=== print_burst_master_flat ===
print_burst_master_flat, local utilization:
The bar under the picture is 100 µm long. 32 x 24 tiles, from white (low) to dark blue (high), 0 to 100% covered.
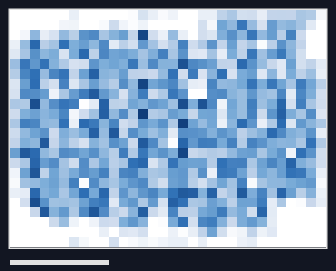

==> src/rtl/print_bus_pkg.sv <==
// Shared types and constants for the print bus master.
package print_bus_pkg;

    localparam int unsigned DATA_W = 32;
    localparam int unsigned BE_W   = 4;
    localparam int unsigned BEAT_W = 8;

    localparam logic [BE_W-1:0]   BE_ALL     = 4'hF;
    localparam logic [DATA_W-1:0] PRINT_BASE = 32'h6000_0000;

    typedef enum logic [2:0] {
        ST_IDLE,
        ST_REQ,
        ST_BEGIN,
        ST_DATA,
        ST_END
    } state_t;

    // Registered bus payload; all-zero whenever the master is not driving.
    typedef struct packed {
        logic [DATA_W-1:0] addrData;
        logic [BE_W-1:0]   byteEnables;
        logic [BEAT_W-1:0] burstSize;
        logic              beginTransaction;
        logic              endTransaction;
        logic              dataValid;
    } busDrive_t;

endpackage

==> src/rtl/print_burst_master_if.sv <==
// Producer stream plus shared-bus signals of the print burst master.
interface print_burst_master_if;
    import print_bus_pkg::*;

    logic [DATA_W-1:0] in_data_i;
    logic              in_valid_i;
    logic              in_ready_o;
    logic              bus_request_o;
    logic              bus_grant_i;
    logic              bus_busy_i;
    logic [DATA_W-1:0] bus_addrData_o;
    logic [BE_W-1:0]   bus_byteEnables_o;
    logic [BEAT_W-1:0] bus_burstSize_o;
    logic              bus_readNWrite_o;
    logic              bus_beginTransaction_o;
    logic              bus_endTransaction_o;
    logic              bus_dataValid_o;

    modport master (
        input  in_data_i, in_valid_i, bus_grant_i, bus_busy_i,
        output in_ready_o, bus_request_o, bus_addrData_o, bus_byteEnables_o,
               bus_burstSize_o, bus_readNWrite_o, bus_beginTransaction_o,
               bus_endTransaction_o, bus_dataValid_o
    );

    modport slave (
        output in_data_i, in_valid_i, bus_grant_i, bus_busy_i,
        input  in_ready_o, bus_request_o, bus_addrData_o, bus_byteEnables_o,
               bus_burstSize_o, bus_readNWrite_o, bus_beginTransaction_o,
               bus_endTransaction_o, bus_dataValid_o
    );

endinterface

==> src/rtl/print_fifo.sv <==
// Synchronous word FIFO with head and head+1 peek for registered bus drive.
module print_fifo
    import print_bus_pkg::*;
#(
    parameter int unsigned DEPTH = 16
) (
    input  logic                           clk_i,
    input  logic                           rst_n_i,
    input  logic                           push,
    input  logic                           pop,
    input  logic [DATA_W-1:0]              wrData,
    output logic [DATA_W-1:0]              head,
    output logic [DATA_W-1:0]              nextHead,
    output logic                           ready,
    output logic                           full,
    output logic                           empty,
    output logic [$clog2(DEPTH):0]         count
);

    localparam int unsigned PTR_W = $clog2(DEPTH);
    localparam int unsigned CNT_W = PTR_W + 1;

    logic [DATA_W-1:0] mem [DEPTH];
    logic [PTR_W-1:0]  wrPtr;
    logic [PTR_W-1:0]  rdPtr;
    logic [CNT_W-1:0]  countNext;

    assign head     = mem[rdPtr];
    assign nextHead = mem[rdPtr + PTR_W'(1)];
    assign full     = (count == CNT_W'(DEPTH));
    assign empty    = (count == '0);
    assign countNext = count + CNT_W'(push) - CNT_W'(pop);

    // Storage array; contents need no reset.
    always_ff @(posedge clk_i) begin
        if (push) begin
            mem[wrPtr] <= wrData;
        end
    end

    // Pointers, occupancy and a registered ready that stays low through reset.
    always_ff @(posedge clk_i) begin
        if (!rst_n_i) begin
            wrPtr <= '0;
            rdPtr <= '0;
            count <= '0;
            ready <= 1'b0;
        end else begin
            if (push) begin
                wrPtr <= wrPtr + PTR_W'(1);
            end
            if (pop) begin
                rdPtr <= rdPtr + PTR_W'(1);
            end
            count <= countNext;
            ready <= (countNext != CNT_W'(DEPTH));
        end
    end

endmodule

==> src/rtl/print_burst_master.sv <==
// Buffers producer words and writes them to the print slave as single-address bursts.
module print_burst_master
    import print_bus_pkg::*;
#(
    parameter logic [DATA_W-1:0] BASE_ADDR    = PRINT_BASE,
    parameter int unsigned       FIFO_DEPTH   = 16,
    parameter int unsigned       MAX_BURST    = 8,
    parameter int unsigned       IDLE_TIMEOUT = 32
) (
    input  logic                 clk_i,
    input  logic                 rst_n_i,
    print_burst_master_if.master bus
);

    localparam int unsigned CNT_W = $clog2(FIFO_DEPTH) + 1;
    localparam int unsigned TMR_W = $clog2(IDLE_TIMEOUT + 1);
    localparam int unsigned LEN_W = $clog2(MAX_BURST + 1);

    state_t            state;
    busDrive_t         drive;
    logic              request;
    logic [TMR_W-1:0]  timer;
    logic [LEN_W-1:0]  lenReg;
    logic [LEN_W-1:0]  beats;
    logic [LEN_W-1:0]  lenNow;

    logic              push;
    logic              pop;
    logic              goReq;
    logic              lastBeat;
    logic              fifoReady;
    logic              fifoFull;
    logic              fifoEmpty;
    logic [CNT_W-1:0]  count;
    logic [DATA_W-1:0] head;
    logic [DATA_W-1:0] nextHead;

    print_fifo #(
        .DEPTH (FIFO_DEPTH)
    ) u_fifo (
        .clk_i    (clk_i),
        .rst_n_i  (rst_n_i),
        .push     (push),
        .pop      (pop),
        .wrData   (bus.in_data_i),
        .head     (head),
        .nextHead (nextHead),
        .ready    (fifoReady),
        .full     (fifoFull),
        .empty    (fifoEmpty),
        .count    (count)
    );

    assign push     = bus.in_valid_i && fifoReady;
    assign pop      = (state == ST_DATA) && !bus.bus_busy_i;
    assign goReq    = (count >= CNT_W'(MAX_BURST)) ||
                      (!fifoEmpty && (timer == TMR_W'(IDLE_TIMEOUT - 1)));
    assign lastBeat = (beats == lenReg - LEN_W'(1));

    // Burst length captured at grant: whatever is buffered, capped at MAX_BURST.
    always_comb begin
        lenNow = LEN_W'(MAX_BURST);
        if (count < CNT_W'(MAX_BURST)) begin
            lenNow = LEN_W'(count);
        end
    end

    assign bus.in_ready_o             = fifoReady;
    assign bus.bus_request_o          = request;
    assign bus.bus_addrData_o         = drive.addrData;
    assign bus.bus_byteEnables_o      = drive.byteEnables;
    assign bus.bus_burstSize_o        = drive.burstSize;
    assign bus.bus_readNWrite_o       = 1'b0;
    assign bus.bus_beginTransaction_o = drive.beginTransaction;
    assign bus.bus_endTransaction_o   = drive.endTransaction;
    assign bus.bus_dataValid_o        = drive.dataValid;

    // Age of a partial buffer; only runs while idle with a sub-burst amount queued.
    always_ff @(posedge clk_i) begin
        if (!rst_n_i) begin
            timer <= '0;
        end else if (push || (state != ST_IDLE) || fifoEmpty || goReq) begin
            timer <= '0;
        end else if (count < CNT_W'(MAX_BURST)) begin
            timer <= timer + TMR_W'(1);
        end
    end

    // Burst FSM; outputs are loaded with the values for the state being entered.
    always_ff @(posedge clk_i) begin
        if (!rst_n_i) begin
            state   <= ST_IDLE;
            drive   <= '0;
            request <= 1'b0;
            lenReg  <= '0;
            beats   <= '0;
        end else begin
            drive   <= '0;
            request <= 1'b0;
            case (state)
                ST_IDLE: begin
                    if (goReq) begin
                        state   <= ST_REQ;
                        request <= 1'b1;
                    end
                end
                ST_REQ: begin
                    request <= 1'b1;
                    if (bus.bus_grant_i) begin
                        state                  <= ST_BEGIN;
                        lenReg                 <= lenNow;
                        beats                  <= '0;
                        drive.beginTransaction <= 1'b1;
                        drive.addrData         <= BASE_ADDR;
                        drive.burstSize        <= BEAT_W'(lenNow - LEN_W'(1));
                        drive.byteEnables      <= BE_ALL;
                    end
                end
                ST_BEGIN: begin
                    state           <= ST_DATA;
                    request         <= 1'b1;
                    drive.dataValid <= 1'b1;
                    drive.addrData  <= head;
                end
                ST_DATA: begin
                    if (pop && lastBeat) begin
                        state                <= ST_END;
                        drive.endTransaction <= 1'b1;
                    end else begin
                        request         <= 1'b1;
                        drive.dataValid <= 1'b1;
                        drive.addrData  <= pop ? nextHead : head;
                        if (pop) begin
                            beats <= beats + LEN_W'(1);
                        end
                    end
                end
                ST_END: begin
                    state <= ST_IDLE;
                end
                default: begin
                    state <= ST_IDLE;
                end
            endcase
        end
    end

    // Arbiter must hold grant from begin through end.
    grantHeld: assert property (@(posedge clk_i) disable iff (!rst_n_i)
        (state inside {ST_BEGIN, ST_DATA, ST_END}) |-> bus.bus_grant_i);

    // A push is never presented to a full FIFO.
    noOverflow: assert property (@(posedge clk_i) disable iff (!rst_n_i)
        !(push && fifoFull));

endmodule
==> src/flat_wrapper.sv <==
// flat-port wrapper written by rule: the top's interface ports become plain ports
module print_burst_master_flat import print_bus_pkg::*;
#(
    parameter logic [DATA_W-1:0] BASE_ADDR    = PRINT_BASE,
    parameter int unsigned       FIFO_DEPTH   = 16,
    parameter int unsigned       MAX_BURST    = 8,
    parameter int unsigned       IDLE_TIMEOUT = 32
)
  (clk_i, rst_n_i, bus_in_data_i, bus_in_valid_i, bus_bus_grant_i, bus_bus_busy_i, bus_in_ready_o, bus_bus_request_o, bus_bus_addrData_o, bus_bus_byteEnables_o, bus_bus_burstSize_o, bus_bus_readNWrite_o, bus_bus_beginTransaction_o, bus_bus_endTransaction_o, bus_bus_dataValid_o);
  print_burst_master_if bus_i ();
  input  logic clk_i;
  input  logic rst_n_i;
  input wire logic [$bits(bus_i.in_data_i)-1:0] bus_in_data_i;
  input wire logic [$bits(bus_i.in_valid_i)-1:0] bus_in_valid_i;
  input wire logic [$bits(bus_i.bus_grant_i)-1:0] bus_bus_grant_i;
  input wire logic [$bits(bus_i.bus_busy_i)-1:0] bus_bus_busy_i;
  output wire logic [$bits(bus_i.in_ready_o)-1:0] bus_in_ready_o;
  output wire logic [$bits(bus_i.bus_request_o)-1:0] bus_bus_request_o;
  output wire logic [$bits(bus_i.bus_addrData_o)-1:0] bus_bus_addrData_o;
  output wire logic [$bits(bus_i.bus_byteEnables_o)-1:0] bus_bus_byteEnables_o;
  output wire logic [$bits(bus_i.bus_burstSize_o)-1:0] bus_bus_burstSize_o;
  output wire logic [$bits(bus_i.bus_readNWrite_o)-1:0] bus_bus_readNWrite_o;
  output wire logic [$bits(bus_i.bus_beginTransaction_o)-1:0] bus_bus_beginTransaction_o;
  output wire logic [$bits(bus_i.bus_endTransaction_o)-1:0] bus_bus_endTransaction_o;
  output wire logic [$bits(bus_i.bus_dataValid_o)-1:0] bus_bus_dataValid_o;
  assign bus_i.in_data_i = bus_in_data_i;
  assign bus_i.in_valid_i = bus_in_valid_i;
  assign bus_i.bus_grant_i = bus_bus_grant_i;
  assign bus_i.bus_busy_i = bus_bus_busy_i;
  assign bus_in_ready_o = bus_i.in_ready_o;
  assign bus_bus_request_o = bus_i.bus_request_o;
  assign bus_bus_addrData_o = bus_i.bus_addrData_o;
  assign bus_bus_byteEnables_o = bus_i.bus_byteEnables_o;
  assign bus_bus_burstSize_o = bus_i.bus_burstSize_o;
  assign bus_bus_readNWrite_o = bus_i.bus_readNWrite_o;
  assign bus_bus_beginTransaction_o = bus_i.bus_beginTransaction_o;
  assign bus_bus_endTransaction_o = bus_i.bus_endTransaction_o;
  assign bus_bus_dataValid_o = bus_i.bus_dataValid_o;
  print_burst_master #(.BASE_ADDR(BASE_ADDR), .FIFO_DEPTH(FIFO_DEPTH), .MAX_BURST(MAX_BURST), .IDLE_TIMEOUT(IDLE_TIMEOUT)) u_core (.clk_i(clk_i), .rst_n_i(rst_n_i), .bus(bus_i));
endmodule
==> config.mk <==
export PLATFORM = sky130hd
export DESIGN_NAME = print_burst_master_flat
export DESIGN_NICKNAME = d
export VERILOG_FILES = /design/src/rtl/print_bus_pkg.sv /design/src/rtl/print_burst_master_if.sv /design/src/rtl/print_fifo.sv /design/src/rtl/print_burst_master.sv /design/src/flat_wrapper.sv
export SDC_FILE = /design/constraint.sdc
export NUM_CORES = 1
export LEC_CHECK = 0
export CAP_MARGIN = 10
export CORE_ASPECT_RATIO = 0.75
export CORE_UTILIZATION = 35
export CTS_BUF_LIST = sky130_fd_sc_hd__clkbuf_8 sky130_fd_sc_hd__clkbuf_16
export CTS_CLUSTER_DIAMETER = 150
export DETAILED_ROUTE_END_ITERATION = 8
export GPL_ROUTABILITY_DRIVEN = 0
export PLACE_DENSITY = 0.49
export RECOVER_POWER = 50
export SLEW_MARGIN = 20
export SYNTH_ARGS = -nofsm -noshare
export SYNTH_HDL_FRONTEND = slang
export SYNTH_HIERARCHICAL = 1
export SYNTH_SLANG_ARGS = --single-unit
==> constraint.sdc <==
create_clock -name clk_i -period 7.7 [get_ports clk_i]
set_input_delay 0.77 -clock clk_i [delete_from_list [all_inputs] [get_ports clk_i]]
set_output_delay 0.77 -clock clk_i [all_outputs]
set_load 0.03 [all_outputs]
=== iterative_comparator ===
--- config.mk ---
export PLATFORM = sky130hd
export DESIGN_NAME = iterative_comparator
export DESIGN_NICKNAME = d
export VERILOG_FILES = /design/src/rtl/iterative_comparator_pkg.sv /design/src/rtl/iterative_comparator_chunk_compare.sv /design/src/rtl/iterative_comparator.sv
export SDC_FILE = /design/constraint.sdc
export NUM_CORES = 1
export LEC_CHECK = 0
export CORE_UTILIZATION = 39
export CTS_CLUSTER_SIZE = 8
export DETAILED_ROUTE_END_ITERATION = 16
export SYNTH_ARGS = -nofsm -noshare
export SYNTH_HDL_FRONTEND = slang
export SYNTH_SLANG_ARGS = --single-unit
--- constraint.sdc ---
create_clock -name Clock -period 3.2 [get_ports Clock]
set_input_delay 0.64 -clock Clock [delete_from_list [all_inputs] [get_ports Clock]]
set_output_delay 0.64 -clock Clock [all_outputs]
set_load 0.01 [all_outputs]
--- src/rtl/iterative_comparator_pkg.sv ---
`default_nettype none
// ============================================================================
// Module      : comparator_pkg
// Description : Shared state encoding and result-flag ordering for the
//               iterative magnitude comparator.
// Revision    : 1.0 - initial release
// ============================================================================
package comparator_pkg;

  // Controller states. Encoding 2'd3 is unused and recovers to ST_IDLE.
  typedef enum logic [1:0] {
    ST_IDLE = 2'd0,
    ST_RUN  = 2'd1,
    ST_DONE = 2'd2
  } state_t;

  // Bit positions of the result flags inside the 3-bit result vector.
  localparam int FLAG_EQ = 0;
  localparam int FLAG_GT = 1;
  localparam int FLAG_LT = 2;
  localparam int FLAG_W  = 3;

endpackage : comparator_pkg
`default_nettype wire

--- src/rtl/iterative_comparator_chunk_compare.sv ---
`default_nettype none
// ============================================================================
// Module      : chunk_compare
// Description : Combinational unsigned compare of one ChunkBits-wide slice.
//               Exactly one of o_gt/o_lt/o_eq is high for any input.
// Revision    : 1.0 - initial release
// ============================================================================
module chunk_compare #(
  parameter int ChunkBits = 8
) (
  input  logic [ChunkBits-1:0] i_a,
  input  logic [ChunkBits-1:0] i_b,
  output logic                 o_gt,
  output logic                 o_lt,
  output logic                 o_eq
);

  assign o_gt = (i_a >  i_b);
  assign o_lt = (i_a <  i_b);
  assign o_eq = (i_a == i_b);

endmodule : chunk_compare
`default_nettype wire

--- src/rtl/iterative_comparator.sv ---
`default_nettype none
// ============================================================================
// Module      : iterative_comparator
// Description : Multi-cycle magnitude comparator. Compares two NrOfBits-wide
//               operands ChunkBits at a time, most significant chunk first,
//               stopping at the first differing chunk. Signed/unsigned mode
//               is chosen per operation; the result is registered and
//               announced with a one-cycle Done pulse.
// Revision    : 1.0 - initial release
// ============================================================================
module iterative_comparator
  import comparator_pkg::*;
#(
  parameter int NrOfBits  = 32,
  parameter int ChunkBits = 8
) (
  input  logic                Clock,
  input  logic                Reset,
  input  logic                Start,
  input  logic                TwosComplement,
  input  logic [NrOfBits-1:0] DataA,
  input  logic [NrOfBits-1:0] DataB,
  output logic                Busy,
  output logic                Done,
  output logic                A_EQ_B,
  output logic                A_GT_B,
  output logic                A_LT_B
);

  localparam int NrOfChunks = NrOfBits / ChunkBits;
  localparam int IDXW       = (NrOfChunks > 1) ? $clog2(NrOfChunks) : 1;

  localparam logic [IDXW-1:0]     C_LAST_IDX = IDXW'(NrOfChunks - 1);
  localparam logic [NrOfBits-1:0] C_MSB_MASK = {1'b1, {(NrOfBits-1){1'b0}}};

  state_t              r_state;
  logic [NrOfBits-1:0] r_a;
  logic [NrOfBits-1:0] r_b;
  logic                r_tc;
  logic [IDXW-1:0]     r_idx;
  logic [FLAG_W-1:0]   r_flags;
  logic                r_busy;
  logic                r_done;

  logic [NrOfBits-1:0]  w_a_eff;
  logic [NrOfBits-1:0]  w_b_eff;
  logic [ChunkBits-1:0] w_chunk_a;
  logic [ChunkBits-1:0] w_chunk_b;
  logic                 w_gt;
  logic                 w_lt;
  logic                 w_eq;
  logic                 w_accept;

  // Flipping both sign bits maps two's-complement order onto unsigned order,
  // so the chunk datapath only ever needs an unsigned compare.
  assign w_a_eff = r_tc ? (r_a ^ C_MSB_MASK) : r_a;
  assign w_b_eff = r_tc ? (r_b ^ C_MSB_MASK) : r_b;

  assign w_chunk_a = w_a_eff[int'(r_idx) * ChunkBits +: ChunkBits];
  assign w_chunk_b = w_b_eff[int'(r_idx) * ChunkBits +: ChunkBits];

  chunk_compare #(
    .ChunkBits (ChunkBits)
  ) u_chunk_compare (
    .i_a  (w_chunk_a),
    .i_b  (w_chunk_b),
    .o_gt (w_gt),
    .o_lt (w_lt),
    .o_eq (w_eq)
  );

  // A request is honoured only when no compare is in flight.
  assign w_accept = Start && ((r_state == ST_IDLE) || (r_state == ST_DONE));

  // Controller: operand capture, chunk walk and registered result/status.
  always_ff @(posedge Clock) begin
    if (Reset) begin
      r_state <= ST_IDLE;
      r_a     <= '0;
      r_b     <= '0;
      r_tc    <= 1'b0;
      r_idx   <= '0;
      r_flags <= '0;
      r_busy  <= 1'b0;
      r_done  <= 1'b0;
    end else begin
      r_done <= 1'b0;
      if (w_accept) begin
        r_a     <= DataA;
        r_b     <= DataB;
        r_tc    <= TwosComplement;
        r_idx   <= C_LAST_IDX;
        r_flags <= '0;
        r_state <= ST_RUN;
        r_busy  <= 1'b1;
      end else begin
        case (r_state)
          ST_IDLE: begin
            r_busy <= 1'b0;
          end
          ST_RUN: begin
            if (w_gt) begin
              r_flags[FLAG_GT] <= 1'b1;
              r_state          <= ST_DONE;
              r_busy           <= 1'b0;
              r_done           <= 1'b1;
            end else if (w_lt) begin
              r_flags[FLAG_LT] <= 1'b1;
              r_state          <= ST_DONE;
              r_busy           <= 1'b0;
              r_done           <= 1'b1;
            end else if (w_eq && (r_idx == '0)) begin
              r_flags[FLAG_EQ] <= 1'b1;
              r_state          <= ST_DONE;
              r_busy           <= 1'b0;
              r_done           <= 1'b1;
            end else begin
              r_idx <= r_idx - 1'b1;
            end
          end
          ST_DONE: begin
            r_state <= ST_IDLE;
            r_busy  <= 1'b0;
          end
          default: begin
            r_state <= ST_IDLE;
            r_busy  <= 1'b0;
          end
        endcase
      end
    end
  end

  assign Busy   = r_busy;
  assign Done   = r_done;
  assign A_EQ_B = r_flags[FLAG_EQ];
  assign A_GT_B = r_flags[FLAG_GT];
  assign A_LT_B = r_flags[FLAG_LT];

endmodule : iterative_comparator
`default_nettype wire

=== led_sequencer ===
`config.mk`:
```
export PLATFORM = sky130hd
export DESIGN_NAME = led_sequencer
export DESIGN_NICKNAME = d
export VERILOG_FILES = /design/src/rtl/led_sequencer.sv
export SDC_FILE = /design/constraint.sdc
export NUM_CORES = 1
export LEC_CHECK = 0
export CORE_MARGIN = 3
export CORE_UTILIZATION = 35
export CTS_CLUSTER_SIZE = 14
export DETAILED_ROUTE_END_ITERATION = 16
export SLEW_MARGIN = 20
export SYNTH_ARGS = -nofsm -noshare
export SYNTH_HDL_FRONTEND = slang
export SYNTH_SLANG_ARGS = --single-unit
```
`constraint.sdc`:
```
create_clock -name clk -period 2.4 [get_ports clk]
set_input_delay 0.48 -clock clk [delete_from_list [all_inputs] [get_ports clk]]
set_output_delay 0.48 -clock clk [all_outputs]
set_load 0.005 [all_outputs]
```
`src/rtl/led_sequencer.sv`:
```
`default_nettype none
// +-----------------------------------------------------------------------------+
// | Module      : led_sequencer                                                 |
// | Description : CSR-programmable status LED sequencer. Drives the active-low  |
// |               health LED with a 1 Hz heartbeat, a fast recovery blink, a    |
// |               power-off dark state, or software-selected N-pulse codes.     |
// | Revision    : 1.0 - initial release                                         |
// +-----------------------------------------------------------------------------+
module led_sequencer #(
  parameter logic [4:0] BASE_ADDR = 5'h1d,
  parameter logic [3:0] HB_TICKS  = 4'd8,
  parameter logic [3:0] GAP_TICKS = 4'd8
) (
  input  logic       clk,
  input  logic       rst,
  input  logic       ce,
  input  logic [4:0] csr_a,
  input  logic [7:0] csr_di,
  input  logic       csr_we,
  output logic [7:0] csr_do,
  input  logic       pwr_enable,
  input  logic       force_recovery,
  output logic       led_n
);

  localparam logic [4:0] c_STAT_ADDR   = BASE_ADDR + 5'd1;
  localparam logic [3:0] c_PULSE_TICKS = 4'd2;
  // Only EN (bit 7) and COUNT (bits 3:0) are implemented in CTRL.
  localparam logic [7:0] c_CTRL_MASK   = 8'h8F;

  typedef enum logic [1:0] {
    S_HB  = 2'd0,
    S_ON  = 2'd1,
    S_OFF = 2'd2,
    S_GAP = 2'd3
  } state_t;

  state_t     r_state;
  state_t     w_state_nxt;
  logic [7:0] r_ctrl;
  logic [3:0] r_tick;
  logic [3:0] w_tick_nxt;
  logic [3:0] r_idx;
  logic [3:0] w_idx_nxt;
  logic [3:0] r_snap;
  logic [3:0] w_snap_nxt;
  logic       r_led_n;
  logic       w_led_nxt;
  logic       r_rec_q;
  logic       w_code;
  logic       w_busy;

  assign w_code = r_ctrl[7] && (r_ctrl[3:0] != 4'd0);
  assign w_busy = (r_state != S_HB);
  assign led_n  = r_led_n;

  // CTRL register: write strobe lands on the same clk, unimplemented bits read 0.
  always_ff @(posedge clk) begin
    if (rst) begin
      r_ctrl <= 8'h00;
    end else if (csr_we && (csr_a == BASE_ADDR)) begin
      r_ctrl <= csr_di & c_CTRL_MASK;
    end
  end

  // Remember recovery state so its falling edge can restart the heartbeat dark.
  always_ff @(posedge clk) begin
    if (rst) begin
      r_rec_q <= 1'b0;
    end else begin
      r_rec_q <= force_recovery && pwr_enable;
    end
  end

  // Sequencer state, counters and registered LED drive.
  always_ff @(posedge clk) begin
    if (rst) begin
      r_state <= S_HB;
      r_tick  <= 4'd0;
      r_idx   <= 4'd0;
      r_snap  <= 4'd0;
      r_led_n <= 1'b1;
    end else begin
      r_state <= w_state_nxt;
      r_tick  <= w_tick_nxt;
      r_idx   <= w_idx_nxt;
      r_snap  <= w_snap_nxt;
      r_led_n <= w_led_nxt;
    end
  end

  // Next-state logic: power-off and recovery override the pattern FSM, and
  // losing code mode mid-sequence drops straight back to a dark heartbeat
  // without waiting for a ce tick.
  always_comb begin
    w_state_nxt = r_state;
    w_tick_nxt  = r_tick;
    w_idx_nxt   = r_idx;
    w_snap_nxt  = r_snap;
    w_led_nxt   = r_led_n;

    if (!pwr_enable) begin
      w_state_nxt = S_HB;
      w_tick_nxt  = 4'd0;
      w_idx_nxt   = 4'd0;
      w_snap_nxt  = 4'd0;
      w_led_nxt   = 1'b1;
    end else if (force_recovery) begin
      w_state_nxt = S_HB;
      w_tick_nxt  = 4'd0;
      w_idx_nxt   = 4'd0;
      if (ce) begin
        w_led_nxt = ~r_led_n;
      end
    end else if (r_rec_q || (w_busy && !w_code)) begin
      w_state_nxt = S_HB;
      w_tick_nxt  = 4'd0;
      w_idx_nxt   = 4'd0;
      w_led_nxt   = 1'b1;
    end else if (ce) begin
      case (r_state)
        S_HB: begin
          if (w_code) begin
            w_state_nxt = S_ON;
            w_tick_nxt  = 4'd0;
            w_idx_nxt   = 4'd1;
            w_snap_nxt  = r_ctrl[3:0];
            w_led_nxt   = 1'b0;
          end else if (r_tick == HB_TICKS - 4'd1) begin
            w_tick_nxt = 4'd0;
            w_led_nxt  = ~r_led_n;
          end else begin
            w_tick_nxt = r_tick + 4'd1;
          end
        end
        S_ON: begin
          if (r_tick == c_PULSE_TICKS - 4'd1) begin
            w_state_nxt = S_OFF;
            w_tick_nxt  = 4'd0;
            w_led_nxt   = 1'b1;
          end else begin
            w_tick_nxt = r_tick + 4'd1;
          end
        end
        S_OFF: begin
          if (r_tick == c_PULSE_TICKS - 4'd1) begin
            w_tick_nxt = 4'd0;
            if (r_idx < r_snap) begin
              w_state_nxt = S_ON;
              w_idx_nxt   = r_idx + 4'd1;
              w_led_nxt   = 1'b0;
            end else begin
              w_state_nxt = S_GAP;
              w_idx_nxt   = 4'd0;
              w_led_nxt   = 1'b1;
            end
          end else begin
            w_tick_nxt = r_tick + 4'd1;
          end
        end
        S_GAP: begin
          if (r_tick == GAP_TICKS - 4'd1) begin
            w_tick_nxt = 4'd0;
            if (w_code) begin
              w_state_nxt = S_ON;
              w_idx_nxt   = 4'd1;
              w_snap_nxt  = r_ctrl[3:0];
              w_led_nxt   = 1'b0;
            end else begin
              w_state_nxt = S_HB;
              w_led_nxt   = 1'b1;
            end
          end else begin
            w_tick_nxt = r_tick + 4'd1;
          end
        end
        default: begin
          w_state_nxt = S_HB;
          w_tick_nxt  = 4'd0;
          w_idx_nxt   = 4'd0;
          w_led_nxt   = 1'b1;
        end
      endcase
    end
  end

  // Read mux: zero when not addressed so it can be OR-ed into the shared bus.
  always_comb begin
    csr_do = 8'h00;
    if (csr_a == BASE_ADDR) begin
      csr_do = r_ctrl;
    end else if (csr_a == c_STAT_ADDR) begin
      csr_do = {w_busy, 3'b000, r_idx};
    end
  end

endmodule
`default_nettype wire
```
led_sequencer, wires at chosen ports, followed through buffers:
The bar under the picture is 20 µm long.
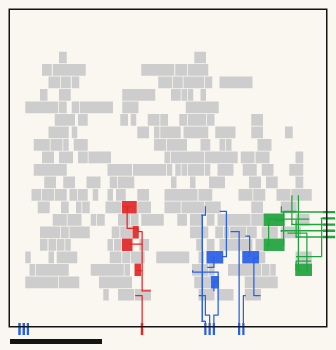
red -> force_recovery  # bits 1, direction input, edge south, end cells 5, buffers 1, wire 36.9 µm
blue -> csr_di  # bits 8, direction input, edge south, end cells 5, buffers 5, wire 118 µm
green -> csr_a  # bits 5, direction input, edge east, end cells 3, buffers 5, wire 120 µm

==> results.toml, led_sequencer <==
# flow metrics
[clocking]
cts_resized = 12
clk_pin_slew_worst_paths_ps = 80
cts_root_buf = "clkbuf_8"
clockBufferDepth = 2

[critical_path]
path_buffers = 5
path_delay_family = "buffers and inverters"
max_stage_delay_ps = 470
path_common_cell = "buf_4"
path_depth = 8

[synthesis]
synthArstFlopShare_pct = 0
ys_sh_mux_pct = 4.348
synthSimpleGateAreaFrac_pct = 26.54
yosys-dominant-comb-family = "simple AND/OR/NAND/NOR gates"
fa_ha_area_share_pct = 9.058
ys_sh_xor_pct = 0
synth_area_um2 = 1381
ys_cells = 166

[floorplanning]
dieArea_um2 = 4736
fp_util_pct = 36.90

[cells_and_area]
nonClkBufAreaFrac_pct = 16.11
logic_area_um2 = 893.4
seq_share_pct = 24.28

[min_path]
worstHoldPathCells = 2
min_from = "r_snap[1]$_SDFFE_PP0P_"

[routing]
wire_per_inst_um = 14.12
num_vias = 1335
drt_pre_antenna_iters = 4

[power_and_ir_drop]
ir_drop_v = 0.0003198
power_leader = "registers"
combPwrFrac_pct = 9.7
p_comb_mw = 0.0634

[job]
warning_count = 34

[grt]
gr-max-usage-layer = "met2"
first_global_vias = 1263
met2_usage_pct = 27.77
grt_antenna_before_repair = 0
grt_use_total_pct = 15.42

[status]
status = "completed"

[timing]
max_freq_mhz = 435.2
hold_violations = 0
drv_slew = 0
led_sequencer: synth_stat cells, types with 2 or more instances:
library cell   n
dfxtp_1       21
inv_1          9
a31oi_1        3
nand3b_1       5
nor3b_1        6
ha_1          10
o21a_1         2
o21bai_1       2
nand3_1       10
a22o_1         5
o22ai_1        2
nor2_1        12
nor3_1         3
nand2_1       11
buf_4          4
a221oi_1       3
mux2i_1        6
a21oi_1       12
clkbuf_1       4
nand2b_1       6
o21ai_0       10
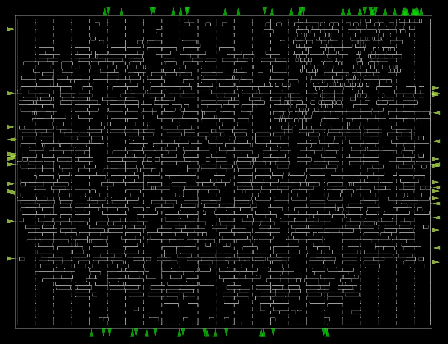
print_burst_master_flat: placed standard cells
TAP cells: 968
row cnt: 86
Non-Filler Instances: 2323
Flops: 588
Core Area: 73920 µm²

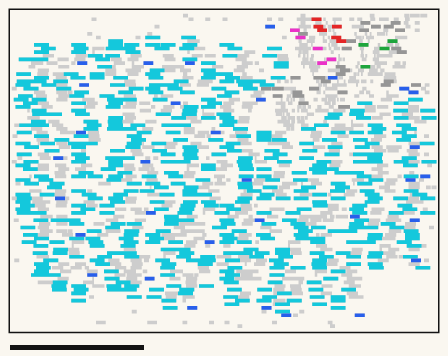
print_burst_master_flat: sequential cells coloured by netlist name
The bar under the picture is 100 µm long. Other sequential cells in the stronger grey, the rest of the logic in the fainter grey.
blue -> u_core/bus.bus_addrData_o  # sequential cells 32, where spread over the die
red -> u_core/timer  # sequential cells 6, where north-east
cyan -> u_core/u_fifo/mem  # sequential cells 512
green -> u_core/lenReg  # sequential cells 4, where north-east
magenta -> u_core/u_fifo/count  # sequential cells 5, where north-east
not coloured = 29

## Picture notes: 'local utilization' of print_burst_master_flat
fullest tile = 95%
tiles over 75% full = 6.2%
mean over tiles = 38%
nearly empty tiles = 13%

==> results.toml, print_burst_master_flat <==
# flow metrics
[cells_and_area]
n_antenna_cell = 1
fillers = 6447
area_growth_pct = 14.75
largest_register = "u_core/u_fifo/mem"
clock_buffers = 66
dominant_cells = "sequential cells"
clkCellAreaFrac_pct = 6.871
layout_top_cell = "edfxtp_1"
mostFrequentLayoutCells = "edfxtp_1, mux4_2, dfxtp_1"

[critical_path]
cp_data_arrival_time_ps = 4320
worstReg2RegStart = "u_core/u_fifo/rdPtr[0]$_SDFFE_PN0P_"
crit_path_end = "u_core/bus.bus_addrData_o[20]$_SDFF_PN0_"
path_common_cell = "mux4_2"
path_delay_family = "multiplexers"
startpoint_type = "register"

[place]
dp_cells = 2212
portBuffers = 85

[clocking]
cts_tree = "built"
numCtsBuffers = 59

[floorplanning]
die_y_um = 239.4
dieArea_um2 = 76280
die_w_um = 318.6

[power_and_ir_drop]
switching_power_mw = 1.671
power_leader = "registers"
p_comb_mw = 0.659
pg_clk_mw = 3.07

[min_path]
min_from = "u_core/timer[5]$_SDFFE_PP0N_"
hold_path.class = "reg2reg"

[synthesis]
synth_area_um2 = 26310
ys.warnings.count = 6
fp_nets = 1273
syn_avg_cell_area_um2 = 21.57

[timing]
hold_violations = 0
tns_ps = 0
max_freq_mhz = 261.8
hold_ws_ps = 503.7
min_period_ps = 3820

[status]
status = "completed"

[grt]
first_global_vias = 14170

[routing]
num_vias = 13190
drt_pre_antenna_iters = 4
[print_burst_master_flat: per-layer routing]
metal / vias up / GRT usage, % / wire (µm)
met1: 7241 / 25.58 / 30880
met2: 374 / 30.04 / 32670
met4: 8 / 4.231 / 1152
met5: - / 0 / 48
met3: 101 / 3.695 / 3789
li1: 5468 / - / -
[print_burst_master_flat: worst register-to-register path, stage by stage, from the launching register on]
cell     delay, ps
dfxtp_4        760
ha_4           870
buf_4          830
mux4_2         440
mux4_2         520
a32oi_1        220
nor3_1          70
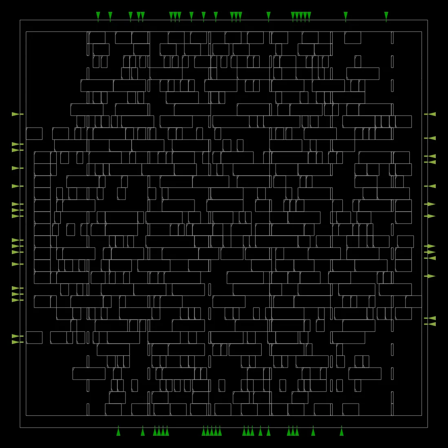
iterative_comparator: placed standard cells
Core Area: 7807 µm²
row cnt: 32

==> results.toml, iterative_comparator <==
# flow metrics
[floorplanning]
tap_cells = 102
die_y_um = 92.41
boundaryPins = 73

[timing]
setup_slack_ps = 448.4
drv_slew = 0
hold_violations = 0
max_freq_mhz = 363.4
hold_ws_ps = 455.6

[clocking]
cts_hold_buf = 0
clk_latency_ps = 340
cts_resized = 0

[job]
warning_count = 26

[status]
status = "completed"

[critical_path]
worstPathRequired_ps = 3480
worstReg2RegStart = "r_idx[0]$_SDFFE_PP0P_"
path_depth = 8

[cells_and_area]
drive_gt1_share_pct = 10.34
comb_share_pct = 37.41
comb.multi_input.count = 257
postLayoutCoreUtil_pct = 53.72
clock_buffers = 12
mostFrequentLayoutCells = "nand2_1, dfxtp_1, clkdlybuf4s50_1"
n_all_inverters = 10
n_antenna_cell = 0
dominant_cells = "multi-input combinational cells"

[synthesis]
synthSimpleGateAreaFrac_pct = 18.60

[min_path]
whs_endpoint = "r_b[19]$_SDFFE_PP0P_"

[routing]
wire_per_inst_um = 13.28
finalWirelength_um = 7133
drtIter0Drc = 105

[grt]
grt_antenna_before_repair = 0

[place]
dpl.hpwl_um = 5186

[power_and_ir_drop]
switching_power_mw = 0.5526
-- iterative_comparator: metrics by stage --
step                      area (µm²)  cells
after detailed placement        3989    521
after global routing            4194    537
after global placement          3989    521
after floorplan                 3188    368
final                           4194    537
after CTS                       4194    537
-- iterative_comparator: layer usage --
metal	global-route usage [%]	share of wire (%)	vias up
met5	0	0	-
met1	23.80	46	1219
met2	27.78	46	64
met4	8.984	2.5	0
met3	4.844	5.3	14
li1	-	-	1358

==> screenshots <==
Power grid.
(a)
The bar under the picture is 20 µm long. Pins as bars on the die edge. Tap cells in grey.
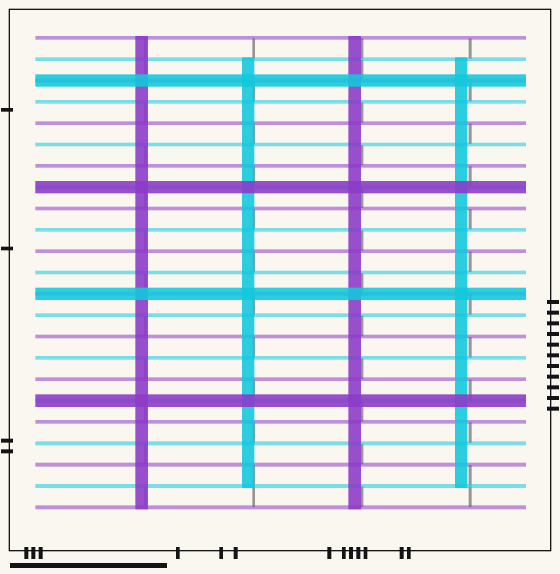
(b)
The bar under the picture is 100 µm long. Pins as bars on the die edge. Tap cells in grey.
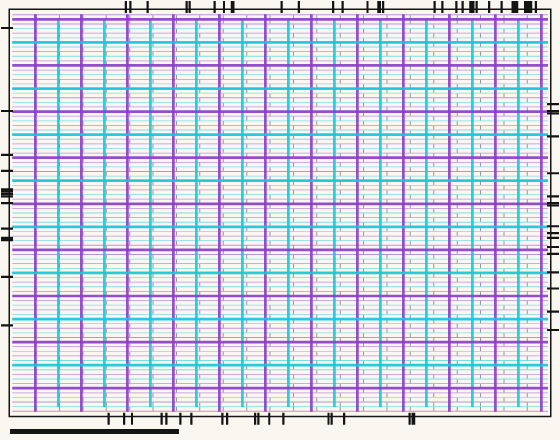
(c)
The bar under the picture is 20 µm long. Pins as bars on the die edge. Tap cells in grey.
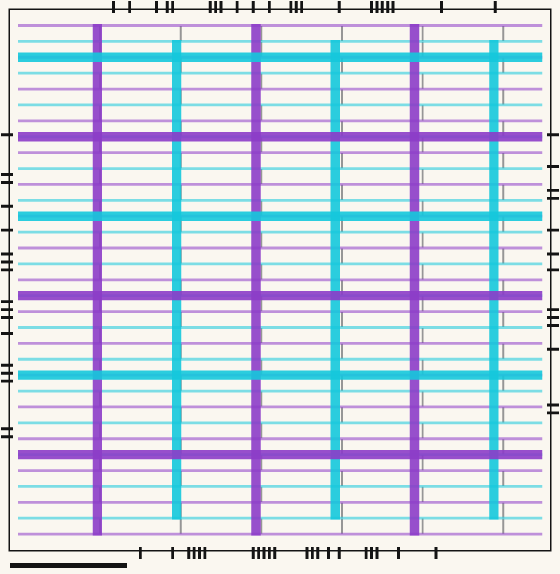
print_burst_master_flat -> (b)
iterative_comparator -> (c)
led_sequencer -> (a)
- fewest pins: (a)
- most pins: (b)

Key to (b):
purple -> VSS
cyan -> VDD
rows = 86
met5 straps = 17
met1 rails = 87
signal pins = 87
tap cells = 968


=== spi_rom_arbiter ===
spi_rom_arbiter, placed standard cells:
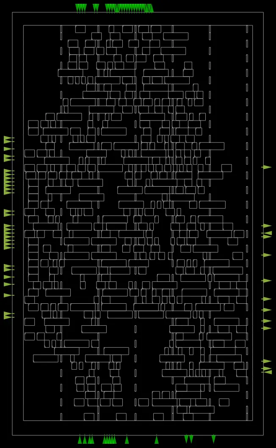

File: config.mk
export PLATFORM = sky130hd
export DESIGN_NAME = spi_rom_arbiter
export DESIGN_NICKNAME = d
export VERILOG_FILES = /design/src/rtl/spi_rom_arbiter.sv
export SDC_FILE = /design/constraint.sdc
export NUM_CORES = 1
export LEC_CHECK = 0
export CELL_PAD_IN_SITES_DETAIL_PLACEMENT = 1
export CELL_PAD_IN_SITES_GLOBAL_PLACEMENT = 2
export CORE_ASPECT_RATIO = 1.75
export CORE_MARGIN = 4
export CORE_UTILIZATION = 28
export DETAILED_ROUTE_END_ITERATION = 12
export PLACE_DENSITY = 0.81
export SLEW_MARGIN = 5
export SYNTH_ARGS = -nofsm -noshare
export SYNTH_HDL_FRONTEND = slang
export SYNTH_SLANG_ARGS = --single-unit
File: constraint.sdc
create_clock -name clk -period 2.6 [get_ports clk]
set_input_delay 0.78 -clock clk [delete_from_list [all_inputs] [get_ports clk]]
set_output_delay 0.78 -clock clk [all_outputs]
set_load 0.005 [all_outputs]
File: src/rtl/spi_rom_arbiter.sv
`default_nettype none
// ============================================================================
//  Module   : spi_rom_arbiter
//  Purpose  : Shares one SPI flash ROM between two requesters. Port 0 has
//             fixed priority over port 1. Each grant runs a complete READ
//             (03h) transaction: chip select, command byte, 24-bit address,
//             then a burst of 1..2**LEN_W bytes. Received bytes are
//             returned with the number of the port that owns them.
//  Revision : 1.0  initial release
// ============================================================================
module spi_rom_arbiter #(
    parameter int LEN_W  = 5,   // width of the burst length inputs; 0 means 2**LEN_W bytes
    parameter int CS_GAP = 2    // cycles spi_cs stays low between transactions (>= 1)
) (
    input  logic             clk,
    input  logic             reset,

    // SPI pads
    output logic             spi_cs,      // active high; the pad inverts it
    output logic             spi_sclk,
    output logic             spi_mosi,
    input  logic             spi_miso,

    // Port 0 (high priority)
    input  logic             req0,
    input  logic [23:0]      addr0,
    input  logic [LEN_W-1:0] len0,
    output logic             gnt0,

    // Port 1 (low priority)
    input  logic             req1,
    input  logic [23:0]      addr1,
    input  logic [LEN_W-1:0] len1,
    output logic             gnt1,

    // Read data return
    output logic [7:0]       rd_data,
    output logic             rd_valid,
    output logic             rd_owner,
    output logic             done,
    output logic             busy
);

    // ------------------------------------------------------------------------
    // Constants
    // ------------------------------------------------------------------------
    // The cycle counter must hold 32 command/address cycles plus the longest
    // burst of 8 * 2**LEN_W data cycles.
    localparam int c_CNT_W = $clog2(32 + 8 * (2 ** LEN_W));
    // The gap counter loads CS_GAP-1 and counts down to zero.
    localparam int c_GAP_W = (CS_GAP > 1) ? $clog2(CS_GAP) : 1;

    localparam logic [7:0] c_CMD_READ = 8'h03;

    localparam logic [2:0] c_IDLE = 3'd0;
    localparam logic [2:0] c_CMD  = 3'd1;
    localparam logic [2:0] c_ADDR = 3'd2;
    localparam logic [2:0] c_DATA = 3'd3;
    localparam logic [2:0] c_GAP  = 3'd4;

    // ------------------------------------------------------------------------
    // Registers
    // ------------------------------------------------------------------------
    logic [2:0]         r_state;
    logic [c_CNT_W-1:0] r_cnt;       // cycle number within the transaction
    logic [31:0]        r_shift;     // remaining command/address bits, MSB next
    logic [LEN_W-1:0]   r_len;       // latched burst length of the winner
    logic [7:0]         r_byte;      // data bits assembled so far
    logic [c_GAP_W-1:0] r_gap;       // GAP cycles still to go after this one
    logic               r_miso_q;    // spi_miso sampled on rising SCLK

    // ------------------------------------------------------------------------
    // Combinational helpers
    // ------------------------------------------------------------------------
    logic               w_arb_slot;  // a cycle in which a new grant may be made
    logic               w_start;     // grant issued at the coming edge
    logic               w_win;       // winning port number
    logic [23:0]        w_addr;
    logic [LEN_W-1:0]   w_len;
    logic [LEN_W:0]     w_len_eff;   // burst length with 0 expanded to 2**LEN_W
    logic [c_CNT_W-1:0] w_last_cnt;  // value of r_cnt in the final data cycle

    // Arbitration is allowed in IDLE and in the last GAP cycle, so that a
    // held request restarts exactly CS_GAP cycles after chip select drops.
    assign w_arb_slot = (r_state == c_IDLE) ||
                        ((r_state == c_GAP) && (r_gap == '0));
    assign w_start    = w_arb_slot && (req0 || req1);

    // Fixed priority: port 1 wins only when port 0 is not requesting.
    assign w_win  = ~req0;
    assign w_addr = w_win ? addr1 : addr0;
    assign w_len  = w_win ? len1  : len0;

    assign w_len_eff  = (r_len == '0) ? {1'b1, {LEN_W{1'b0}}} : {1'b0, r_len};
    // Last data cycle is 32 + 8*N - 1.
    assign w_last_cnt = c_CNT_W'(31) + c_CNT_W'({w_len_eff, 3'b000});

    // SCLK is the inverted system clock, running continuously.
    assign spi_sclk = ~clk;

    assign busy = (r_state != c_IDLE);

    // ------------------------------------------------------------------------
    // Capture flash data on rising SCLK, half a cycle after it was launched.
    // ------------------------------------------------------------------------
    always_ff @(negedge clk or posedge reset) begin
        if (reset) begin
            r_miso_q <= 1'b0;
        end else begin
            r_miso_q <= spi_miso;
        end
    end

    // ------------------------------------------------------------------------
    // Transaction sequencer: arbitration, command/address shift-out,
    // data assembly and chip-select gap.
    // ------------------------------------------------------------------------
    always_ff @(posedge clk or posedge reset) begin
        if (reset) begin
            r_state  <= c_IDLE;
            r_cnt    <= '0;
            r_shift  <= '0;
            r_len    <= '0;
            r_byte   <= '0;
            r_gap    <= '0;
            spi_cs   <= 1'b0;
            spi_mosi <= 1'b0;
            gnt0     <= 1'b0;
            gnt1     <= 1'b0;
            rd_data  <= '0;
            rd_valid <= 1'b0;
            rd_owner <= 1'b0;
            done     <= 1'b0;
        end else begin
            // Strobes are single-cycle unless set again below.
            gnt0     <= 1'b0;
            gnt1     <= 1'b0;
            rd_valid <= 1'b0;
            done     <= 1'b0;

            if (w_start) begin
                // Cycle 0 begins: raise CS, drive CMD[7], latch the winner's
                // request. The rest of the command and the address wait in
                // r_shift, so later changes on addrN/lenN have no effect.
                r_state  <= c_CMD;
                r_cnt    <= '0;
                spi_cs   <= 1'b1;
                spi_mosi <= c_CMD_READ[7];
                r_shift  <= {c_CMD_READ[6:0], w_addr, 1'b0};
                r_len    <= w_len;
                rd_owner <= w_win;
                gnt0     <= ~w_win;
                gnt1     <= w_win;
            end else begin
                case (r_state)
                    c_IDLE: begin
                        r_state <= c_IDLE;
                    end

                    c_CMD: begin
                        spi_mosi <= r_shift[31];
                        r_shift  <= {r_shift[30:0], 1'b0};
                        r_cnt    <= r_cnt + c_CNT_W'(1);
                        if (r_cnt == c_CNT_W'(7)) begin
                            r_state <= c_ADDR;
                        end
                    end

                    c_ADDR: begin
                        // After the 31st shift r_shift is empty, so MOSI
                        // drops to 0 as the burst begins.
                        spi_mosi <= r_shift[31];
                        r_shift  <= {r_shift[30:0], 1'b0};
                        r_cnt    <= r_cnt + c_CNT_W'(1);
                        if (r_cnt == c_CNT_W'(31)) begin
                            r_state <= c_DATA;
                        end
                    end

                    c_DATA: begin
                        spi_mosi <= 1'b0;
                        r_byte   <= {r_byte[6:0], r_miso_q};
                        // Data starts at cycle 32, a multiple of 8, so the
                        // low three counter bits give the bit position.
                        if (r_cnt[2:0] == 3'd7) begin
                            rd_data  <= {r_byte[6:0], r_miso_q};
                            rd_valid <= 1'b1;
                        end
                        if (r_cnt == w_last_cnt) begin
                            spi_cs  <= 1'b0;
                            done    <= 1'b1;
                            r_gap   <= c_GAP_W'(CS_GAP - 1);
                            r_state <= c_GAP;
                        end else begin
                            r_cnt <= r_cnt + c_CNT_W'(1);
                        end
                    end

                    c_GAP: begin
                        // A request in the final GAP cycle is taken by
                        // w_start above; otherwise fall back to IDLE.
                        if (r_gap == '0) begin
                            r_state <= c_IDLE;
                        end else begin
                            r_gap <= r_gap - c_GAP_W'(1);
                        end
                    end

                    default: begin
                        r_state <= c_IDLE;
                        spi_cs  <= 1'b0;
                    end
                endcase
            end
        end
    end

endmodule
`default_nettype wire

=== approx_err_sweep ===
## config.mk

```make
export PLATFORM = sky130hd
export DESIGN_NAME = approx_err_sweep
export DESIGN_NICKNAME = d
export VERILOG_FILES = /design/src/rtl/approx_err_sweep.sv
export SDC_FILE = /design/constraint.sdc
export NUM_CORES = 1
export LEC_CHECK = 0
export ABC_AREA = 1
export CORE_MARGIN = 2
export CORE_UTILIZATION = 58
export DETAILED_ROUTE_END_ITERATION = 12
export GPL_ROUTABILITY_DRIVEN = 0
export PLACE_DENSITY = 0.86
export SETUP_SLACK_MARGIN = 0.15
export SLEW_MARGIN = 20
export SYNTH_ARGS = -nofsm -noshare
export SYNTH_HDL_FRONTEND = slang
export SYNTH_SLANG_ARGS = --single-unit
```

## constraint.sdc

```tcl
create_clock -name clk -period 7.75 [get_ports clk]
set_input_delay 0.775 -clock clk [delete_from_list [all_inputs] [get_ports clk]]
set_output_delay 0.775 -clock clk [all_outputs]
set_load 0.02 [all_outputs]
```

## src/rtl/approx_err_sweep.sv

```systemverilog
`default_nettype none
// ============================================================================
//  Module   : approx_err_sweep
//  Purpose  : Exhaustive 8x8-bit operand sweep of an external approximate
//             adder, accumulating error count, signed sum, absolute sum,
//             squared sum and maximum absolute error.
//  Options  : ERR_SQ_EN - build the squared-error accumulator; when not
//             defined, sq_sum is tied to zero and no multiplier exists.
//  Revision : 1.0 - initial release
// ============================================================================
module approx_err_sweep (
   input  logic               clk,
   input  logic               rst,
   input  logic               start,
   input  logic               abort,
   output logic [7:0]         dut_a,
   output logic [7:0]         dut_b,
   input  logic [8:0]         dut_sum,
   output logic               busy,
   output logic               done,
   output logic [16:0]        err_count,
   output logic signed [25:0] err_sum,
   output logic [24:0]        abs_sum,
   output logic [33:0]        sq_sum,
   output logic [8:0]         max_abs_err
);

   typedef enum logic [1:0] {
      ST_IDLE  = 2'd0,
      ST_RUN   = 2'd1,
      ST_DRAIN = 2'd2,
      ST_DONE  = 2'd3
   } state_t;

   localparam logic [15:0] C_LAST_PAIR = 16'hFFFF;

   state_t              state_q, state_d;
   logic [15:0]         pair_q, pair_d;        // {a, b}; b is the inner index
   logic signed [10:0]  stage_q, stage_d;      // error of the previous pair
   logic                stage_vld_q, stage_vld_d;
   logic                done_q, done_d;
   logic [16:0]         err_count_q, err_count_d;
   logic signed [25:0]  err_sum_q, err_sum_d;
   logic [24:0]         abs_sum_q, abs_sum_d;
   logic [8:0]          max_abs_q, max_abs_d;

   logic                w_start_acc;
   logic [10:0]         w_pair_sum;
   logic signed [10:0]  w_err;
   logic signed [10:0]  w_neg;
   logic [9:0]          w_abs;

   // Error of the pair currently presented, and magnitude of the staged error
   always_comb begin
      w_pair_sum = {3'b000, pair_q[15:8]} + {3'b000, pair_q[7:0]};
      w_err      = $signed({2'b00, dut_sum}) - $signed(w_pair_sum);
      w_neg      = -stage_q;
      w_abs      = stage_q[10] ? w_neg[9:0] : stage_q[9:0];
   end

   // Next-state, operand sequencing, error staging and accumulation
   always_comb begin
      state_d     = state_q;
      pair_d      = pair_q;
      stage_d     = stage_q;
      stage_vld_d = 1'b0;
      err_count_d = err_count_q;
      err_sum_d   = err_sum_q;
      abs_sum_d   = abs_sum_q;
      max_abs_d   = max_abs_q;
      w_start_acc = start && ((state_q == ST_IDLE) || (state_q == ST_DONE));

      case (state_q)
         ST_IDLE, ST_DONE: begin
            if (start) state_d = ST_RUN;
         end
         ST_RUN: begin
            if (abort)                     state_d = ST_IDLE;
            else if (pair_q == C_LAST_PAIR) state_d = ST_DRAIN;
         end
         ST_DRAIN: begin
            if (abort) state_d = ST_IDLE;
            else       state_d = ST_DONE;
         end
         default: state_d = ST_IDLE;
      endcase

      // Operands advance only while the sweep continues; the last pair
      // stays on the bus through DRAIN and DONE.
      if (w_start_acc)
         pair_d = 16'd0;
      else if ((state_q == ST_RUN) && (state_d == ST_RUN))
         pair_d = pair_q + 16'd1;

      // An aborted cycle does not stage its pair
      if ((state_q == ST_RUN) && (state_d != ST_IDLE)) begin
         stage_d     = w_err;
         stage_vld_d = 1'b1;
      end

      if (w_start_acc) begin
         err_count_d = '0;
         err_sum_d   = '0;
         abs_sum_d   = '0;
         max_abs_d   = '0;
      end else if (stage_vld_q) begin
         if (stage_q != 11'sd0) err_count_d = err_count_q + 17'd1;
         err_sum_d = err_sum_q + {{15{stage_q[10]}}, stage_q};
         abs_sum_d = abs_sum_q + {15'd0, w_abs};
         if (w_abs > {1'b0, max_abs_q}) max_abs_d = w_abs[8:0];
      end

      // done rises one cycle after DONE is entered so the final
      // accumulation has settled; it drops on the edge a restart is taken.
      done_d = (state_q == ST_DONE) && (state_d == ST_DONE);
   end

   // State and datapath registers
   always_ff @(posedge clk) begin
      if (rst) begin
         state_q     <= ST_IDLE;
         pair_q      <= '0;
         stage_q     <= '0;
         stage_vld_q <= 1'b0;
         done_q      <= 1'b0;
         err_count_q <= '0;
         err_sum_q   <= '0;
         abs_sum_q   <= '0;
         max_abs_q   <= '0;
      end else begin
         state_q     <= state_d;
         pair_q      <= pair_d;
         stage_q     <= stage_d;
         stage_vld_q <= stage_vld_d;
         done_q      <= done_d;
         err_count_q <= err_count_d;
         err_sum_q   <= err_sum_d;
         abs_sum_q   <= abs_sum_d;
         max_abs_q   <= max_abs_d;
      end
   end

`ifdef ERR_SQ_EN
   logic [33:0]        sq_sum_q, sq_sum_d;
   logic signed [21:0] w_sq;

   // Squared-error accumulation alongside the other totals
   always_comb begin
      w_sq     = stage_q * stage_q;
      sq_sum_d = sq_sum_q;
      if (w_start_acc)
         sq_sum_d = '0;
      else if (stage_vld_q)
         sq_sum_d = sq_sum_q + {12'd0, w_sq};
   end

   // Squared-error register
   always_ff @(posedge clk) begin
      if (rst) sq_sum_q <= '0;
      else     sq_sum_q <= sq_sum_d;
   end

   assign sq_sum = sq_sum_q;
`else
   assign sq_sum = '0;
`endif

   assign dut_a       = pair_q[15:8];
   assign dut_b       = pair_q[7:0];
   assign busy        = (state_q == ST_RUN) || (state_q == ST_DRAIN);
   assign done        = done_q;
   assign err_count   = err_count_q;
   assign err_sum     = err_sum_q;
   assign abs_sum     = abs_sum_q;
   assign max_abs_err = max_abs_q;

endmodule
`default_nettype wire

```

=== imem_loader ===
$ cat config.mk
export PLATFORM = sky130hd
export DESIGN_NAME = imem_loader
export DESIGN_NICKNAME = d
export VERILOG_FILES = /design/src/rtl/imem_loader.sv
export SDC_FILE = /design/constraint.sdc
export NUM_CORES = 1
export LEC_CHECK = 0
export CAP_MARGIN = 15
export CORE_UTILIZATION = 45
export CTS_BUF_LIST = sky130_fd_sc_hd__clkbuf_8
export DETAILED_ROUTE_END_ITERATION = 16
export MAX_ROUTING_LAYER = met4
export PLACE_DENSITY = 0.82
export SKIP_LAST_GASP = 1
export SYNTH_ARGS = -nofsm -noshare
export SYNTH_HDL_FRONTEND = slang
export SYNTH_SLANG_ARGS = --single-unit
$ cat constraint.sdc
create_clock -name clk -period 2.58 [get_ports clk]
set_input_delay 0.516 -clock clk [delete_from_list [all_inputs] [get_ports clk]]
set_output_delay 0.516 -clock clk [all_outputs]
set_load 0.05 [all_outputs]
$ cat src/rtl/imem_loader.sv
// imem_loader: receives a program as a byte stream and writes it into the
// word-indexed instruction memory as little-endian 32-bit words. The CPU
// stays in reset (cpu_hold) until a load has finished.
//
// Byte stream handshake: a byte transfers on a rising clock edge where
// in_valid && in_ready are both high. The source holds in_data/in_last
// stable while in_valid is high and in_ready is low. in_last is only
// meaningful when it arrives with a transferred byte.
module imem_loader #(
  parameter int MEM_SIZE = 32,
  parameter int CNT_W    = $clog2(MEM_SIZE) + 1
) (
  input  logic             clk,
  input  logic             reset,
  input  logic             start,
  input  logic [7:0]       in_data,
  input  logic             in_valid,
  input  logic             in_last,
  output logic             in_ready,
  output logic             wr_en,
  output logic [31:0]      wr_addr,
  output logic [31:0]      wr_data,
  output logic             busy,
  output logic             done,
  output logic             overflow,
  output logic [CNT_W-1:0] word_count,
  output logic             cpu_hold,
  output logic [2:0]       dbg_state
);

  localparam logic [2:0] S_IDLE  = 3'd0;
  localparam logic [2:0] S_RECV  = 3'd1;
  localparam logic [2:0] S_WRITE = 3'd2;
  localparam logic [2:0] S_DRAIN = 3'd3;
  localparam logic [2:0] S_DONE  = 3'd4;

  logic [2:0]       state_q, state_d;
  logic [1:0]       lane_q, lane_d;
  logic [31:0]      part_q, part_d;
  logic             last_q, last_d;
  logic [CNT_W-1:0] cnt_q, cnt_d;
  logic             ovf_q, ovf_d;
  logic [31:0]      addr_q, addr_d;
  logic [31:0]      data_q, data_d;

  logic             xfer;
  logic [31:0]      merged;
  logic [CNT_W-1:0] cnt_inc;

  // Outputs decoded directly from the registered state.
  always_comb begin
    in_ready   = (state_q == S_RECV) || (state_q == S_DRAIN);
    wr_en      = (state_q == S_WRITE);
    busy       = (state_q == S_RECV) || (state_q == S_WRITE) || (state_q == S_DRAIN);
    done       = (state_q == S_DONE);
    cpu_hold   = (state_q != S_DONE);
    overflow   = ovf_q;
    word_count = cnt_q;
    wr_addr    = addr_q;
    wr_data    = data_q;
    dbg_state  = state_q;
  end

  // Next-state logic: byte assembly, write sequencing and overflow drain.
  always_comb begin
    state_d = state_q;
    lane_d  = lane_q;
    part_d  = part_q;
    last_d  = last_q;
    cnt_d   = cnt_q;
    ovf_d   = ovf_q;
    addr_d  = addr_q;
    data_d  = data_q;
    xfer    = in_valid && in_ready;
    // Unfilled lanes stay zero because the partial word clears per word.
    merged  = part_q | ({24'b0, in_data} << {lane_q, 3'b000});
    cnt_inc = cnt_q + CNT_W'(1);

    case (state_q)
      S_IDLE, S_DONE: begin
        if (start) begin
          state_d = S_RECV;
          lane_d  = 2'd0;
          part_d  = 32'd0;
          last_d  = 1'b0;
          cnt_d   = '0;
          ovf_d   = 1'b0;
        end
      end
      S_RECV: begin
        if (xfer) begin
          part_d = merged;
          lane_d = lane_q + 2'd1;
          if (lane_q == 2'd3 || in_last) begin
            // Capture the write now so wr_addr/wr_data are stable for
            // the whole WRITE cycle and hold afterwards.
            state_d = S_WRITE;
            last_d  = in_last;
            addr_d  = 32'(cnt_q);
            data_d  = merged;
          end
        end
      end
      S_WRITE: begin
        cnt_d  = cnt_inc;
        lane_d = 2'd0;
        part_d = 32'd0;
        if (last_q)
          state_d = S_DONE;
        else if (cnt_inc == CNT_W'(MEM_SIZE))
          state_d = S_DRAIN;
        else
          state_d = S_RECV;
      end
      S_DRAIN: begin
        if (xfer) begin
          ovf_d = 1'b1;
          if (in_last) state_d = S_DONE;
        end
      end
      default: state_d = S_IDLE;
    endcase
  end

  // State registers with asynchronous reset; a partial word is discarded.
  always_ff @(posedge clk or posedge reset) begin
    if (reset) begin
      state_q <= S_IDLE;
      lane_q  <= 2'd0;
      part_q  <= 32'd0;
      last_q  <= 1'b0;
      cnt_q   <= '0;
      ovf_q   <= 1'b0;
      addr_q  <= 32'd0;
      data_q  <= 32'd0;
    end else begin
      state_q <= state_d;
      lane_q  <= lane_d;
      part_q  <= part_d;
      last_q  <= last_d;
      cnt_q   <= cnt_d;
      ovf_q   <= ovf_d;
      addr_q  <= addr_d;
      data_q  <= data_d;
    end
  end

endmodule


==> screenshots <==
Power grid.
The bar under the picture is 20 µm long. Pins as bars on the die edge. Tap cells in grey.
Plate I
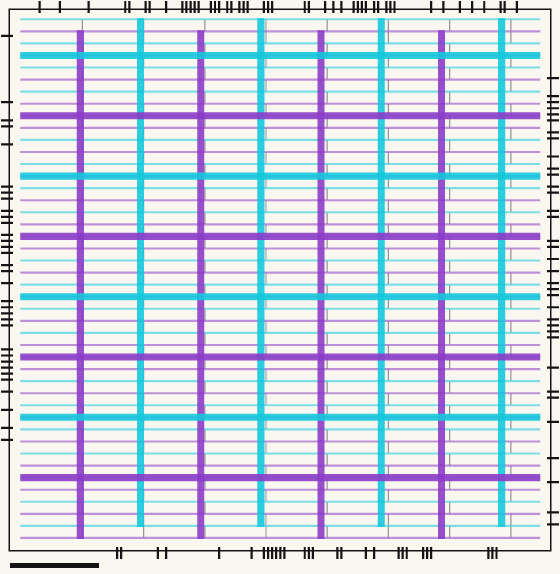
Plate II
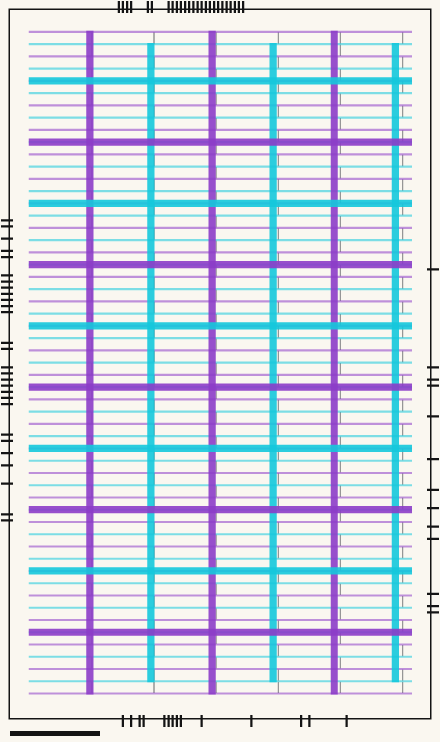
Plate III
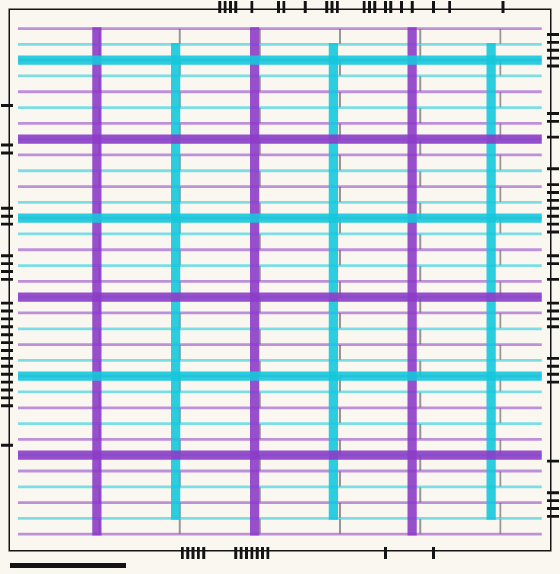
Of these, most pins: Plate I
Of these, smallest die: Plate III
- approx_err_sweep = Plate I
- spi_rom_arbiter = Plate II
- imem_loader = Plate III

spi_rom_arbiter, local utilization:
The bar under the picture is 20 µm long. 9 x 16 tiles, from white (low) to dark blue (high), 0 to 100% covered.
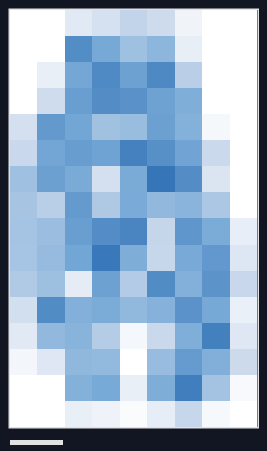
fullest tile = 72%
nearly empty tiles = 17%
emptiest ninth of the die = north-east
mean over tiles = 33%

Notes on 'placed standard cells' of spi_rom_arbiter above:
Flops: 72
Non-Filler Instances: 614

==> results.toml, spi_rom_arbiter <==
# flow metrics
[grt]
grt_use_met3_pct = 3.443
grt_use_total_pct = 13.74
overflow = 0

[clocking]
cts_hold_buf = 0
cts_root_buf = "clkbuf_16"

[power_and_ir_drop]
powerDensity_nw_per_um2 = 531.4
pwr-share-clk_pct = 50.9

[critical_path]
cp_max_fo = 12
path_depth = 3
crit_path_end = "busy"
path_delay_family = "simple AND/OR/NAND/NOR gates"
worstReg2RegStart = "r_cnt[0]$_DFFE_PP0P_"
reg2reg_depth = 7
worstPathRequired_ps = 1820

[timing]
slew_headroom_pct = 38.69
setup_viol = 0
hold_violations = 0
fin_crit_sh_pct = 96.34

[status]
status = "completed"

[synthesis]
top_area_share_pct = 49.89
fa_ha_area_share_pct = 1.054
numSynthFlops = 72
ys_cells = 357
synthArstFlopShare_pct = 100.0

[floorplanning]
core-area_um2 = 12500

[min_path]
worstHoldPathCells = 1
spi_rom_arbiter: final cells by class:
class	count	share of cell area (%)
repair buffers	96	19.42
multi-input cells	250	32.83
clock inverters	8	1.610
flip-flops and latches	72	36.23
clock buffers	13	5.082
well taps	168	4.226
inverters	7	0.6038
spi_rom_arbiter: registers in the layout (all words and copies together) (netlist names):
signal    cells
r_shift      31
r_cnt         9
rd_data       8
r_byte        7
r_len         5
r_state       3
done          1
gnt0          1
gnt1          1
r_gap         1
r_miso_q      1
rd_owner      1
rd_valid      1
spi_cs        1
spi_mosi      1
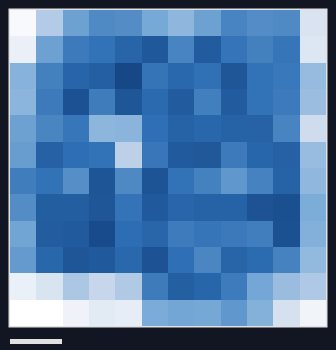
approx_err_sweep: local utilization
The bar under the picture is 20 µm long. 12 x 12 tiles, from white (low) to dark blue (high), 0 to 100% covered.
mean over tiles = 62%
tiles over 75% full = 34%
fullest tile = 91%
nearly empty tiles = 1.4%
emptiest ninth of the die = south-west

==> results.toml, approx_err_sweep <==
# flow metrics
[routing]
drc = 0
drt_pre_antenna_iters = 5
top_layer_used = "met4"
vias_per_cell = 5.249

[grt]
grt_antenna_before_repair = 0
grt_use_met3_pct = 4.541
grt_max_degree = 57
grt_pass1_wl_um = 33040
grtUsageMet1_pct = 34.78

[synthesis]
synthArstFlopShare_pct = 0
yosys_area_um2 = 8045
ys.flop_type = "dfxtp_1"

[cells_and_area]
finalInstanceArea_um2 = 9435
largest_reg_flops = 26
seq_cell_count = 107
buffers = 109
comb_share_pct = 52.96
mostFrequentLayoutCells = "nand2_1, nor2_1, inv_1"
area.sequential_um2 = 2143

[clocking]
cts_hold_buf = 0
cts_sinks = 107
cts_root_buf = "clkbuf_16"
clockBufferDepth = 2

[timing]
setup_viol = 0
tns_ps = 0
max_freq_mhz = 267.1

[critical_path]
crit_path_end = "err_count[7]$_SDFFE_PP0P_"

[place]
place_area_um2 = 9126

[status]
status = "completed"

[floorplanning]
die_y_um = 121.8
-- approx_err_sweep: report_power, final --
part           internal (mW)  total (mW)  switching, mW
sequential             0.566       0.596         0.0302
combinational          0.125       0.349          0.224
clock                  0.264       0.480          0.217
total                  0.955        1.43          0.471
-- approx_err_sweep: critical path: stages (launching register included) --
cell      delay, ps
dfxtp_2        1020
clkinv_1       1000
a31oi_2         980
nand3_1         300
o21ai_0         230
nand2_1          60
nor2_1           80
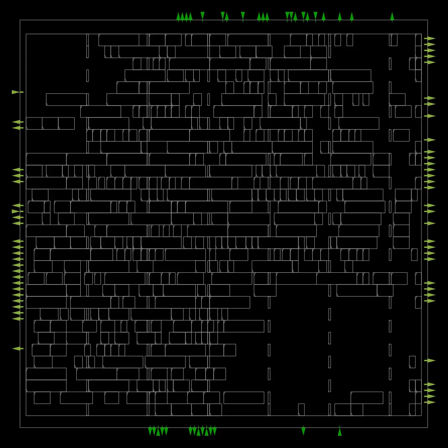
imem_loader: placed standard cells
TAP cells: 102
Flops: 83
post-layout util: 58.34%
Fill cells: 669
Non-Filler Instances: 543

==> results.toml, imem_loader <==
# flow metrics
[status]
status = "completed"

[clocking]
cts_resized = 0
ctsHtreeMaxLevel = 3
clk_pin_slew_worst_paths_ps = 90
clk_latency_ps = 360
numCtsBuffers = 9

[floorplanning]
fp_util_pct = 47.43
dieArea_um2 = 8640
die_y_um = 92.95

[critical_path]
worstPathRequired_ps = 2060
cp_data_arrival_time_ps = 1810
endpoint_kind = "output port"
worstReg2RegStart = "dbg_state[0]$_DFFE_PP0P_"
crit_type = "reg2out"

[power_and_ir_drop]
powerSeq_mw = 2.18
power.share.switching_pct = 49.40
pwr-share-clk_pct = 13.6
powerDensity_nw_per_um2 = 1439
combPwrFrac_pct = 53.3

[min_path]
worstHoldPathCells = 2
hold_path.class = "reg2reg"

[cells_and_area]
comb_share_pct = 30.86
comb.multi_input.count = 261
dominant_cells = "sequential cells"
buffers = 72

[timing]
setup_viol = 0
slew_headroom_pct = 63.49
drv_slew = 0

[routing]
drc = 0
met2_length_um = 3795
vias_per_cell = 5.204

[synthesis]
synth_cells = 376
synth-edff-count = 0
syn_avg_cell_area_um2 = 9.900
synthSimpleGateAreaFrac_pct = 11.43
ys_sh_mux_pct = 2.084
top_cell = "a21oi_1"
synth-compound-area-share_pct = 19.60
==> imem_loader: through the flow <==
stage | std cells | power (mW) | area (µm²) | setup WS, ps | hold slack, ps
2_1_floorplan | 401 | 4.672 | 3820 | 283.2 | 463.3
3_3_place_gp | 527 | 5.626 | 4388 | 193.9 | 476.4
3_5_place_dp | 527 | 5.714 | 4388 | 100.5 | 484.3
4_1_cts | 543 | 6.615 | 4573 | 58.96 | 507.0
5_1_grt | 543 | 6.982 | 4578 | 177.8 | 535.6
6_report | 543 | 6.586 | 4578 | 258.4 | 503.3

=== button_events_flat ===
button_events_flat, wires at chosen ports, followed through buffers:
The bar under the picture is 50 µm long.
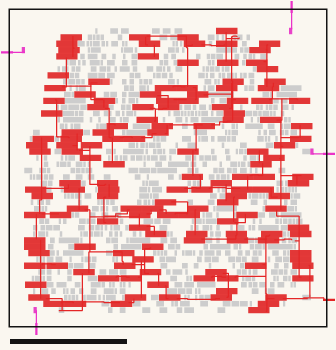

`src/rtl/button_events_if.sv`:
```
// button_events_if: debounced button levels in, per-channel event pulses and held level out.
interface button_events_if #(
    parameter int unsigned N_BUTTONS = 4
);
    logic [N_BUTTONS-1:0] in_i;
    logic [N_BUTTONS-1:0] press_o;
    logic [N_BUTTONS-1:0] release_o;
    logic [N_BUTTONS-1:0] long_press_o;
    logic [N_BUTTONS-1:0] repeat_o;
    logic [N_BUTTONS-1:0] held_o;
    modport master (output in_i, input press_o, release_o, long_press_o, repeat_o, held_o);
    modport slave  (input in_i, output press_o, release_o, long_press_o, repeat_o, held_o);
endinterface

```
`src/rtl/button_events.sv`:
```
// button_events: per-button press/release/long-press pulses and held level from debounced inputs.
// Auto-repeat pulses in the LONG state are built only when BUTTON_REPEAT_EN is defined.
module button_events #(
    parameter int unsigned N_BUTTONS     = 4,
    parameter int unsigned LONG_DELAY    = 12500000,
    parameter int unsigned REPEAT_PERIOD = 2500000
) (
    input logic clk,
    input logic rst_n,
    button_events_if.slave bus
);
    typedef enum logic [1:0] {IDLE, PRESSED, LONG} state_t;
    localparam logic [31:0] LONG_LAST = 32'(LONG_DELAY - 1);
`ifdef BUTTON_REPEAT_EN
    localparam logic [31:0] REP_LAST = 32'(REPEAT_PERIOD - 1);
`endif
    if (LONG_DELAY < 2 || REPEAT_PERIOD < 1) begin : g_bad_params
        $error("button_events: LONG_DELAY must be >= 2 and REPEAT_PERIOD >= 1");
    end
    for (genvar i = 0; i < N_BUTTONS; i++) begin : g_ch
        state_t st_q, st_d;
        logic [31:0] cnt_q, cnt_d;
        logic prs_q, prs_d, rel_q, rel_d, lng_q, lng_d;
        always_comb begin
            st_d  = st_q;
            cnt_d = cnt_q;
            prs_d = 1'b0;
            rel_d = 1'b0;
            lng_d = 1'b0;
            case (st_q)
                IDLE: if (bus.in_i[i]) begin
                    st_d  = PRESSED;
                    cnt_d = '0;
                    prs_d = 1'b1;
                end
                PRESSED: if (!bus.in_i[i]) begin
                    st_d  = IDLE;
                    cnt_d = '0;
                    rel_d = 1'b1;
                end else if (cnt_q == LONG_LAST) begin
                    st_d  = LONG;
                    cnt_d = '0;
                    lng_d = 1'b1;
                end else begin
                    cnt_d = cnt_q + 32'd1;
                end
                LONG: if (!bus.in_i[i]) begin
                    st_d  = IDLE;
                    cnt_d = '0;
                    rel_d = 1'b1;
                end
`ifdef BUTTON_REPEAT_EN
                else if (cnt_q != REP_LAST) begin
                    cnt_d = cnt_q + 32'd1;
                end else begin
                    cnt_d = '0;
                end
`endif
                default: st_d = IDLE;
            endcase
        end
        always_ff @(posedge clk or negedge rst_n) begin
            if (!rst_n) begin
                st_q  <= IDLE;
                cnt_q <= '0;
                prs_q <= 1'b0;
                rel_q <= 1'b0;
                lng_q <= 1'b0;
            end else begin
                st_q  <= st_d;
                cnt_q <= cnt_d;
                prs_q <= prs_d;
                rel_q <= rel_d;
                lng_q <= lng_d;
            end
        end
`ifdef BUTTON_REPEAT_EN
        // Repeat fires on the terminal count while the button is still held.
        logic rpt_q;
        always_ff @(posedge clk or negedge rst_n) begin
            if (!rst_n) rpt_q <= 1'b0;
            else rpt_q <= (st_q == LONG) && bus.in_i[i] && (cnt_q == REP_LAST);
        end
        assign bus.repeat_o[i] = rpt_q;
`else
        assign bus.repeat_o[i] = 1'b0;
`endif
        assign bus.press_o[i]      = prs_q;
        assign bus.release_o[i]    = rel_q;
        assign bus.long_press_o[i] = lng_q;
        assign bus.held_o[i]       = (st_q != IDLE);
    end
endmodule

```
`src/flat_wrapper.sv`:
```
// flat-port wrapper written by rule: the top's interface ports become plain ports
module button_events_flat 
#(
    parameter int unsigned N_BUTTONS     = 4,
    parameter int unsigned LONG_DELAY    = 12500000,
    parameter int unsigned REPEAT_PERIOD = 2500000
)
  (clk, rst_n, bus_in_i, bus_press_o, bus_release_o, bus_long_press_o, bus_repeat_o, bus_held_o);
  button_events_if #(.N_BUTTONS(N_BUTTONS)) bus_i ();
  input logic clk;
  input logic rst_n;
  input wire logic [$bits(bus_i.in_i)-1:0] bus_in_i;
  output wire logic [$bits(bus_i.press_o)-1:0] bus_press_o;
  output wire logic [$bits(bus_i.release_o)-1:0] bus_release_o;
  output wire logic [$bits(bus_i.long_press_o)-1:0] bus_long_press_o;
  output wire logic [$bits(bus_i.repeat_o)-1:0] bus_repeat_o;
  output wire logic [$bits(bus_i.held_o)-1:0] bus_held_o;
  assign bus_i.in_i = bus_in_i;
  assign bus_press_o = bus_i.press_o;
  assign bus_release_o = bus_i.release_o;
  assign bus_long_press_o = bus_i.long_press_o;
  assign bus_repeat_o = bus_i.repeat_o;
  assign bus_held_o = bus_i.held_o;
  button_events #(.N_BUTTONS(N_BUTTONS), .LONG_DELAY(LONG_DELAY), .REPEAT_PERIOD(REPEAT_PERIOD)) u_core (.clk(clk), .rst_n(rst_n), .bus(bus_i));
endmodule
```
`config.mk`:
```
export PLATFORM = sky130hd
export DESIGN_NAME = button_events_flat
export DESIGN_NICKNAME = d
export VERILOG_FILES = /design/src/rtl/button_events_if.sv /design/src/rtl/button_events.sv /design/src/flat_wrapper.sv
export SDC_FILE = /design/constraint.sdc
export NUM_CORES = 1
export LEC_CHECK = 0
export ABC_CLOCK_PERIOD_IN_PS = 3020
export CAP_MARGIN = 10
export CORE_MARGIN = 5
export CORE_UTILIZATION = 51
export DETAILED_ROUTE_END_ITERATION = 6
export PLACE_DENSITY_LB_ADDON = 0.08
export SYNTH_ARGS = -nofsm -noshare
export SYNTH_HDL_FRONTEND = slang
export SYNTH_SLANG_ARGS = --single-unit
```
`constraint.sdc`:
```
create_clock -name clk -period 3.02 [get_ports clk]
set_input_delay 0.453 -clock clk [delete_from_list [all_inputs] [get_ports clk]]
set_output_delay 0.453 -clock clk [all_outputs]
set_load 0.005 [all_outputs]
```
=== rv32m_issue_ctrl_flat ===
## src/rtl/rv32m_issue_ctrl_if.sv

```systemverilog
// Handshake bundle between an issuing core, the RV32M issue controller and
// the external multiplier.
interface rv32m_issue_ctrl_if;
    logic        req_valid_i;
    logic        req_ready_o;
    logic [2:0]  funct3_i;
    logic [31:0] rs1_i;
    logic [31:0] rs2_i;
    logic        rsp_valid_o;
    logic [31:0] rsp_data_o;
    logic        rsp_ready_i;
    logic        busy_o;
    logic        mult_en_o;
    logic [31:0] op_A_o;
    logic [31:0] op_B_o;
    logic        signed_A_o;
    logic        signed_B_o;
    logic        upper_o;
    logic [31:0] mult_result_i;
    logic        mult_done_i;

    modport slave (
        input  req_valid_i, funct3_i, rs1_i, rs2_i, rsp_ready_i, mult_result_i, mult_done_i,
        output req_ready_o, rsp_valid_o, rsp_data_o, busy_o, mult_en_o,
               op_A_o, op_B_o, signed_A_o, signed_B_o, upper_o
    );

    modport master (
        output req_valid_i, funct3_i, rs1_i, rs2_i, rsp_ready_i, mult_result_i, mult_done_i,
        input  req_ready_o, rsp_valid_o, rsp_data_o, busy_o, mult_en_o,
               op_A_o, op_B_o, signed_A_o, signed_B_o, upper_o
    );
endinterface

```

## src/rtl/rv32m_issue_ctrl.sv

```systemverilog
// RV32M issue controller: hands MUL* ops to an external multiplier and runs
// DIV*/REM* on an internal 32-cycle restoring divider.
module rv32m_issue_ctrl (
    input  logic               clk_i,
    input  logic               rst_i,
    rv32m_issue_ctrl_if.slave  bus
);
    typedef enum logic [1:0] {
        IDLE     = 2'd0,
        MUL_WAIT = 2'd1,
        DIV_RUN  = 2'd2,
        RESP     = 2'd3
    } state_e;

    function automatic logic [31:0] neg32(input logic [31:0] v);
        return (~v) + 32'd1;
    endfunction

    function automatic logic [31:0] mag32(input logic [31:0] v, input logic sgn);
        return (sgn && v[31]) ? neg32(v) : v;
    endfunction

    state_e      state_q, state_d;
    logic        req_ready_q, req_ready_d;
    logic        busy_q, busy_d;
    logic        rsp_valid_q, rsp_valid_d;
    logic [31:0] rsp_data_q, rsp_data_d;
    logic        mult_en_q, mult_en_d;
    logic [31:0] op_a_q, op_a_d;
    logic [31:0] op_b_q, op_b_d;
    logic        signed_a_q, signed_a_d;
    logic        signed_b_q, signed_b_d;
    logic        upper_q, upper_d;
    logic [31:0] quo_q, quo_d;
    logic [31:0] rem_q, rem_d;
    logic [31:0] dsr_q, dsr_d;
    logic [4:0]  cnt_q, cnt_d;
    logic        is_rem_q, is_rem_d;
    logic        quo_neg_q, quo_neg_d;
    logic        rem_neg_q, rem_neg_d;

    logic        div_signed_s;
    logic        a_neg_s;
    logic        b_neg_s;
    logic        div_ovf_s;
    logic [32:0] partial_s;
    logic        fits_s;
    logic [31:0] sub_s;
    logic [31:0] rem_next_s;
    logic [31:0] quo_next_s;
    logic [31:0] quo_fix_s;
    logic [31:0] rem_fix_s;

    // Request decode used on acceptance.
    always_comb begin
        div_signed_s = ~bus.funct3_i[0];
        a_neg_s      = div_signed_s & bus.rs1_i[31];
        b_neg_s      = div_signed_s & bus.rs2_i[31];
        div_ovf_s    = div_signed_s && (bus.rs1_i == 32'h8000_0000) && (bus.rs2_i == 32'hFFFF_FFFF);
    end

    // One restoring step: quo_q shifts dividend bits out and quotient bits in.
    always_comb begin
        partial_s  = {rem_q, quo_q[31]};
        fits_s     = (partial_s >= {1'b0, dsr_q});
        sub_s      = partial_s[31:0] - dsr_q;
        rem_next_s = fits_s ? sub_s : partial_s[31:0];
        quo_next_s = {quo_q[30:0], fits_s};
        quo_fix_s  = quo_neg_q ? neg32(quo_next_s) : quo_next_s;
        rem_fix_s  = rem_neg_q ? neg32(rem_next_s) : rem_next_s;
    end

    // Next-state and registered-output computation.
    always_comb begin
        state_d    = state_q;
        rsp_data_d = rsp_data_q;
        mult_en_d  = 1'b0;
        op_a_d     = op_a_q;
        op_b_d     = op_b_q;
        signed_a_d = signed_a_q;
        signed_b_d = signed_b_q;
        upper_d    = upper_q;
        quo_d      = quo_q;
        rem_d      = rem_q;
        dsr_d      = dsr_q;
        cnt_d      = cnt_q;
        is_rem_d   = is_rem_q;
        quo_neg_d  = quo_neg_q;
        rem_neg_d  = rem_neg_q;

        case (state_q)
            IDLE: begin
                if (bus.req_valid_i) begin
                    if (!bus.funct3_i[2]) begin
                        state_d    = MUL_WAIT;
                        mult_en_d  = 1'b1;
                        op_a_d     = bus.rs1_i;
                        op_b_d     = bus.rs2_i;
                        signed_a_d = (bus.funct3_i == 3'b001) || (bus.funct3_i == 3'b010);
                        signed_b_d = (bus.funct3_i == 3'b001);
                        upper_d    = (bus.funct3_i != 3'b000);
                    end else if (bus.rs2_i == 32'd0) begin
                        state_d    = RESP;
                        rsp_data_d = bus.funct3_i[1] ? bus.rs1_i : 32'hFFFF_FFFF;
                    end else if (div_ovf_s) begin
                        state_d    = RESP;
                        rsp_data_d = bus.funct3_i[1] ? 32'h0000_0000 : 32'h8000_0000;
                    end else begin
                        state_d    = DIV_RUN;
                        quo_d      = mag32(bus.rs1_i, div_signed_s);
                        dsr_d      = mag32(bus.rs2_i, div_signed_s);
                        rem_d      = 32'd0;
                        cnt_d      = 5'd0;
                        is_rem_d   = bus.funct3_i[1];
                        quo_neg_d  = a_neg_s ^ b_neg_s;
                        rem_neg_d  = a_neg_s;
                    end
                end else begin
                    state_d = IDLE;
                end
            end
            MUL_WAIT: begin
                if (bus.mult_done_i) begin
                    state_d    = RESP;
                    rsp_data_d = bus.mult_result_i;
                end else begin
                    state_d = MUL_WAIT;
                end
            end
            DIV_RUN: begin
                quo_d = quo_next_s;
                rem_d = rem_next_s;
                cnt_d = cnt_q + 5'd1;
                // The 32nd step's result goes straight to the response register.
                if (cnt_q == 5'd31) begin
                    state_d    = RESP;
                    rsp_data_d = is_rem_q ? rem_fix_s : quo_fix_s;
                end else begin
                    state_d = DIV_RUN;
                end
            end
            RESP: begin
                if (bus.rsp_ready_i) begin
                    state_d = IDLE;
                end else begin
                    state_d = RESP;
                end
            end
            default: begin
                state_d = IDLE;
            end
        endcase

        req_ready_d = (state_d == IDLE);
        busy_d      = (state_d != IDLE);
        rsp_valid_d = (state_d == RESP);
    end

    // State and output registers with synchronous reset.
    always_ff @(posedge clk_i) begin
        if (rst_i) begin
            state_q     <= IDLE;
            req_ready_q <= 1'b1;
            busy_q      <= 1'b0;
            rsp_valid_q <= 1'b0;
            rsp_data_q  <= 32'd0;
            mult_en_q   <= 1'b0;
            op_a_q      <= 32'd0;
            op_b_q      <= 32'd0;
            signed_a_q  <= 1'b0;
            signed_b_q  <= 1'b0;
            upper_q     <= 1'b0;
            quo_q       <= 32'd0;
            rem_q       <= 32'd0;
            dsr_q       <= 32'd0;
            cnt_q       <= 5'd0;
            is_rem_q    <= 1'b0;
            quo_neg_q   <= 1'b0;
            rem_neg_q   <= 1'b0;
        end else begin
            state_q     <= state_d;
            req_ready_q <= req_ready_d;
            busy_q      <= busy_d;
            rsp_valid_q <= rsp_valid_d;
            rsp_data_q  <= rsp_data_d;
            mult_en_q   <= mult_en_d;
            op_a_q      <= op_a_d;
            op_b_q      <= op_b_d;
            signed_a_q  <= signed_a_d;
            signed_b_q  <= signed_b_d;
            upper_q     <= upper_d;
            quo_q       <= quo_d;
            rem_q       <= rem_d;
            dsr_q       <= dsr_d;
            cnt_q       <= cnt_d;
            is_rem_q    <= is_rem_d;
            quo_neg_q   <= quo_neg_d;
            rem_neg_q   <= rem_neg_d;
        end
    end

    assign bus.req_ready_o = req_ready_q;
    assign bus.busy_o      = busy_q;
    assign bus.rsp_valid_o = rsp_valid_q;
    assign bus.rsp_data_o  = rsp_data_q;
    assign bus.mult_en_o   = mult_en_q;
    assign bus.op_A_o      = op_a_q;
    assign bus.op_B_o      = op_b_q;
    assign bus.signed_A_o  = signed_a_q;
    assign bus.signed_B_o  = signed_b_q;
    assign bus.upper_o     = upper_q;

endmodule

```

## src/flat_wrapper.sv

```systemverilog
// flat-port wrapper written by rule: the top's interface ports become plain ports
module rv32m_issue_ctrl_flat 
  (clk_i, rst_i, bus_req_valid_i, bus_funct3_i, bus_rs1_i, bus_rs2_i, bus_rsp_ready_i, bus_mult_result_i, bus_mult_done_i, bus_req_ready_o, bus_rsp_valid_o, bus_rsp_data_o, bus_busy_o, bus_mult_en_o, bus_op_A_o, bus_op_B_o, bus_signed_A_o, bus_signed_B_o, bus_upper_o);
  rv32m_issue_ctrl_if bus_i ();
  input  logic clk_i;
  input  logic rst_i;
  input wire logic [$bits(bus_i.req_valid_i)-1:0] bus_req_valid_i;
  input wire logic [$bits(bus_i.funct3_i)-1:0] bus_funct3_i;
  input wire logic [$bits(bus_i.rs1_i)-1:0] bus_rs1_i;
  input wire logic [$bits(bus_i.rs2_i)-1:0] bus_rs2_i;
  input wire logic [$bits(bus_i.rsp_ready_i)-1:0] bus_rsp_ready_i;
  input wire logic [$bits(bus_i.mult_result_i)-1:0] bus_mult_result_i;
  input wire logic [$bits(bus_i.mult_done_i)-1:0] bus_mult_done_i;
  output wire logic [$bits(bus_i.req_ready_o)-1:0] bus_req_ready_o;
  output wire logic [$bits(bus_i.rsp_valid_o)-1:0] bus_rsp_valid_o;
  output wire logic [$bits(bus_i.rsp_data_o)-1:0] bus_rsp_data_o;
  output wire logic [$bits(bus_i.busy_o)-1:0] bus_busy_o;
  output wire logic [$bits(bus_i.mult_en_o)-1:0] bus_mult_en_o;
  output wire logic [$bits(bus_i.op_A_o)-1:0] bus_op_A_o;
  output wire logic [$bits(bus_i.op_B_o)-1:0] bus_op_B_o;
  output wire logic [$bits(bus_i.signed_A_o)-1:0] bus_signed_A_o;
  output wire logic [$bits(bus_i.signed_B_o)-1:0] bus_signed_B_o;
  output wire logic [$bits(bus_i.upper_o)-1:0] bus_upper_o;
  assign bus_i.req_valid_i = bus_req_valid_i;
  assign bus_i.funct3_i = bus_funct3_i;
  assign bus_i.rs1_i = bus_rs1_i;
  assign bus_i.rs2_i = bus_rs2_i;
  assign bus_i.rsp_ready_i = bus_rsp_ready_i;
  assign bus_i.mult_result_i = bus_mult_result_i;
  assign bus_i.mult_done_i = bus_mult_done_i;
  assign bus_req_ready_o = bus_i.req_ready_o;
  assign bus_rsp_valid_o = bus_i.rsp_valid_o;
  assign bus_rsp_data_o = bus_i.rsp_data_o;
  assign bus_busy_o = bus_i.busy_o;
  assign bus_mult_en_o = bus_i.mult_en_o;
  assign bus_op_A_o = bus_i.op_A_o;
  assign bus_op_B_o = bus_i.op_B_o;
  assign bus_signed_A_o = bus_i.signed_A_o;
  assign bus_signed_B_o = bus_i.signed_B_o;
  assign bus_upper_o = bus_i.upper_o;
  rv32m_issue_ctrl u_core (.clk_i(clk_i), .rst_i(rst_i), .bus(bus_i));
endmodule
```

## config.mk

```make
export PLATFORM = sky130hd
export DESIGN_NAME = rv32m_issue_ctrl_flat
export DESIGN_NICKNAME = d
export VERILOG_FILES = /design/src/rtl/rv32m_issue_ctrl_if.sv /design/src/rtl/rv32m_issue_ctrl.sv /design/src/flat_wrapper.sv
export SDC_FILE = /design/constraint.sdc
export NUM_CORES = 1
export LEC_CHECK = 0
export ABC_CLOCK_PERIOD_IN_PS = 5700
export CAP_MARGIN = 20
export CORE_ASPECT_RATIO = 1.1
export CORE_MARGIN = 1
export CORE_UTILIZATION = 30
export CTS_CLUSTER_DIAMETER = 100
export DETAILED_ROUTE_END_ITERATION = 8
export PLACE_DENSITY = 0.55
export REMOVE_ABC_BUFFERS = 1
export SLEW_MARGIN = 20
export SYNTH_ARGS = -nofsm -noshare
export SYNTH_HDL_FRONTEND = slang
export SYNTH_SLANG_ARGS = --single-unit
```

## constraint.sdc

```tcl
create_clock -name clk_i -period 5.7 [get_ports clk_i]
set_input_delay 1.14 -clock clk_i [delete_from_list [all_inputs] [get_ports clk_i]]
set_output_delay 1.14 -clock clk_i [all_outputs]
set_load 0.01 [all_outputs]
```

=== cpu_branch_predictor ===
<file path="config.mk">
export PLATFORM = sky130hd
export DESIGN_NAME = cpu_branch_predictor
export DESIGN_NICKNAME = d
export VERILOG_FILES = /design/src/rtl/cpu_branch_predictor.sv
export SDC_FILE = /design/constraint.sdc
export NUM_CORES = 1
export LEC_CHECK = 0
export CAP_MARGIN = 20
export CORE_MARGIN = 5
export CORE_UTILIZATION = 60
export CTS_BUF_LIST = sky130_fd_sc_hd__clkbuf_8
export DETAILED_ROUTE_END_ITERATION = 10
export MAX_ROUTING_LAYER = met4
export PLACE_DENSITY = 0.93
export SLEW_MARGIN = 15
export SYNTH_ARGS = -nofsm -noshare
export SYNTH_HDL_FRONTEND = slang
export SYNTH_SLANG_ARGS = --single-unit
</file>
<file path="constraint.sdc">
create_clock -name clk -period 16 [get_ports clk]
set_clock_uncertainty 0.2 [all_clocks]
set_input_delay 4 -clock clk [delete_from_list [all_inputs] [get_ports clk]]
set_output_delay 4 -clock clk [all_outputs]
set_load 0.1 [all_outputs]
</file>
<file path="src/rtl/cpu_branch_predictor.sv">
// Direct-mapped branch target buffer with 2-bit direction counters.
// Fetch gets a zero-latency next-PC prediction; the resolve port checks it, redirects/flushes and trains.
module cpu_branch_predictor #(
  parameter int unsigned WIDTH   = 16,
  parameter int unsigned IDX_W   = 3,
  parameter int unsigned CNT_W   = 16,
  parameter bit          PRED_EN = 1'b1
) (
  input  logic             clk,
  input  logic             reset,
  input  logic             i_f_valid,
  input  logic [WIDTH-1:0] i_f_pc,
  output logic             o_pred_taken,
  output logic [WIDTH-1:0] o_pred_pc,
  input  logic             i_r_valid,
  input  logic [WIDTH-1:0] i_r_pc,
  input  logic             i_r_taken,
  input  logic [WIDTH-1:0] i_r_target,
  input  logic [WIDTH-1:0] i_r_pred_pc,
  output logic             o_redirect,
  output logic [WIDTH-1:0] o_redirect_pc,
  output logic             o_flush,
  output logic [CNT_W-1:0] o_mispred_cnt
);

  localparam int unsigned DEPTH = 2 ** IDX_W;
  localparam int unsigned TAG_W = WIDTH - IDX_W - 1;

  logic [DEPTH-1:0] r_valid;
  logic [TAG_W-1:0] r_tag    [DEPTH];
  logic [WIDTH-1:0] r_target [DEPTH];
  logic [1:0]       r_ctr    [DEPTH];
  logic [CNT_W-1:0] r_mispred_cnt;

  logic [IDX_W-1:0] w_f_idx;
  logic [TAG_W-1:0] w_f_tag;
  logic             w_f_hit;
  logic [WIDTH-1:0] w_f_seq;
  logic [IDX_W-1:0] w_r_idx;
  logic [TAG_W-1:0] w_r_tag;
  logic             w_r_hit;
  logic [WIDTH-1:0] w_actual_pc;
  logic             w_mispred;
  logic [1:0]       w_ctr_nxt;

  // Fetch lookup; i_f_valid only qualifies the result downstream
  always_comb begin
    w_f_idx      = i_f_pc[IDX_W:1];
    w_f_tag      = i_f_pc[WIDTH-1:IDX_W+1];
    w_f_hit      = r_valid[w_f_idx] && (r_tag[w_f_idx] == w_f_tag);
    w_f_seq      = i_f_pc + WIDTH'(2);
    o_pred_taken = PRED_EN && w_f_hit && r_ctr[w_f_idx][1];
    o_pred_pc    = o_pred_taken ? r_target[w_f_idx] : w_f_seq;
  end

  // Resolve check and next counter value for the resolved entry
  always_comb begin
    w_r_idx       = i_r_pc[IDX_W:1];
    w_r_tag       = i_r_pc[WIDTH-1:IDX_W+1];
    w_r_hit       = r_valid[w_r_idx] && (r_tag[w_r_idx] == w_r_tag);
    w_actual_pc   = i_r_taken ? i_r_target : (i_r_pc + WIDTH'(2));
    w_mispred     = i_r_valid && (w_actual_pc != i_r_pred_pc);
    o_redirect    = w_mispred;
    o_flush       = w_mispred;
    o_redirect_pc = w_actual_pc;
    w_ctr_nxt     = r_ctr[w_r_idx];
    if (i_r_taken && (r_ctr[w_r_idx] != 2'b11)) begin
      w_ctr_nxt = r_ctr[w_r_idx] + 2'd1;
    end else if (!i_r_taken && (r_ctr[w_r_idx] != 2'b00)) begin
      w_ctr_nxt = r_ctr[w_r_idx] - 2'd1;
    end
  end

  // Table training and mispredict statistics
  always_ff @(posedge clk or posedge reset) begin
    if (reset) begin
      r_valid       <= '0;
      r_tag         <= '{default: '0};
      r_target      <= '{default: '0};
      r_ctr         <= '{default: 2'b01};
      r_mispred_cnt <= '0;
    end else begin
      if (i_r_valid) begin
        if (w_r_hit) begin
          r_ctr[w_r_idx] <= w_ctr_nxt;
          if (i_r_taken) begin
            r_target[w_r_idx] <= i_r_target;
          end
        end else if (i_r_taken) begin
          r_valid[w_r_idx]  <= 1'b1;
          r_tag[w_r_idx]    <= w_r_tag;
          r_target[w_r_idx] <= i_r_target;
          r_ctr[w_r_idx]    <= 2'b10;
        end
      end
      if (w_mispred && (r_mispred_cnt != {CNT_W{1'b1}})) begin
        r_mispred_cnt <= r_mispred_cnt + CNT_W'(1);
      end
    end
  end

  assign o_mispred_cnt = r_mispred_cnt;

endmodule

</file>
=== pc_sequencer ===
**src/rtl/pc_sequencer_pkg.sv**
```systemverilog
// Shared types and constants for the program-counter sequencer.
// No logic of its own; latency and backpressure are defined by the users.
// Default vectors are 32 bits wide and truncated by the instantiating block.
package pc_sequencer_pkg;

    typedef enum logic {
        RUN  = 1'b0,
        TRAP = 1'b1
    } pc_state_t;

    // Every instruction is one 32-bit word.
    localparam int unsigned INSTR_BYTES = 4;
    // Branch offsets and J-type indices are in words, not bytes.
    localparam int unsigned WORD_SHIFT  = 2;

    localparam logic [31:0] DEFAULT_RESET_VECTOR = 32'h0000_0000;
    localparam logic [31:0] DEFAULT_TRAP_VECTOR  = 32'h0000_0080;

endpackage

```
**src/rtl/pc_target_calc.sv**
```systemverilog
// Candidate next-PC values: PC+4, branch target, J-type target, branch condition.
// Purely combinational, zero latency.
// No flow control; outputs follow the inputs every cycle.
module pc_target_calc
    import pc_sequencer_pkg::*;
#(
    parameter int WIDTH = 32
) (
    input  logic [WIDTH-1:0] pc_i,
    input  logic [WIDTH-1:0] imm_ext_i,
    input  logic [25:0]      jump_idx_i,
    input  logic             branch_eq_i,
    input  logic             branch_ne_i,
    input  logic             alu_zero_i,
    output logic [WIDTH-1:0] pc_plus_4_o,
    output logic [WIDTH-1:0] pc_branch_o,
    output logic [WIDTH-1:0] jump_target_o,
    output logic             branch_taken_o
);

    // Sequential and PC-relative targets; carries out of the top bit are dropped.
    always_comb begin
        pc_plus_4_o    = pc_i + WIDTH'(INSTR_BYTES);
        pc_branch_o    = pc_plus_4_o + (imm_ext_i << WORD_SHIFT);
        branch_taken_o = (branch_eq_i & alu_zero_i) | (branch_ne_i & ~alu_zero_i);
    end

    // J-type target keeps the region bits of PC+4 above the 28-bit word span.
    generate
        if (WIDTH > 28) begin : g_region
            assign jump_target_o = {pc_plus_4_o[WIDTH-1:28], jump_idx_i, 2'b00};
        end else begin : g_no_region
            assign jump_target_o = {jump_idx_i, 2'b00};
        end
    endgenerate

endmodule

```
**src/rtl/pc_sequencer.sv**
```systemverilog
// Registered program counter with next-PC selection, misaligned-target trap and transfer counter.
// One cycle from redirect inputs to pc_o; target outputs are combinational.
// stall_i holds PC, state and counter; redirect inputs must be held by their producer.
module pc_sequencer
    import pc_sequencer_pkg::*;
#(
    parameter int          WIDTH        = 32,
    parameter logic [31:0] RESET_VECTOR = DEFAULT_RESET_VECTOR,
    parameter logic [31:0] TRAP_VECTOR  = DEFAULT_TRAP_VECTOR,
    parameter int          CNT_W        = 16
) (
    input  logic             clk,
    input  logic             reset,
    input  logic             stall_i,
    input  logic             branch_eq_i,
    input  logic             branch_ne_i,
    input  logic             alu_zero_i,
    input  logic [WIDTH-1:0] imm_ext_i,
    input  logic             jump_i,
    input  logic [25:0]      jump_idx_i,
    input  logic             jr_i,
    input  logic [WIDTH-1:0] jr_target_i,
    output logic [WIDTH-1:0] pc_o,
    output logic [WIDTH-1:0] pc_plus_4_o,
    output logic [WIDTH-1:0] pc_branch_o,
    output logic             branch_taken_o,
    output logic             trap_o,
    output logic [CNT_W-1:0] taken_count_o
);

    localparam logic [WIDTH-1:0] RST_PC  = WIDTH'(RESET_VECTOR);
    localparam logic [WIDTH-1:0] TRAP_PC = WIDTH'(TRAP_VECTOR);

    pc_state_t        state_q, state_d;
    logic [WIDTH-1:0] pc_q, pc_d;
    logic [CNT_W-1:0] cnt_q, cnt_d;
    logic [WIDTH-1:0] jump_target;
    logic [WIDTH-1:0] next_pc;
    logic             transfer;

    pc_target_calc #(
        .WIDTH (WIDTH)
    ) u_calc (
        .pc_i           (pc_q),
        .imm_ext_i      (imm_ext_i),
        .jump_idx_i     (jump_idx_i),
        .branch_eq_i    (branch_eq_i),
        .branch_ne_i    (branch_ne_i),
        .alu_zero_i     (alu_zero_i),
        .pc_plus_4_o    (pc_plus_4_o),
        .pc_branch_o    (pc_branch_o),
        .jump_target_o  (jump_target),
        .branch_taken_o (branch_taken_o)
    );

    // Next-PC priority, state transitions and saturating transfer count.
    always_comb begin
        state_d  = state_q;
        pc_d     = pc_q;
        cnt_d    = cnt_q;
        transfer = jr_i | jump_i | branch_taken_o;

        if (jr_i) begin
            next_pc = jr_target_i;
        end else if (jump_i) begin
            next_pc = jump_target;
        end else if (branch_taken_o) begin
            next_pc = pc_branch_o;
        end else begin
            next_pc = pc_plus_4_o;
        end

        case (state_q)
            RUN: begin
                if (!stall_i) begin
                    // Only JR can deliver a misaligned target; a trapping transfer is not counted.
                    if (next_pc[1:0] != 2'b00) begin
                        pc_d    = TRAP_PC;
                        state_d = TRAP;
                    end else begin
                        pc_d = next_pc;
                        if (transfer && (cnt_q != {CNT_W{1'b1}})) begin
                            cnt_d = cnt_q + CNT_W'(1);
                        end
                    end
                end
            end
            TRAP: begin
                pc_d = TRAP_PC;
            end
            default: begin
                state_d = RUN;
            end
        endcase
    end

    // State, PC and counter registers; reset wins in any state, including TRAP.
    always_ff @(posedge clk or posedge reset) begin
        if (reset) begin
            state_q <= RUN;
            pc_q    <= RST_PC;
            cnt_q   <= '0;
        end else begin
            state_q <= state_d;
            pc_q    <= pc_d;
            cnt_q   <= cnt_d;
        end
    end

    assign pc_o          = pc_q;
    assign trap_o        = (state_q == TRAP);
    assign taken_count_o = cnt_q;

endmodule

```
**config.mk**
```make
export PLATFORM = sky130hd
export DESIGN_NAME = pc_sequencer
export DESIGN_NICKNAME = d
export VERILOG_FILES = /design/src/rtl/pc_sequencer_pkg.sv /design/src/rtl/pc_target_calc.sv /design/src/rtl/pc_sequencer.sv
export SDC_FILE = /design/constraint.sdc
export NUM_CORES = 1
export LEC_CHECK = 0
export ABC_CLOCK_PERIOD_IN_PS = 4000
export CAP_MARGIN = 20
export CORE_ASPECT_RATIO = 0.8
export CORE_UTILIZATION = 44
export CTS_CLUSTER_DIAMETER = 200
export DETAILED_ROUTE_END_ITERATION = 10
export PLACE_DENSITY = 0.83
export SLEW_MARGIN = 20
export SYNTH_ARGS = -nofsm -noshare
export SYNTH_HDL_FRONTEND = slang
export SYNTH_SLANG_ARGS = --single-unit
export TNS_END_PERCENT = 30
```
**constraint.sdc**
```tcl
create_clock -name clk -period 4 [get_ports clk]
set_input_delay 0.4 -clock clk [delete_from_list [all_inputs] [get_ports clk]]
set_output_delay 0.4 -clock clk [all_outputs]
set_load 0.02 [all_outputs]
```
pc_sequencer, power grid:
The bar under the picture is 20 µm long. Pins as bars on the die edge. Tap cells in grey.
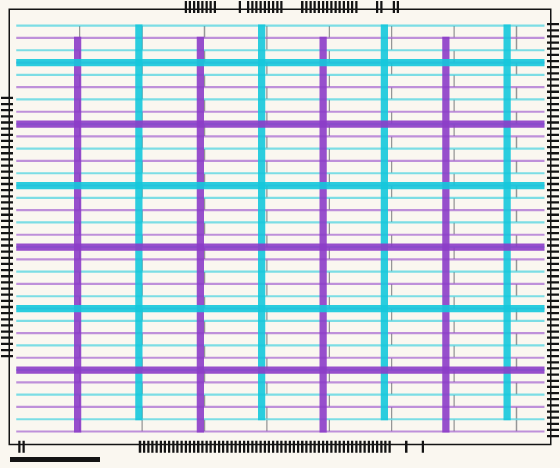
purple -> VSS
cyan -> VDD
signal pins = 212
met4 straps = 8

==> results.toml, pc_sequencer <==
# flow metrics
[power_and_ir_drop]
pg_clk_mw = 0.462
power_frac_seq_pct = 36.2
switching_power_mw = 0.4507
ir_drop_v = 0.0002470
power_mw = 1.444

[grt]
grt_use_met3_pct = 11.14
grt_antenna_before_repair = 0
met2_usage_pct = 65.12

[cells_and_area]
n_antenna_cell = 0
final_cell_count_no_fill = 1083
layout_top_cell = "clkdlybuf4s50_1"
seq_share_pct = 14.25
nonClkBufAreaFrac_pct = 37.35

[min_path]
min_from = "taken_count_o[9]$_DFFE_PP0P_"

[routing]
dr_wl_met3_um = 2351
top_layer_used = "met4"
met1_length_um = 8744
finalWirelength_um = 22380

[timing]
setup_slack_ps = -160.2
hold_ws_ps = 500.4
setup_viol = 9
fin_crit_sh_pct = 104.0

[floorplanning]
num_rows = 33
core-area_um2 = 10490

[place]
dpl.hpwl_um = 17130
preCtsSetupSlack_ps = -447.7

[critical_path]
worstReg2RegStart = "pc_o[2]$_DFFE_PP0P_"
reg2reg_depth = 18
path_buffers = 2
cp_data_arrival_time_ps = 3760
worstPathRequired_ps = 3600
path_depth = 15

[status]
status = "finished, violations left"
violations = "negative setup slack"

[clocking]
cts_root_buf = "clkbuf_16"
ctsHtreeMaxLevel = 2
post_cts_buffers = 3

[synthesis]
top_cell = "nand2_1"

[job]
drv_cap = 0
## pc_sequencer: worst min path at each step
| stage | to | cells after the start |
|---|---|---|
| after floorplan | pc_o[16]$_DFFE_PP0P_ | 2 |
| after global placement | taken_count_o[9]$_DFFE_PP0P_ | 1 |
| after detailed placement | taken_count_o[9]$_DFFE_PP0P_ | 1 |
| after CTS | taken_count_o[9]$_DFFE_PP0P_ | 1 |
| after global routing | taken_count_o[14]$_DFFE_PP0P_ | 1 |
| final | taken_count_o[9]$_DFFE_PP0P_ | 1 |
## pc_sequencer: flip-flops by register name (all words and copies together) (netlist names)
name,flops
taken_count_o,16
pc_o,32
trap_o,1
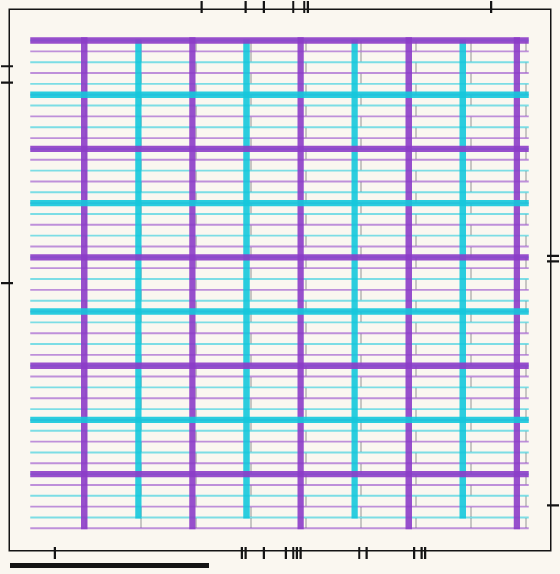
button_events_flat: power grid
The bar under the picture is 50 µm long. Pins as bars on the die edge. Tap cells in grey.
purple -> VSS
cyan -> VDD
signal pins = 26
rows = 45
met5 straps = 9

## Picture notes: 'wires at chosen ports, followed through buffers' of button_events_flat
magenta -> bus_repeat_o  # bits 4, direction output, edge 1 north, 1 west, 1 south, 1 east, end cells 4, buffers 0, wire 25.1 µm
red -> rst_n  # bits 1, direction input, edge east, end cells 148, buffers 5, wire 1190 µm

==> results.toml, button_events_flat <==
# flow metrics
[status]
status = "completed"

[power_and_ir_drop]
combPwrFrac_pct = 19.3
p_comb_mw = 1.02
pwr-share-clk_pct = 39.6
power.share.switching_pct = 28.77

[floorplanning]
die_y_um = 135.5
boundaryPins = 26
core-area_um2 = 15310

[grt]
grt_antenna_before_repair = 0
grtUsageMet1_pct = 26.82
grt_pass1_wl_um = 29040
grt_use_met3_pct = 4.606
overflow = 0

[timing]
rsz0062_at_grt = "false"
hold_violations = 0
tightest_slew_ps = 605.7
setup_viol = 0
max_freq_mhz = 387.3
tns_ps = 0

[place]
dp_cells = 1067
portBuffers = 21

[synthesis]
numSynthFlops = 148
yosys_area_um2 = 8033
synth_area_um2 = 8033
ys_sh_mux_pct = 1.106

[cells_and_area]
n_antenna_cell = 0
nNetsFinal = 900
layout_top_cell = "dfrtp_1"
postLayoutCoreUtil_pct = 58.99
finalInstanceArea_um2 = 9034
drive_gt1_share_pct = 8.108

[clocking]
numCtsBuffers = 17
cts_sinks = 148
cts_tree = "built"
clockBufferDepth = 2

[critical_path]
endpoint_kind = "register"
reg2reg_depth = 7
cp_max_fo = 8
cp_data_arrival_time_ps = 2880
path_buffers = 1

[job]
warning_count = 37

[min_path]
hold_path.class = "in2async"

[routing]
ant_nets = 0
-- button_events_flat: kinds of logic after synthesis --
logic type / Yosys count
buffers and inverters: 79
and+or+nand+nor: 440
other: 1
muxes: 7
xor gates and xnor gates: 107
adders and majority gates: 19
AOI/OAI and AO/OA: 57
DFF: 148
-- button_events_flat: cell type report --
| cell class | count | area (µm²) |
|---|---|---|
| clock buffers | 24 | 491.7 |
| inverters | 29 | 108.9 |
| clock inverters | 8 | 98.84 |
| multi-input cells | 634 | 3975 |
| well taps | 211 | 264.0 |
| fillers | 1336 | 6281 |
| flip-flops and latches | 148 | 3704 |
| repair buffers | 45 | 391.6 |
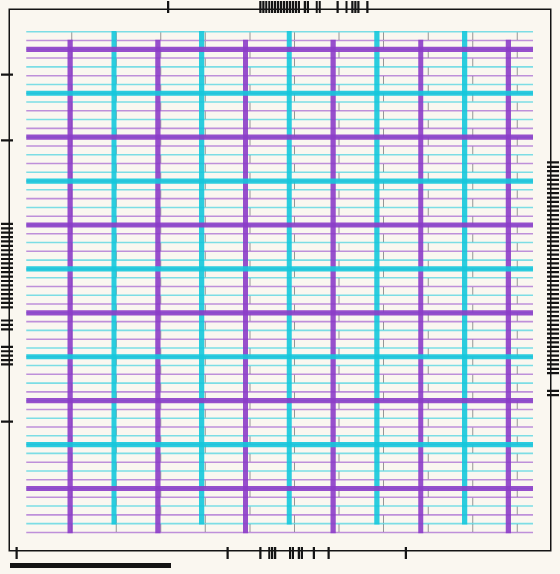
cpu_branch_predictor: power grid
The bar under the picture is 50 µm long. Pins as bars on the die edge. Tap cells in grey.
cyan -> VDD
purple -> VSS
met1 rails = 58
rows = 57
met5 straps = 11
tap cells = 324

==> results.toml, cpu_branch_predictor <==
# flow metrics
[clocking]
post_cts_buffers = 0
clk_pin_slew_worst_paths_ps = 60

[routing]
drt_pre_antenna_iters = 9
met1_length_um = 16230
finalWirelength_um = 41220
drc = 0
wire_per_inst_um = 25.37

[synthesis]
top_cell = "dfrtp_1"
synth.area.top_cells = "dfrtp_1, mux2_2, mux4_2"
top_area_share_pct = 43.20
fa_ha_area_share_pct = 0.4219
synth-compound-area-share_pct = 6.269

[critical_path]
crit_type = "in2out"
r2r_slack_ps = 12210

[floorplanning]
boundaryPins = 120
dieArea_um2 = 27960

[cells_and_area]
fillers = 1515
seq_share_pct = 38.64
largest_register = "r_target"
final_cell_count_no_fill = 1625

[timing]
setup_viol = 0
setup_slack_ps = 3039

[power_and_ir_drop]
p_leak_nw = 7.206

[status]
status = "completed"

[grt]
gr-max-usage-layer = "met2"

[place]
dp_cells = 1536
## cpu_branch_predictor: report_power, final
part,switching (mW),internal [mW]
registers,0.108,0.818
logic,0.307,0.279
clock network,0.283,0.370
## cpu_branch_predictor: critical path, cell delays in order
cell             delay [ps]
buf_2                   560
buf_4                   500
mux4_2                  550
mux2i_1                 370
xor2_1                  330
nand4_1                 150
nor4_2                  150
buf_4                   400
mux2_2                  230
o32ai_1                  80
a21oi_1                 230
clkdlybuf4s50_1        1180
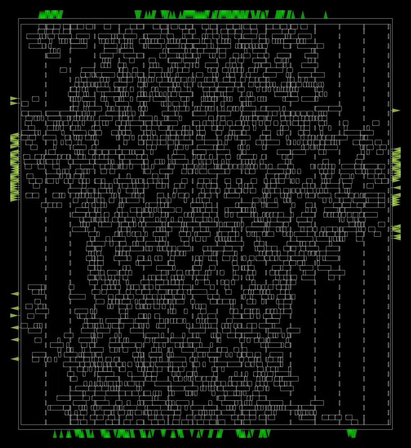
rv32m_issue_ctrl_flat: placed standard cells
Non-Filler Instances: 2792
Flops: 209
Core Area: 47040 µm²
Fill cells: 4980

==> results.toml, rv32m_issue_ctrl_flat <==
# flow metrics
[critical_path]
cp_data_arrival_time_ps = 5310
path_cells = "ha_1 > nand4_2 > or4_1 > or4_4 > o211a_4 > nand2_2 > nand2_1 > o21ai_0 > ha_1 > nand2_1 > nor3_1 > o22a_1 > nand4_1 > o31ai_1 > mux2i_1 > a211o_1"
path_depth = 16
worstReg2RegStart = "u_core.rem_q[8]$_SDFFE_PP0P_"
path_delay_family = "simple AND/OR/NAND/NOR gates"
path_buffers = 0

[synthesis]
fa_ha_area_share_pct = 3.877
top_cells_by_count = "nand2_1, a21oi_1, dfxtp_1"
largest_area_cell = "dfxtp_1"
ys_cells = 1994

[floorplanning]
dieArea_um2 = 48860

[routing]
drtIter0Drc = 1239
drc = 0
vias_per_cell = 5.424
num_vias = 15140

[power_and_ir_drop]
combPwrFrac_pct = 41.2

[min_path]
worstHoldPathCells = 1

[status]
status = "completed"

[cells_and_area]
logic_area_um2 = 9485

[timing]
rsz0062_at_grt = "false"

[clocking]
cts_hold_buf = 0

[grt]
gr-max-usage-layer = "met2"
==> rv32m_issue_ctrl_flat: stage by stage <==
stage	utilization [%]	hold slack [ps]	power, mW	std cells
after floorplan	-	430.1	3.219	1853
after global placement	36.35	438.7	4.177	2741
after detailed placement	36.37	438.7	4.200	2741
after CTS	38.38	452.8	6.052	2792
after global routing	38.38	470.5	6.379	2792
final	38.38	448.5	6.017	2792

==> notes/layouts.md <==
Pictures saved along the way, in no particular order.

Local utilization.
picture 1
The bar under the picture is 50 µm long. 14 x 14 tiles, from white (low) to dark blue (high), 0 to 100% covered.
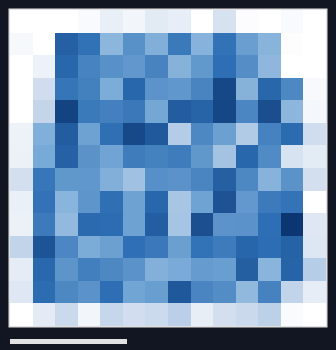
picture 2
The bar under the picture is 50 µm long. 21 x 23 tiles, from white (low) to dark blue (high), 0 to 100% covered.
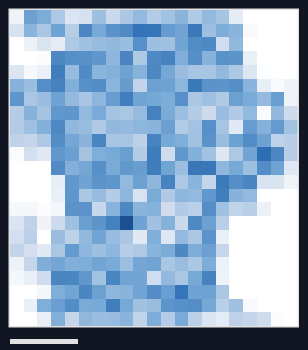
picture 3
The bar under the picture is 50 µm long. 17 x 17 tiles, from white (low) to dark blue (high), 0 to 100% covered.
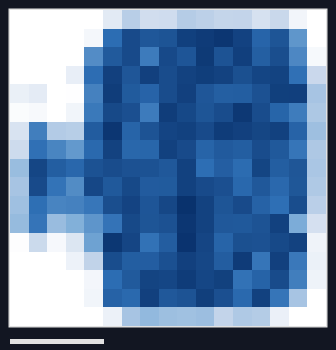
picture 4
The bar under the picture is 20 µm long. 12 x 10 tiles, from white (low) to dark blue (high), 0 to 100% covered.
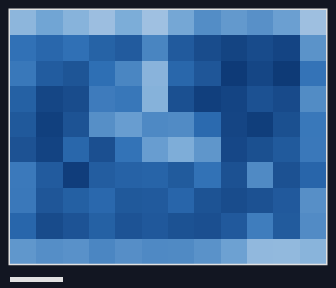
The one with the smallest die is picture 4.
The one with the largest die is picture 2.
| from | picture |
|---|---|
| button_events_flat | picture 1 |
| rv32m_issue_ctrl_flat | picture 2 |
| cpu_branch_predictor | picture 3 |
| pc_sequencer | picture 4 |



==> layout pictures side by side <==
Sequential cells coloured by netlist name.
panel A
The bar under the picture is 20 µm long. Other sequential cells in the stronger grey, the rest of the logic in the fainter grey.
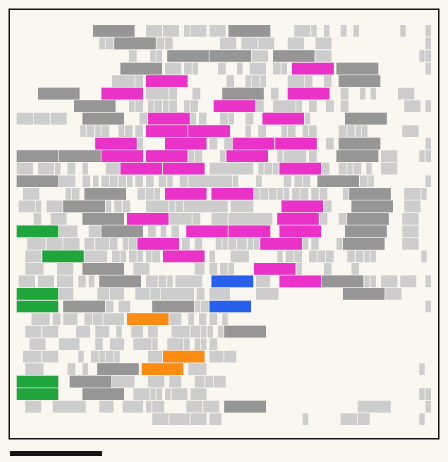
panel B
The bar under the picture is 50 µm long. Other sequential cells in the stronger grey, the rest of the logic in the fainter grey.
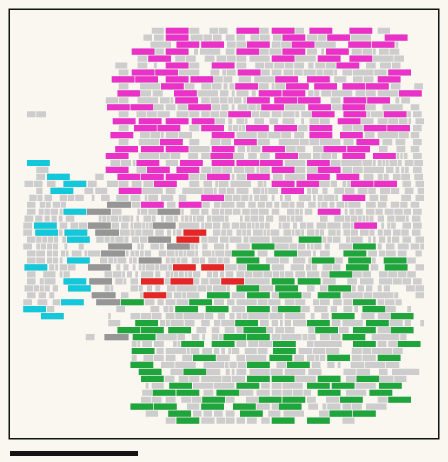
panel C
The bar under the picture is 20 µm long. Other sequential cells in the stronger grey, the rest of the logic in the fainter grey.
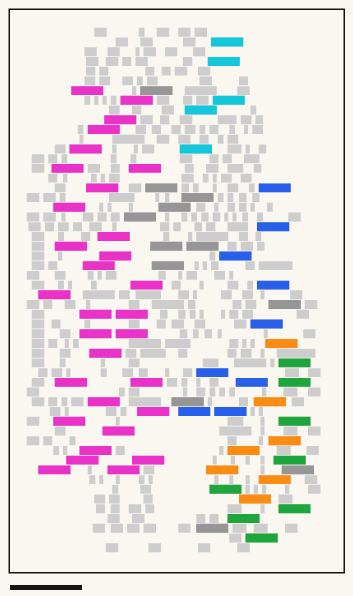
panel D
The bar under the picture is 20 µm long. Other sequential cells in the stronger grey, the rest of the logic in the fainter grey.
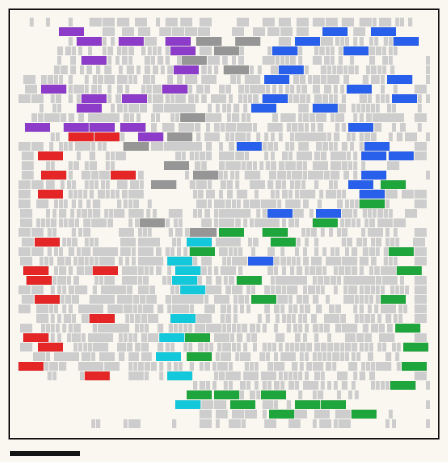
panel E
The bar under the picture is 20 µm long. Other sequential cells in the stronger grey, the rest of the logic in the fainter grey.
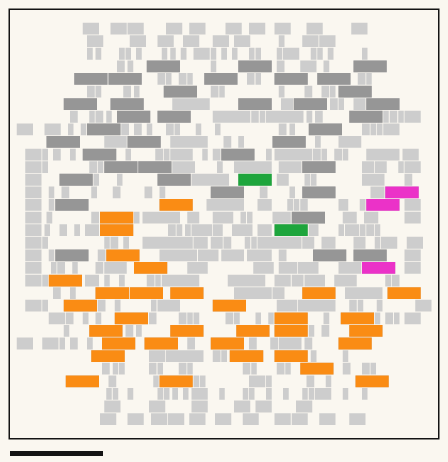
panel F
The bar under the picture is 20 µm long. Other sequential cells in the stronger grey, the rest of the logic in the fainter grey.
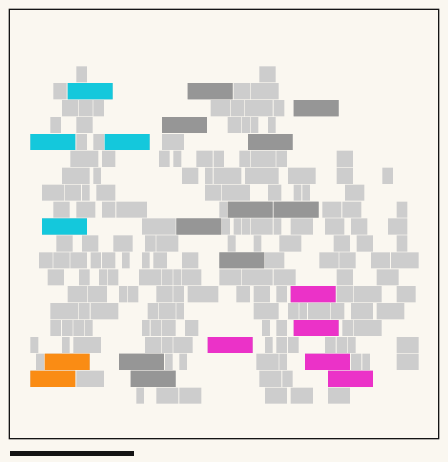
Of these, fewest sequential cells: panel F
spi_rom_arbiter -> panel C
approx_err_sweep -> panel D
led_sequencer -> panel F
iterative_comparator -> panel E
cpu_branch_predictor -> panel B
imem_loader -> panel A

Key to panel A:
blue -> lane_q  # sequential cells 2
green -> wr_addr  # sequential cells 6
magenta -> part_q  # sequential cells 32
orange -> dbg_state  # sequential cells 3
not coloured = 40


==> gallery <==
Local utilization.
shot_01.png
The bar under the picture is 20 µm long. 9 x 9 tiles, from white (low) to dark blue (high), 0 to 100% covered.
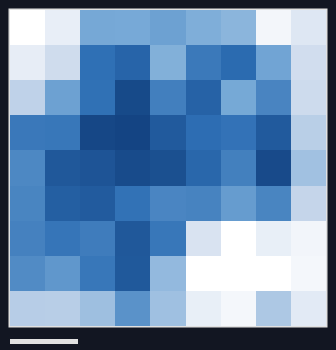
shot_02.png
The bar under the picture is 20 µm long. 7 x 7 tiles, from white (low) to dark blue (high), 0 to 100% covered.
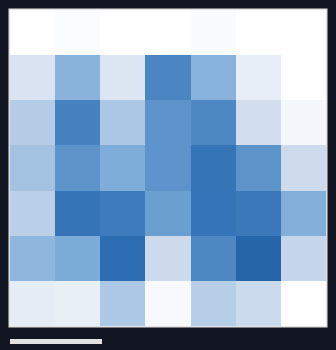
shot_03.png
The bar under the picture is 20 µm long. 9 x 9 tiles, from white (low) to dark blue (high), 0 to 100% covered.
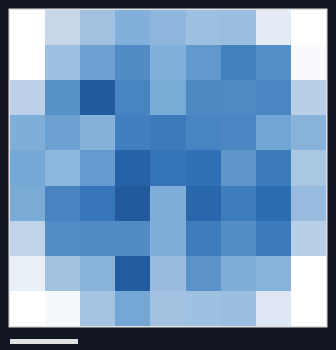
shot_03.png: iterative_comparator
shot_02.png: led_sequencer
shot_01.png: imem_loader
Of these, smallest die: shot_02.png

Key to shot_02.png:
tiles over 75% full = 4.1%
emptiest ninth of the die = north-east
densest ninth of the die = centre
mean over tiles = 35%

Power figures rest on the tool's default switching activity, not on a simulated workload.
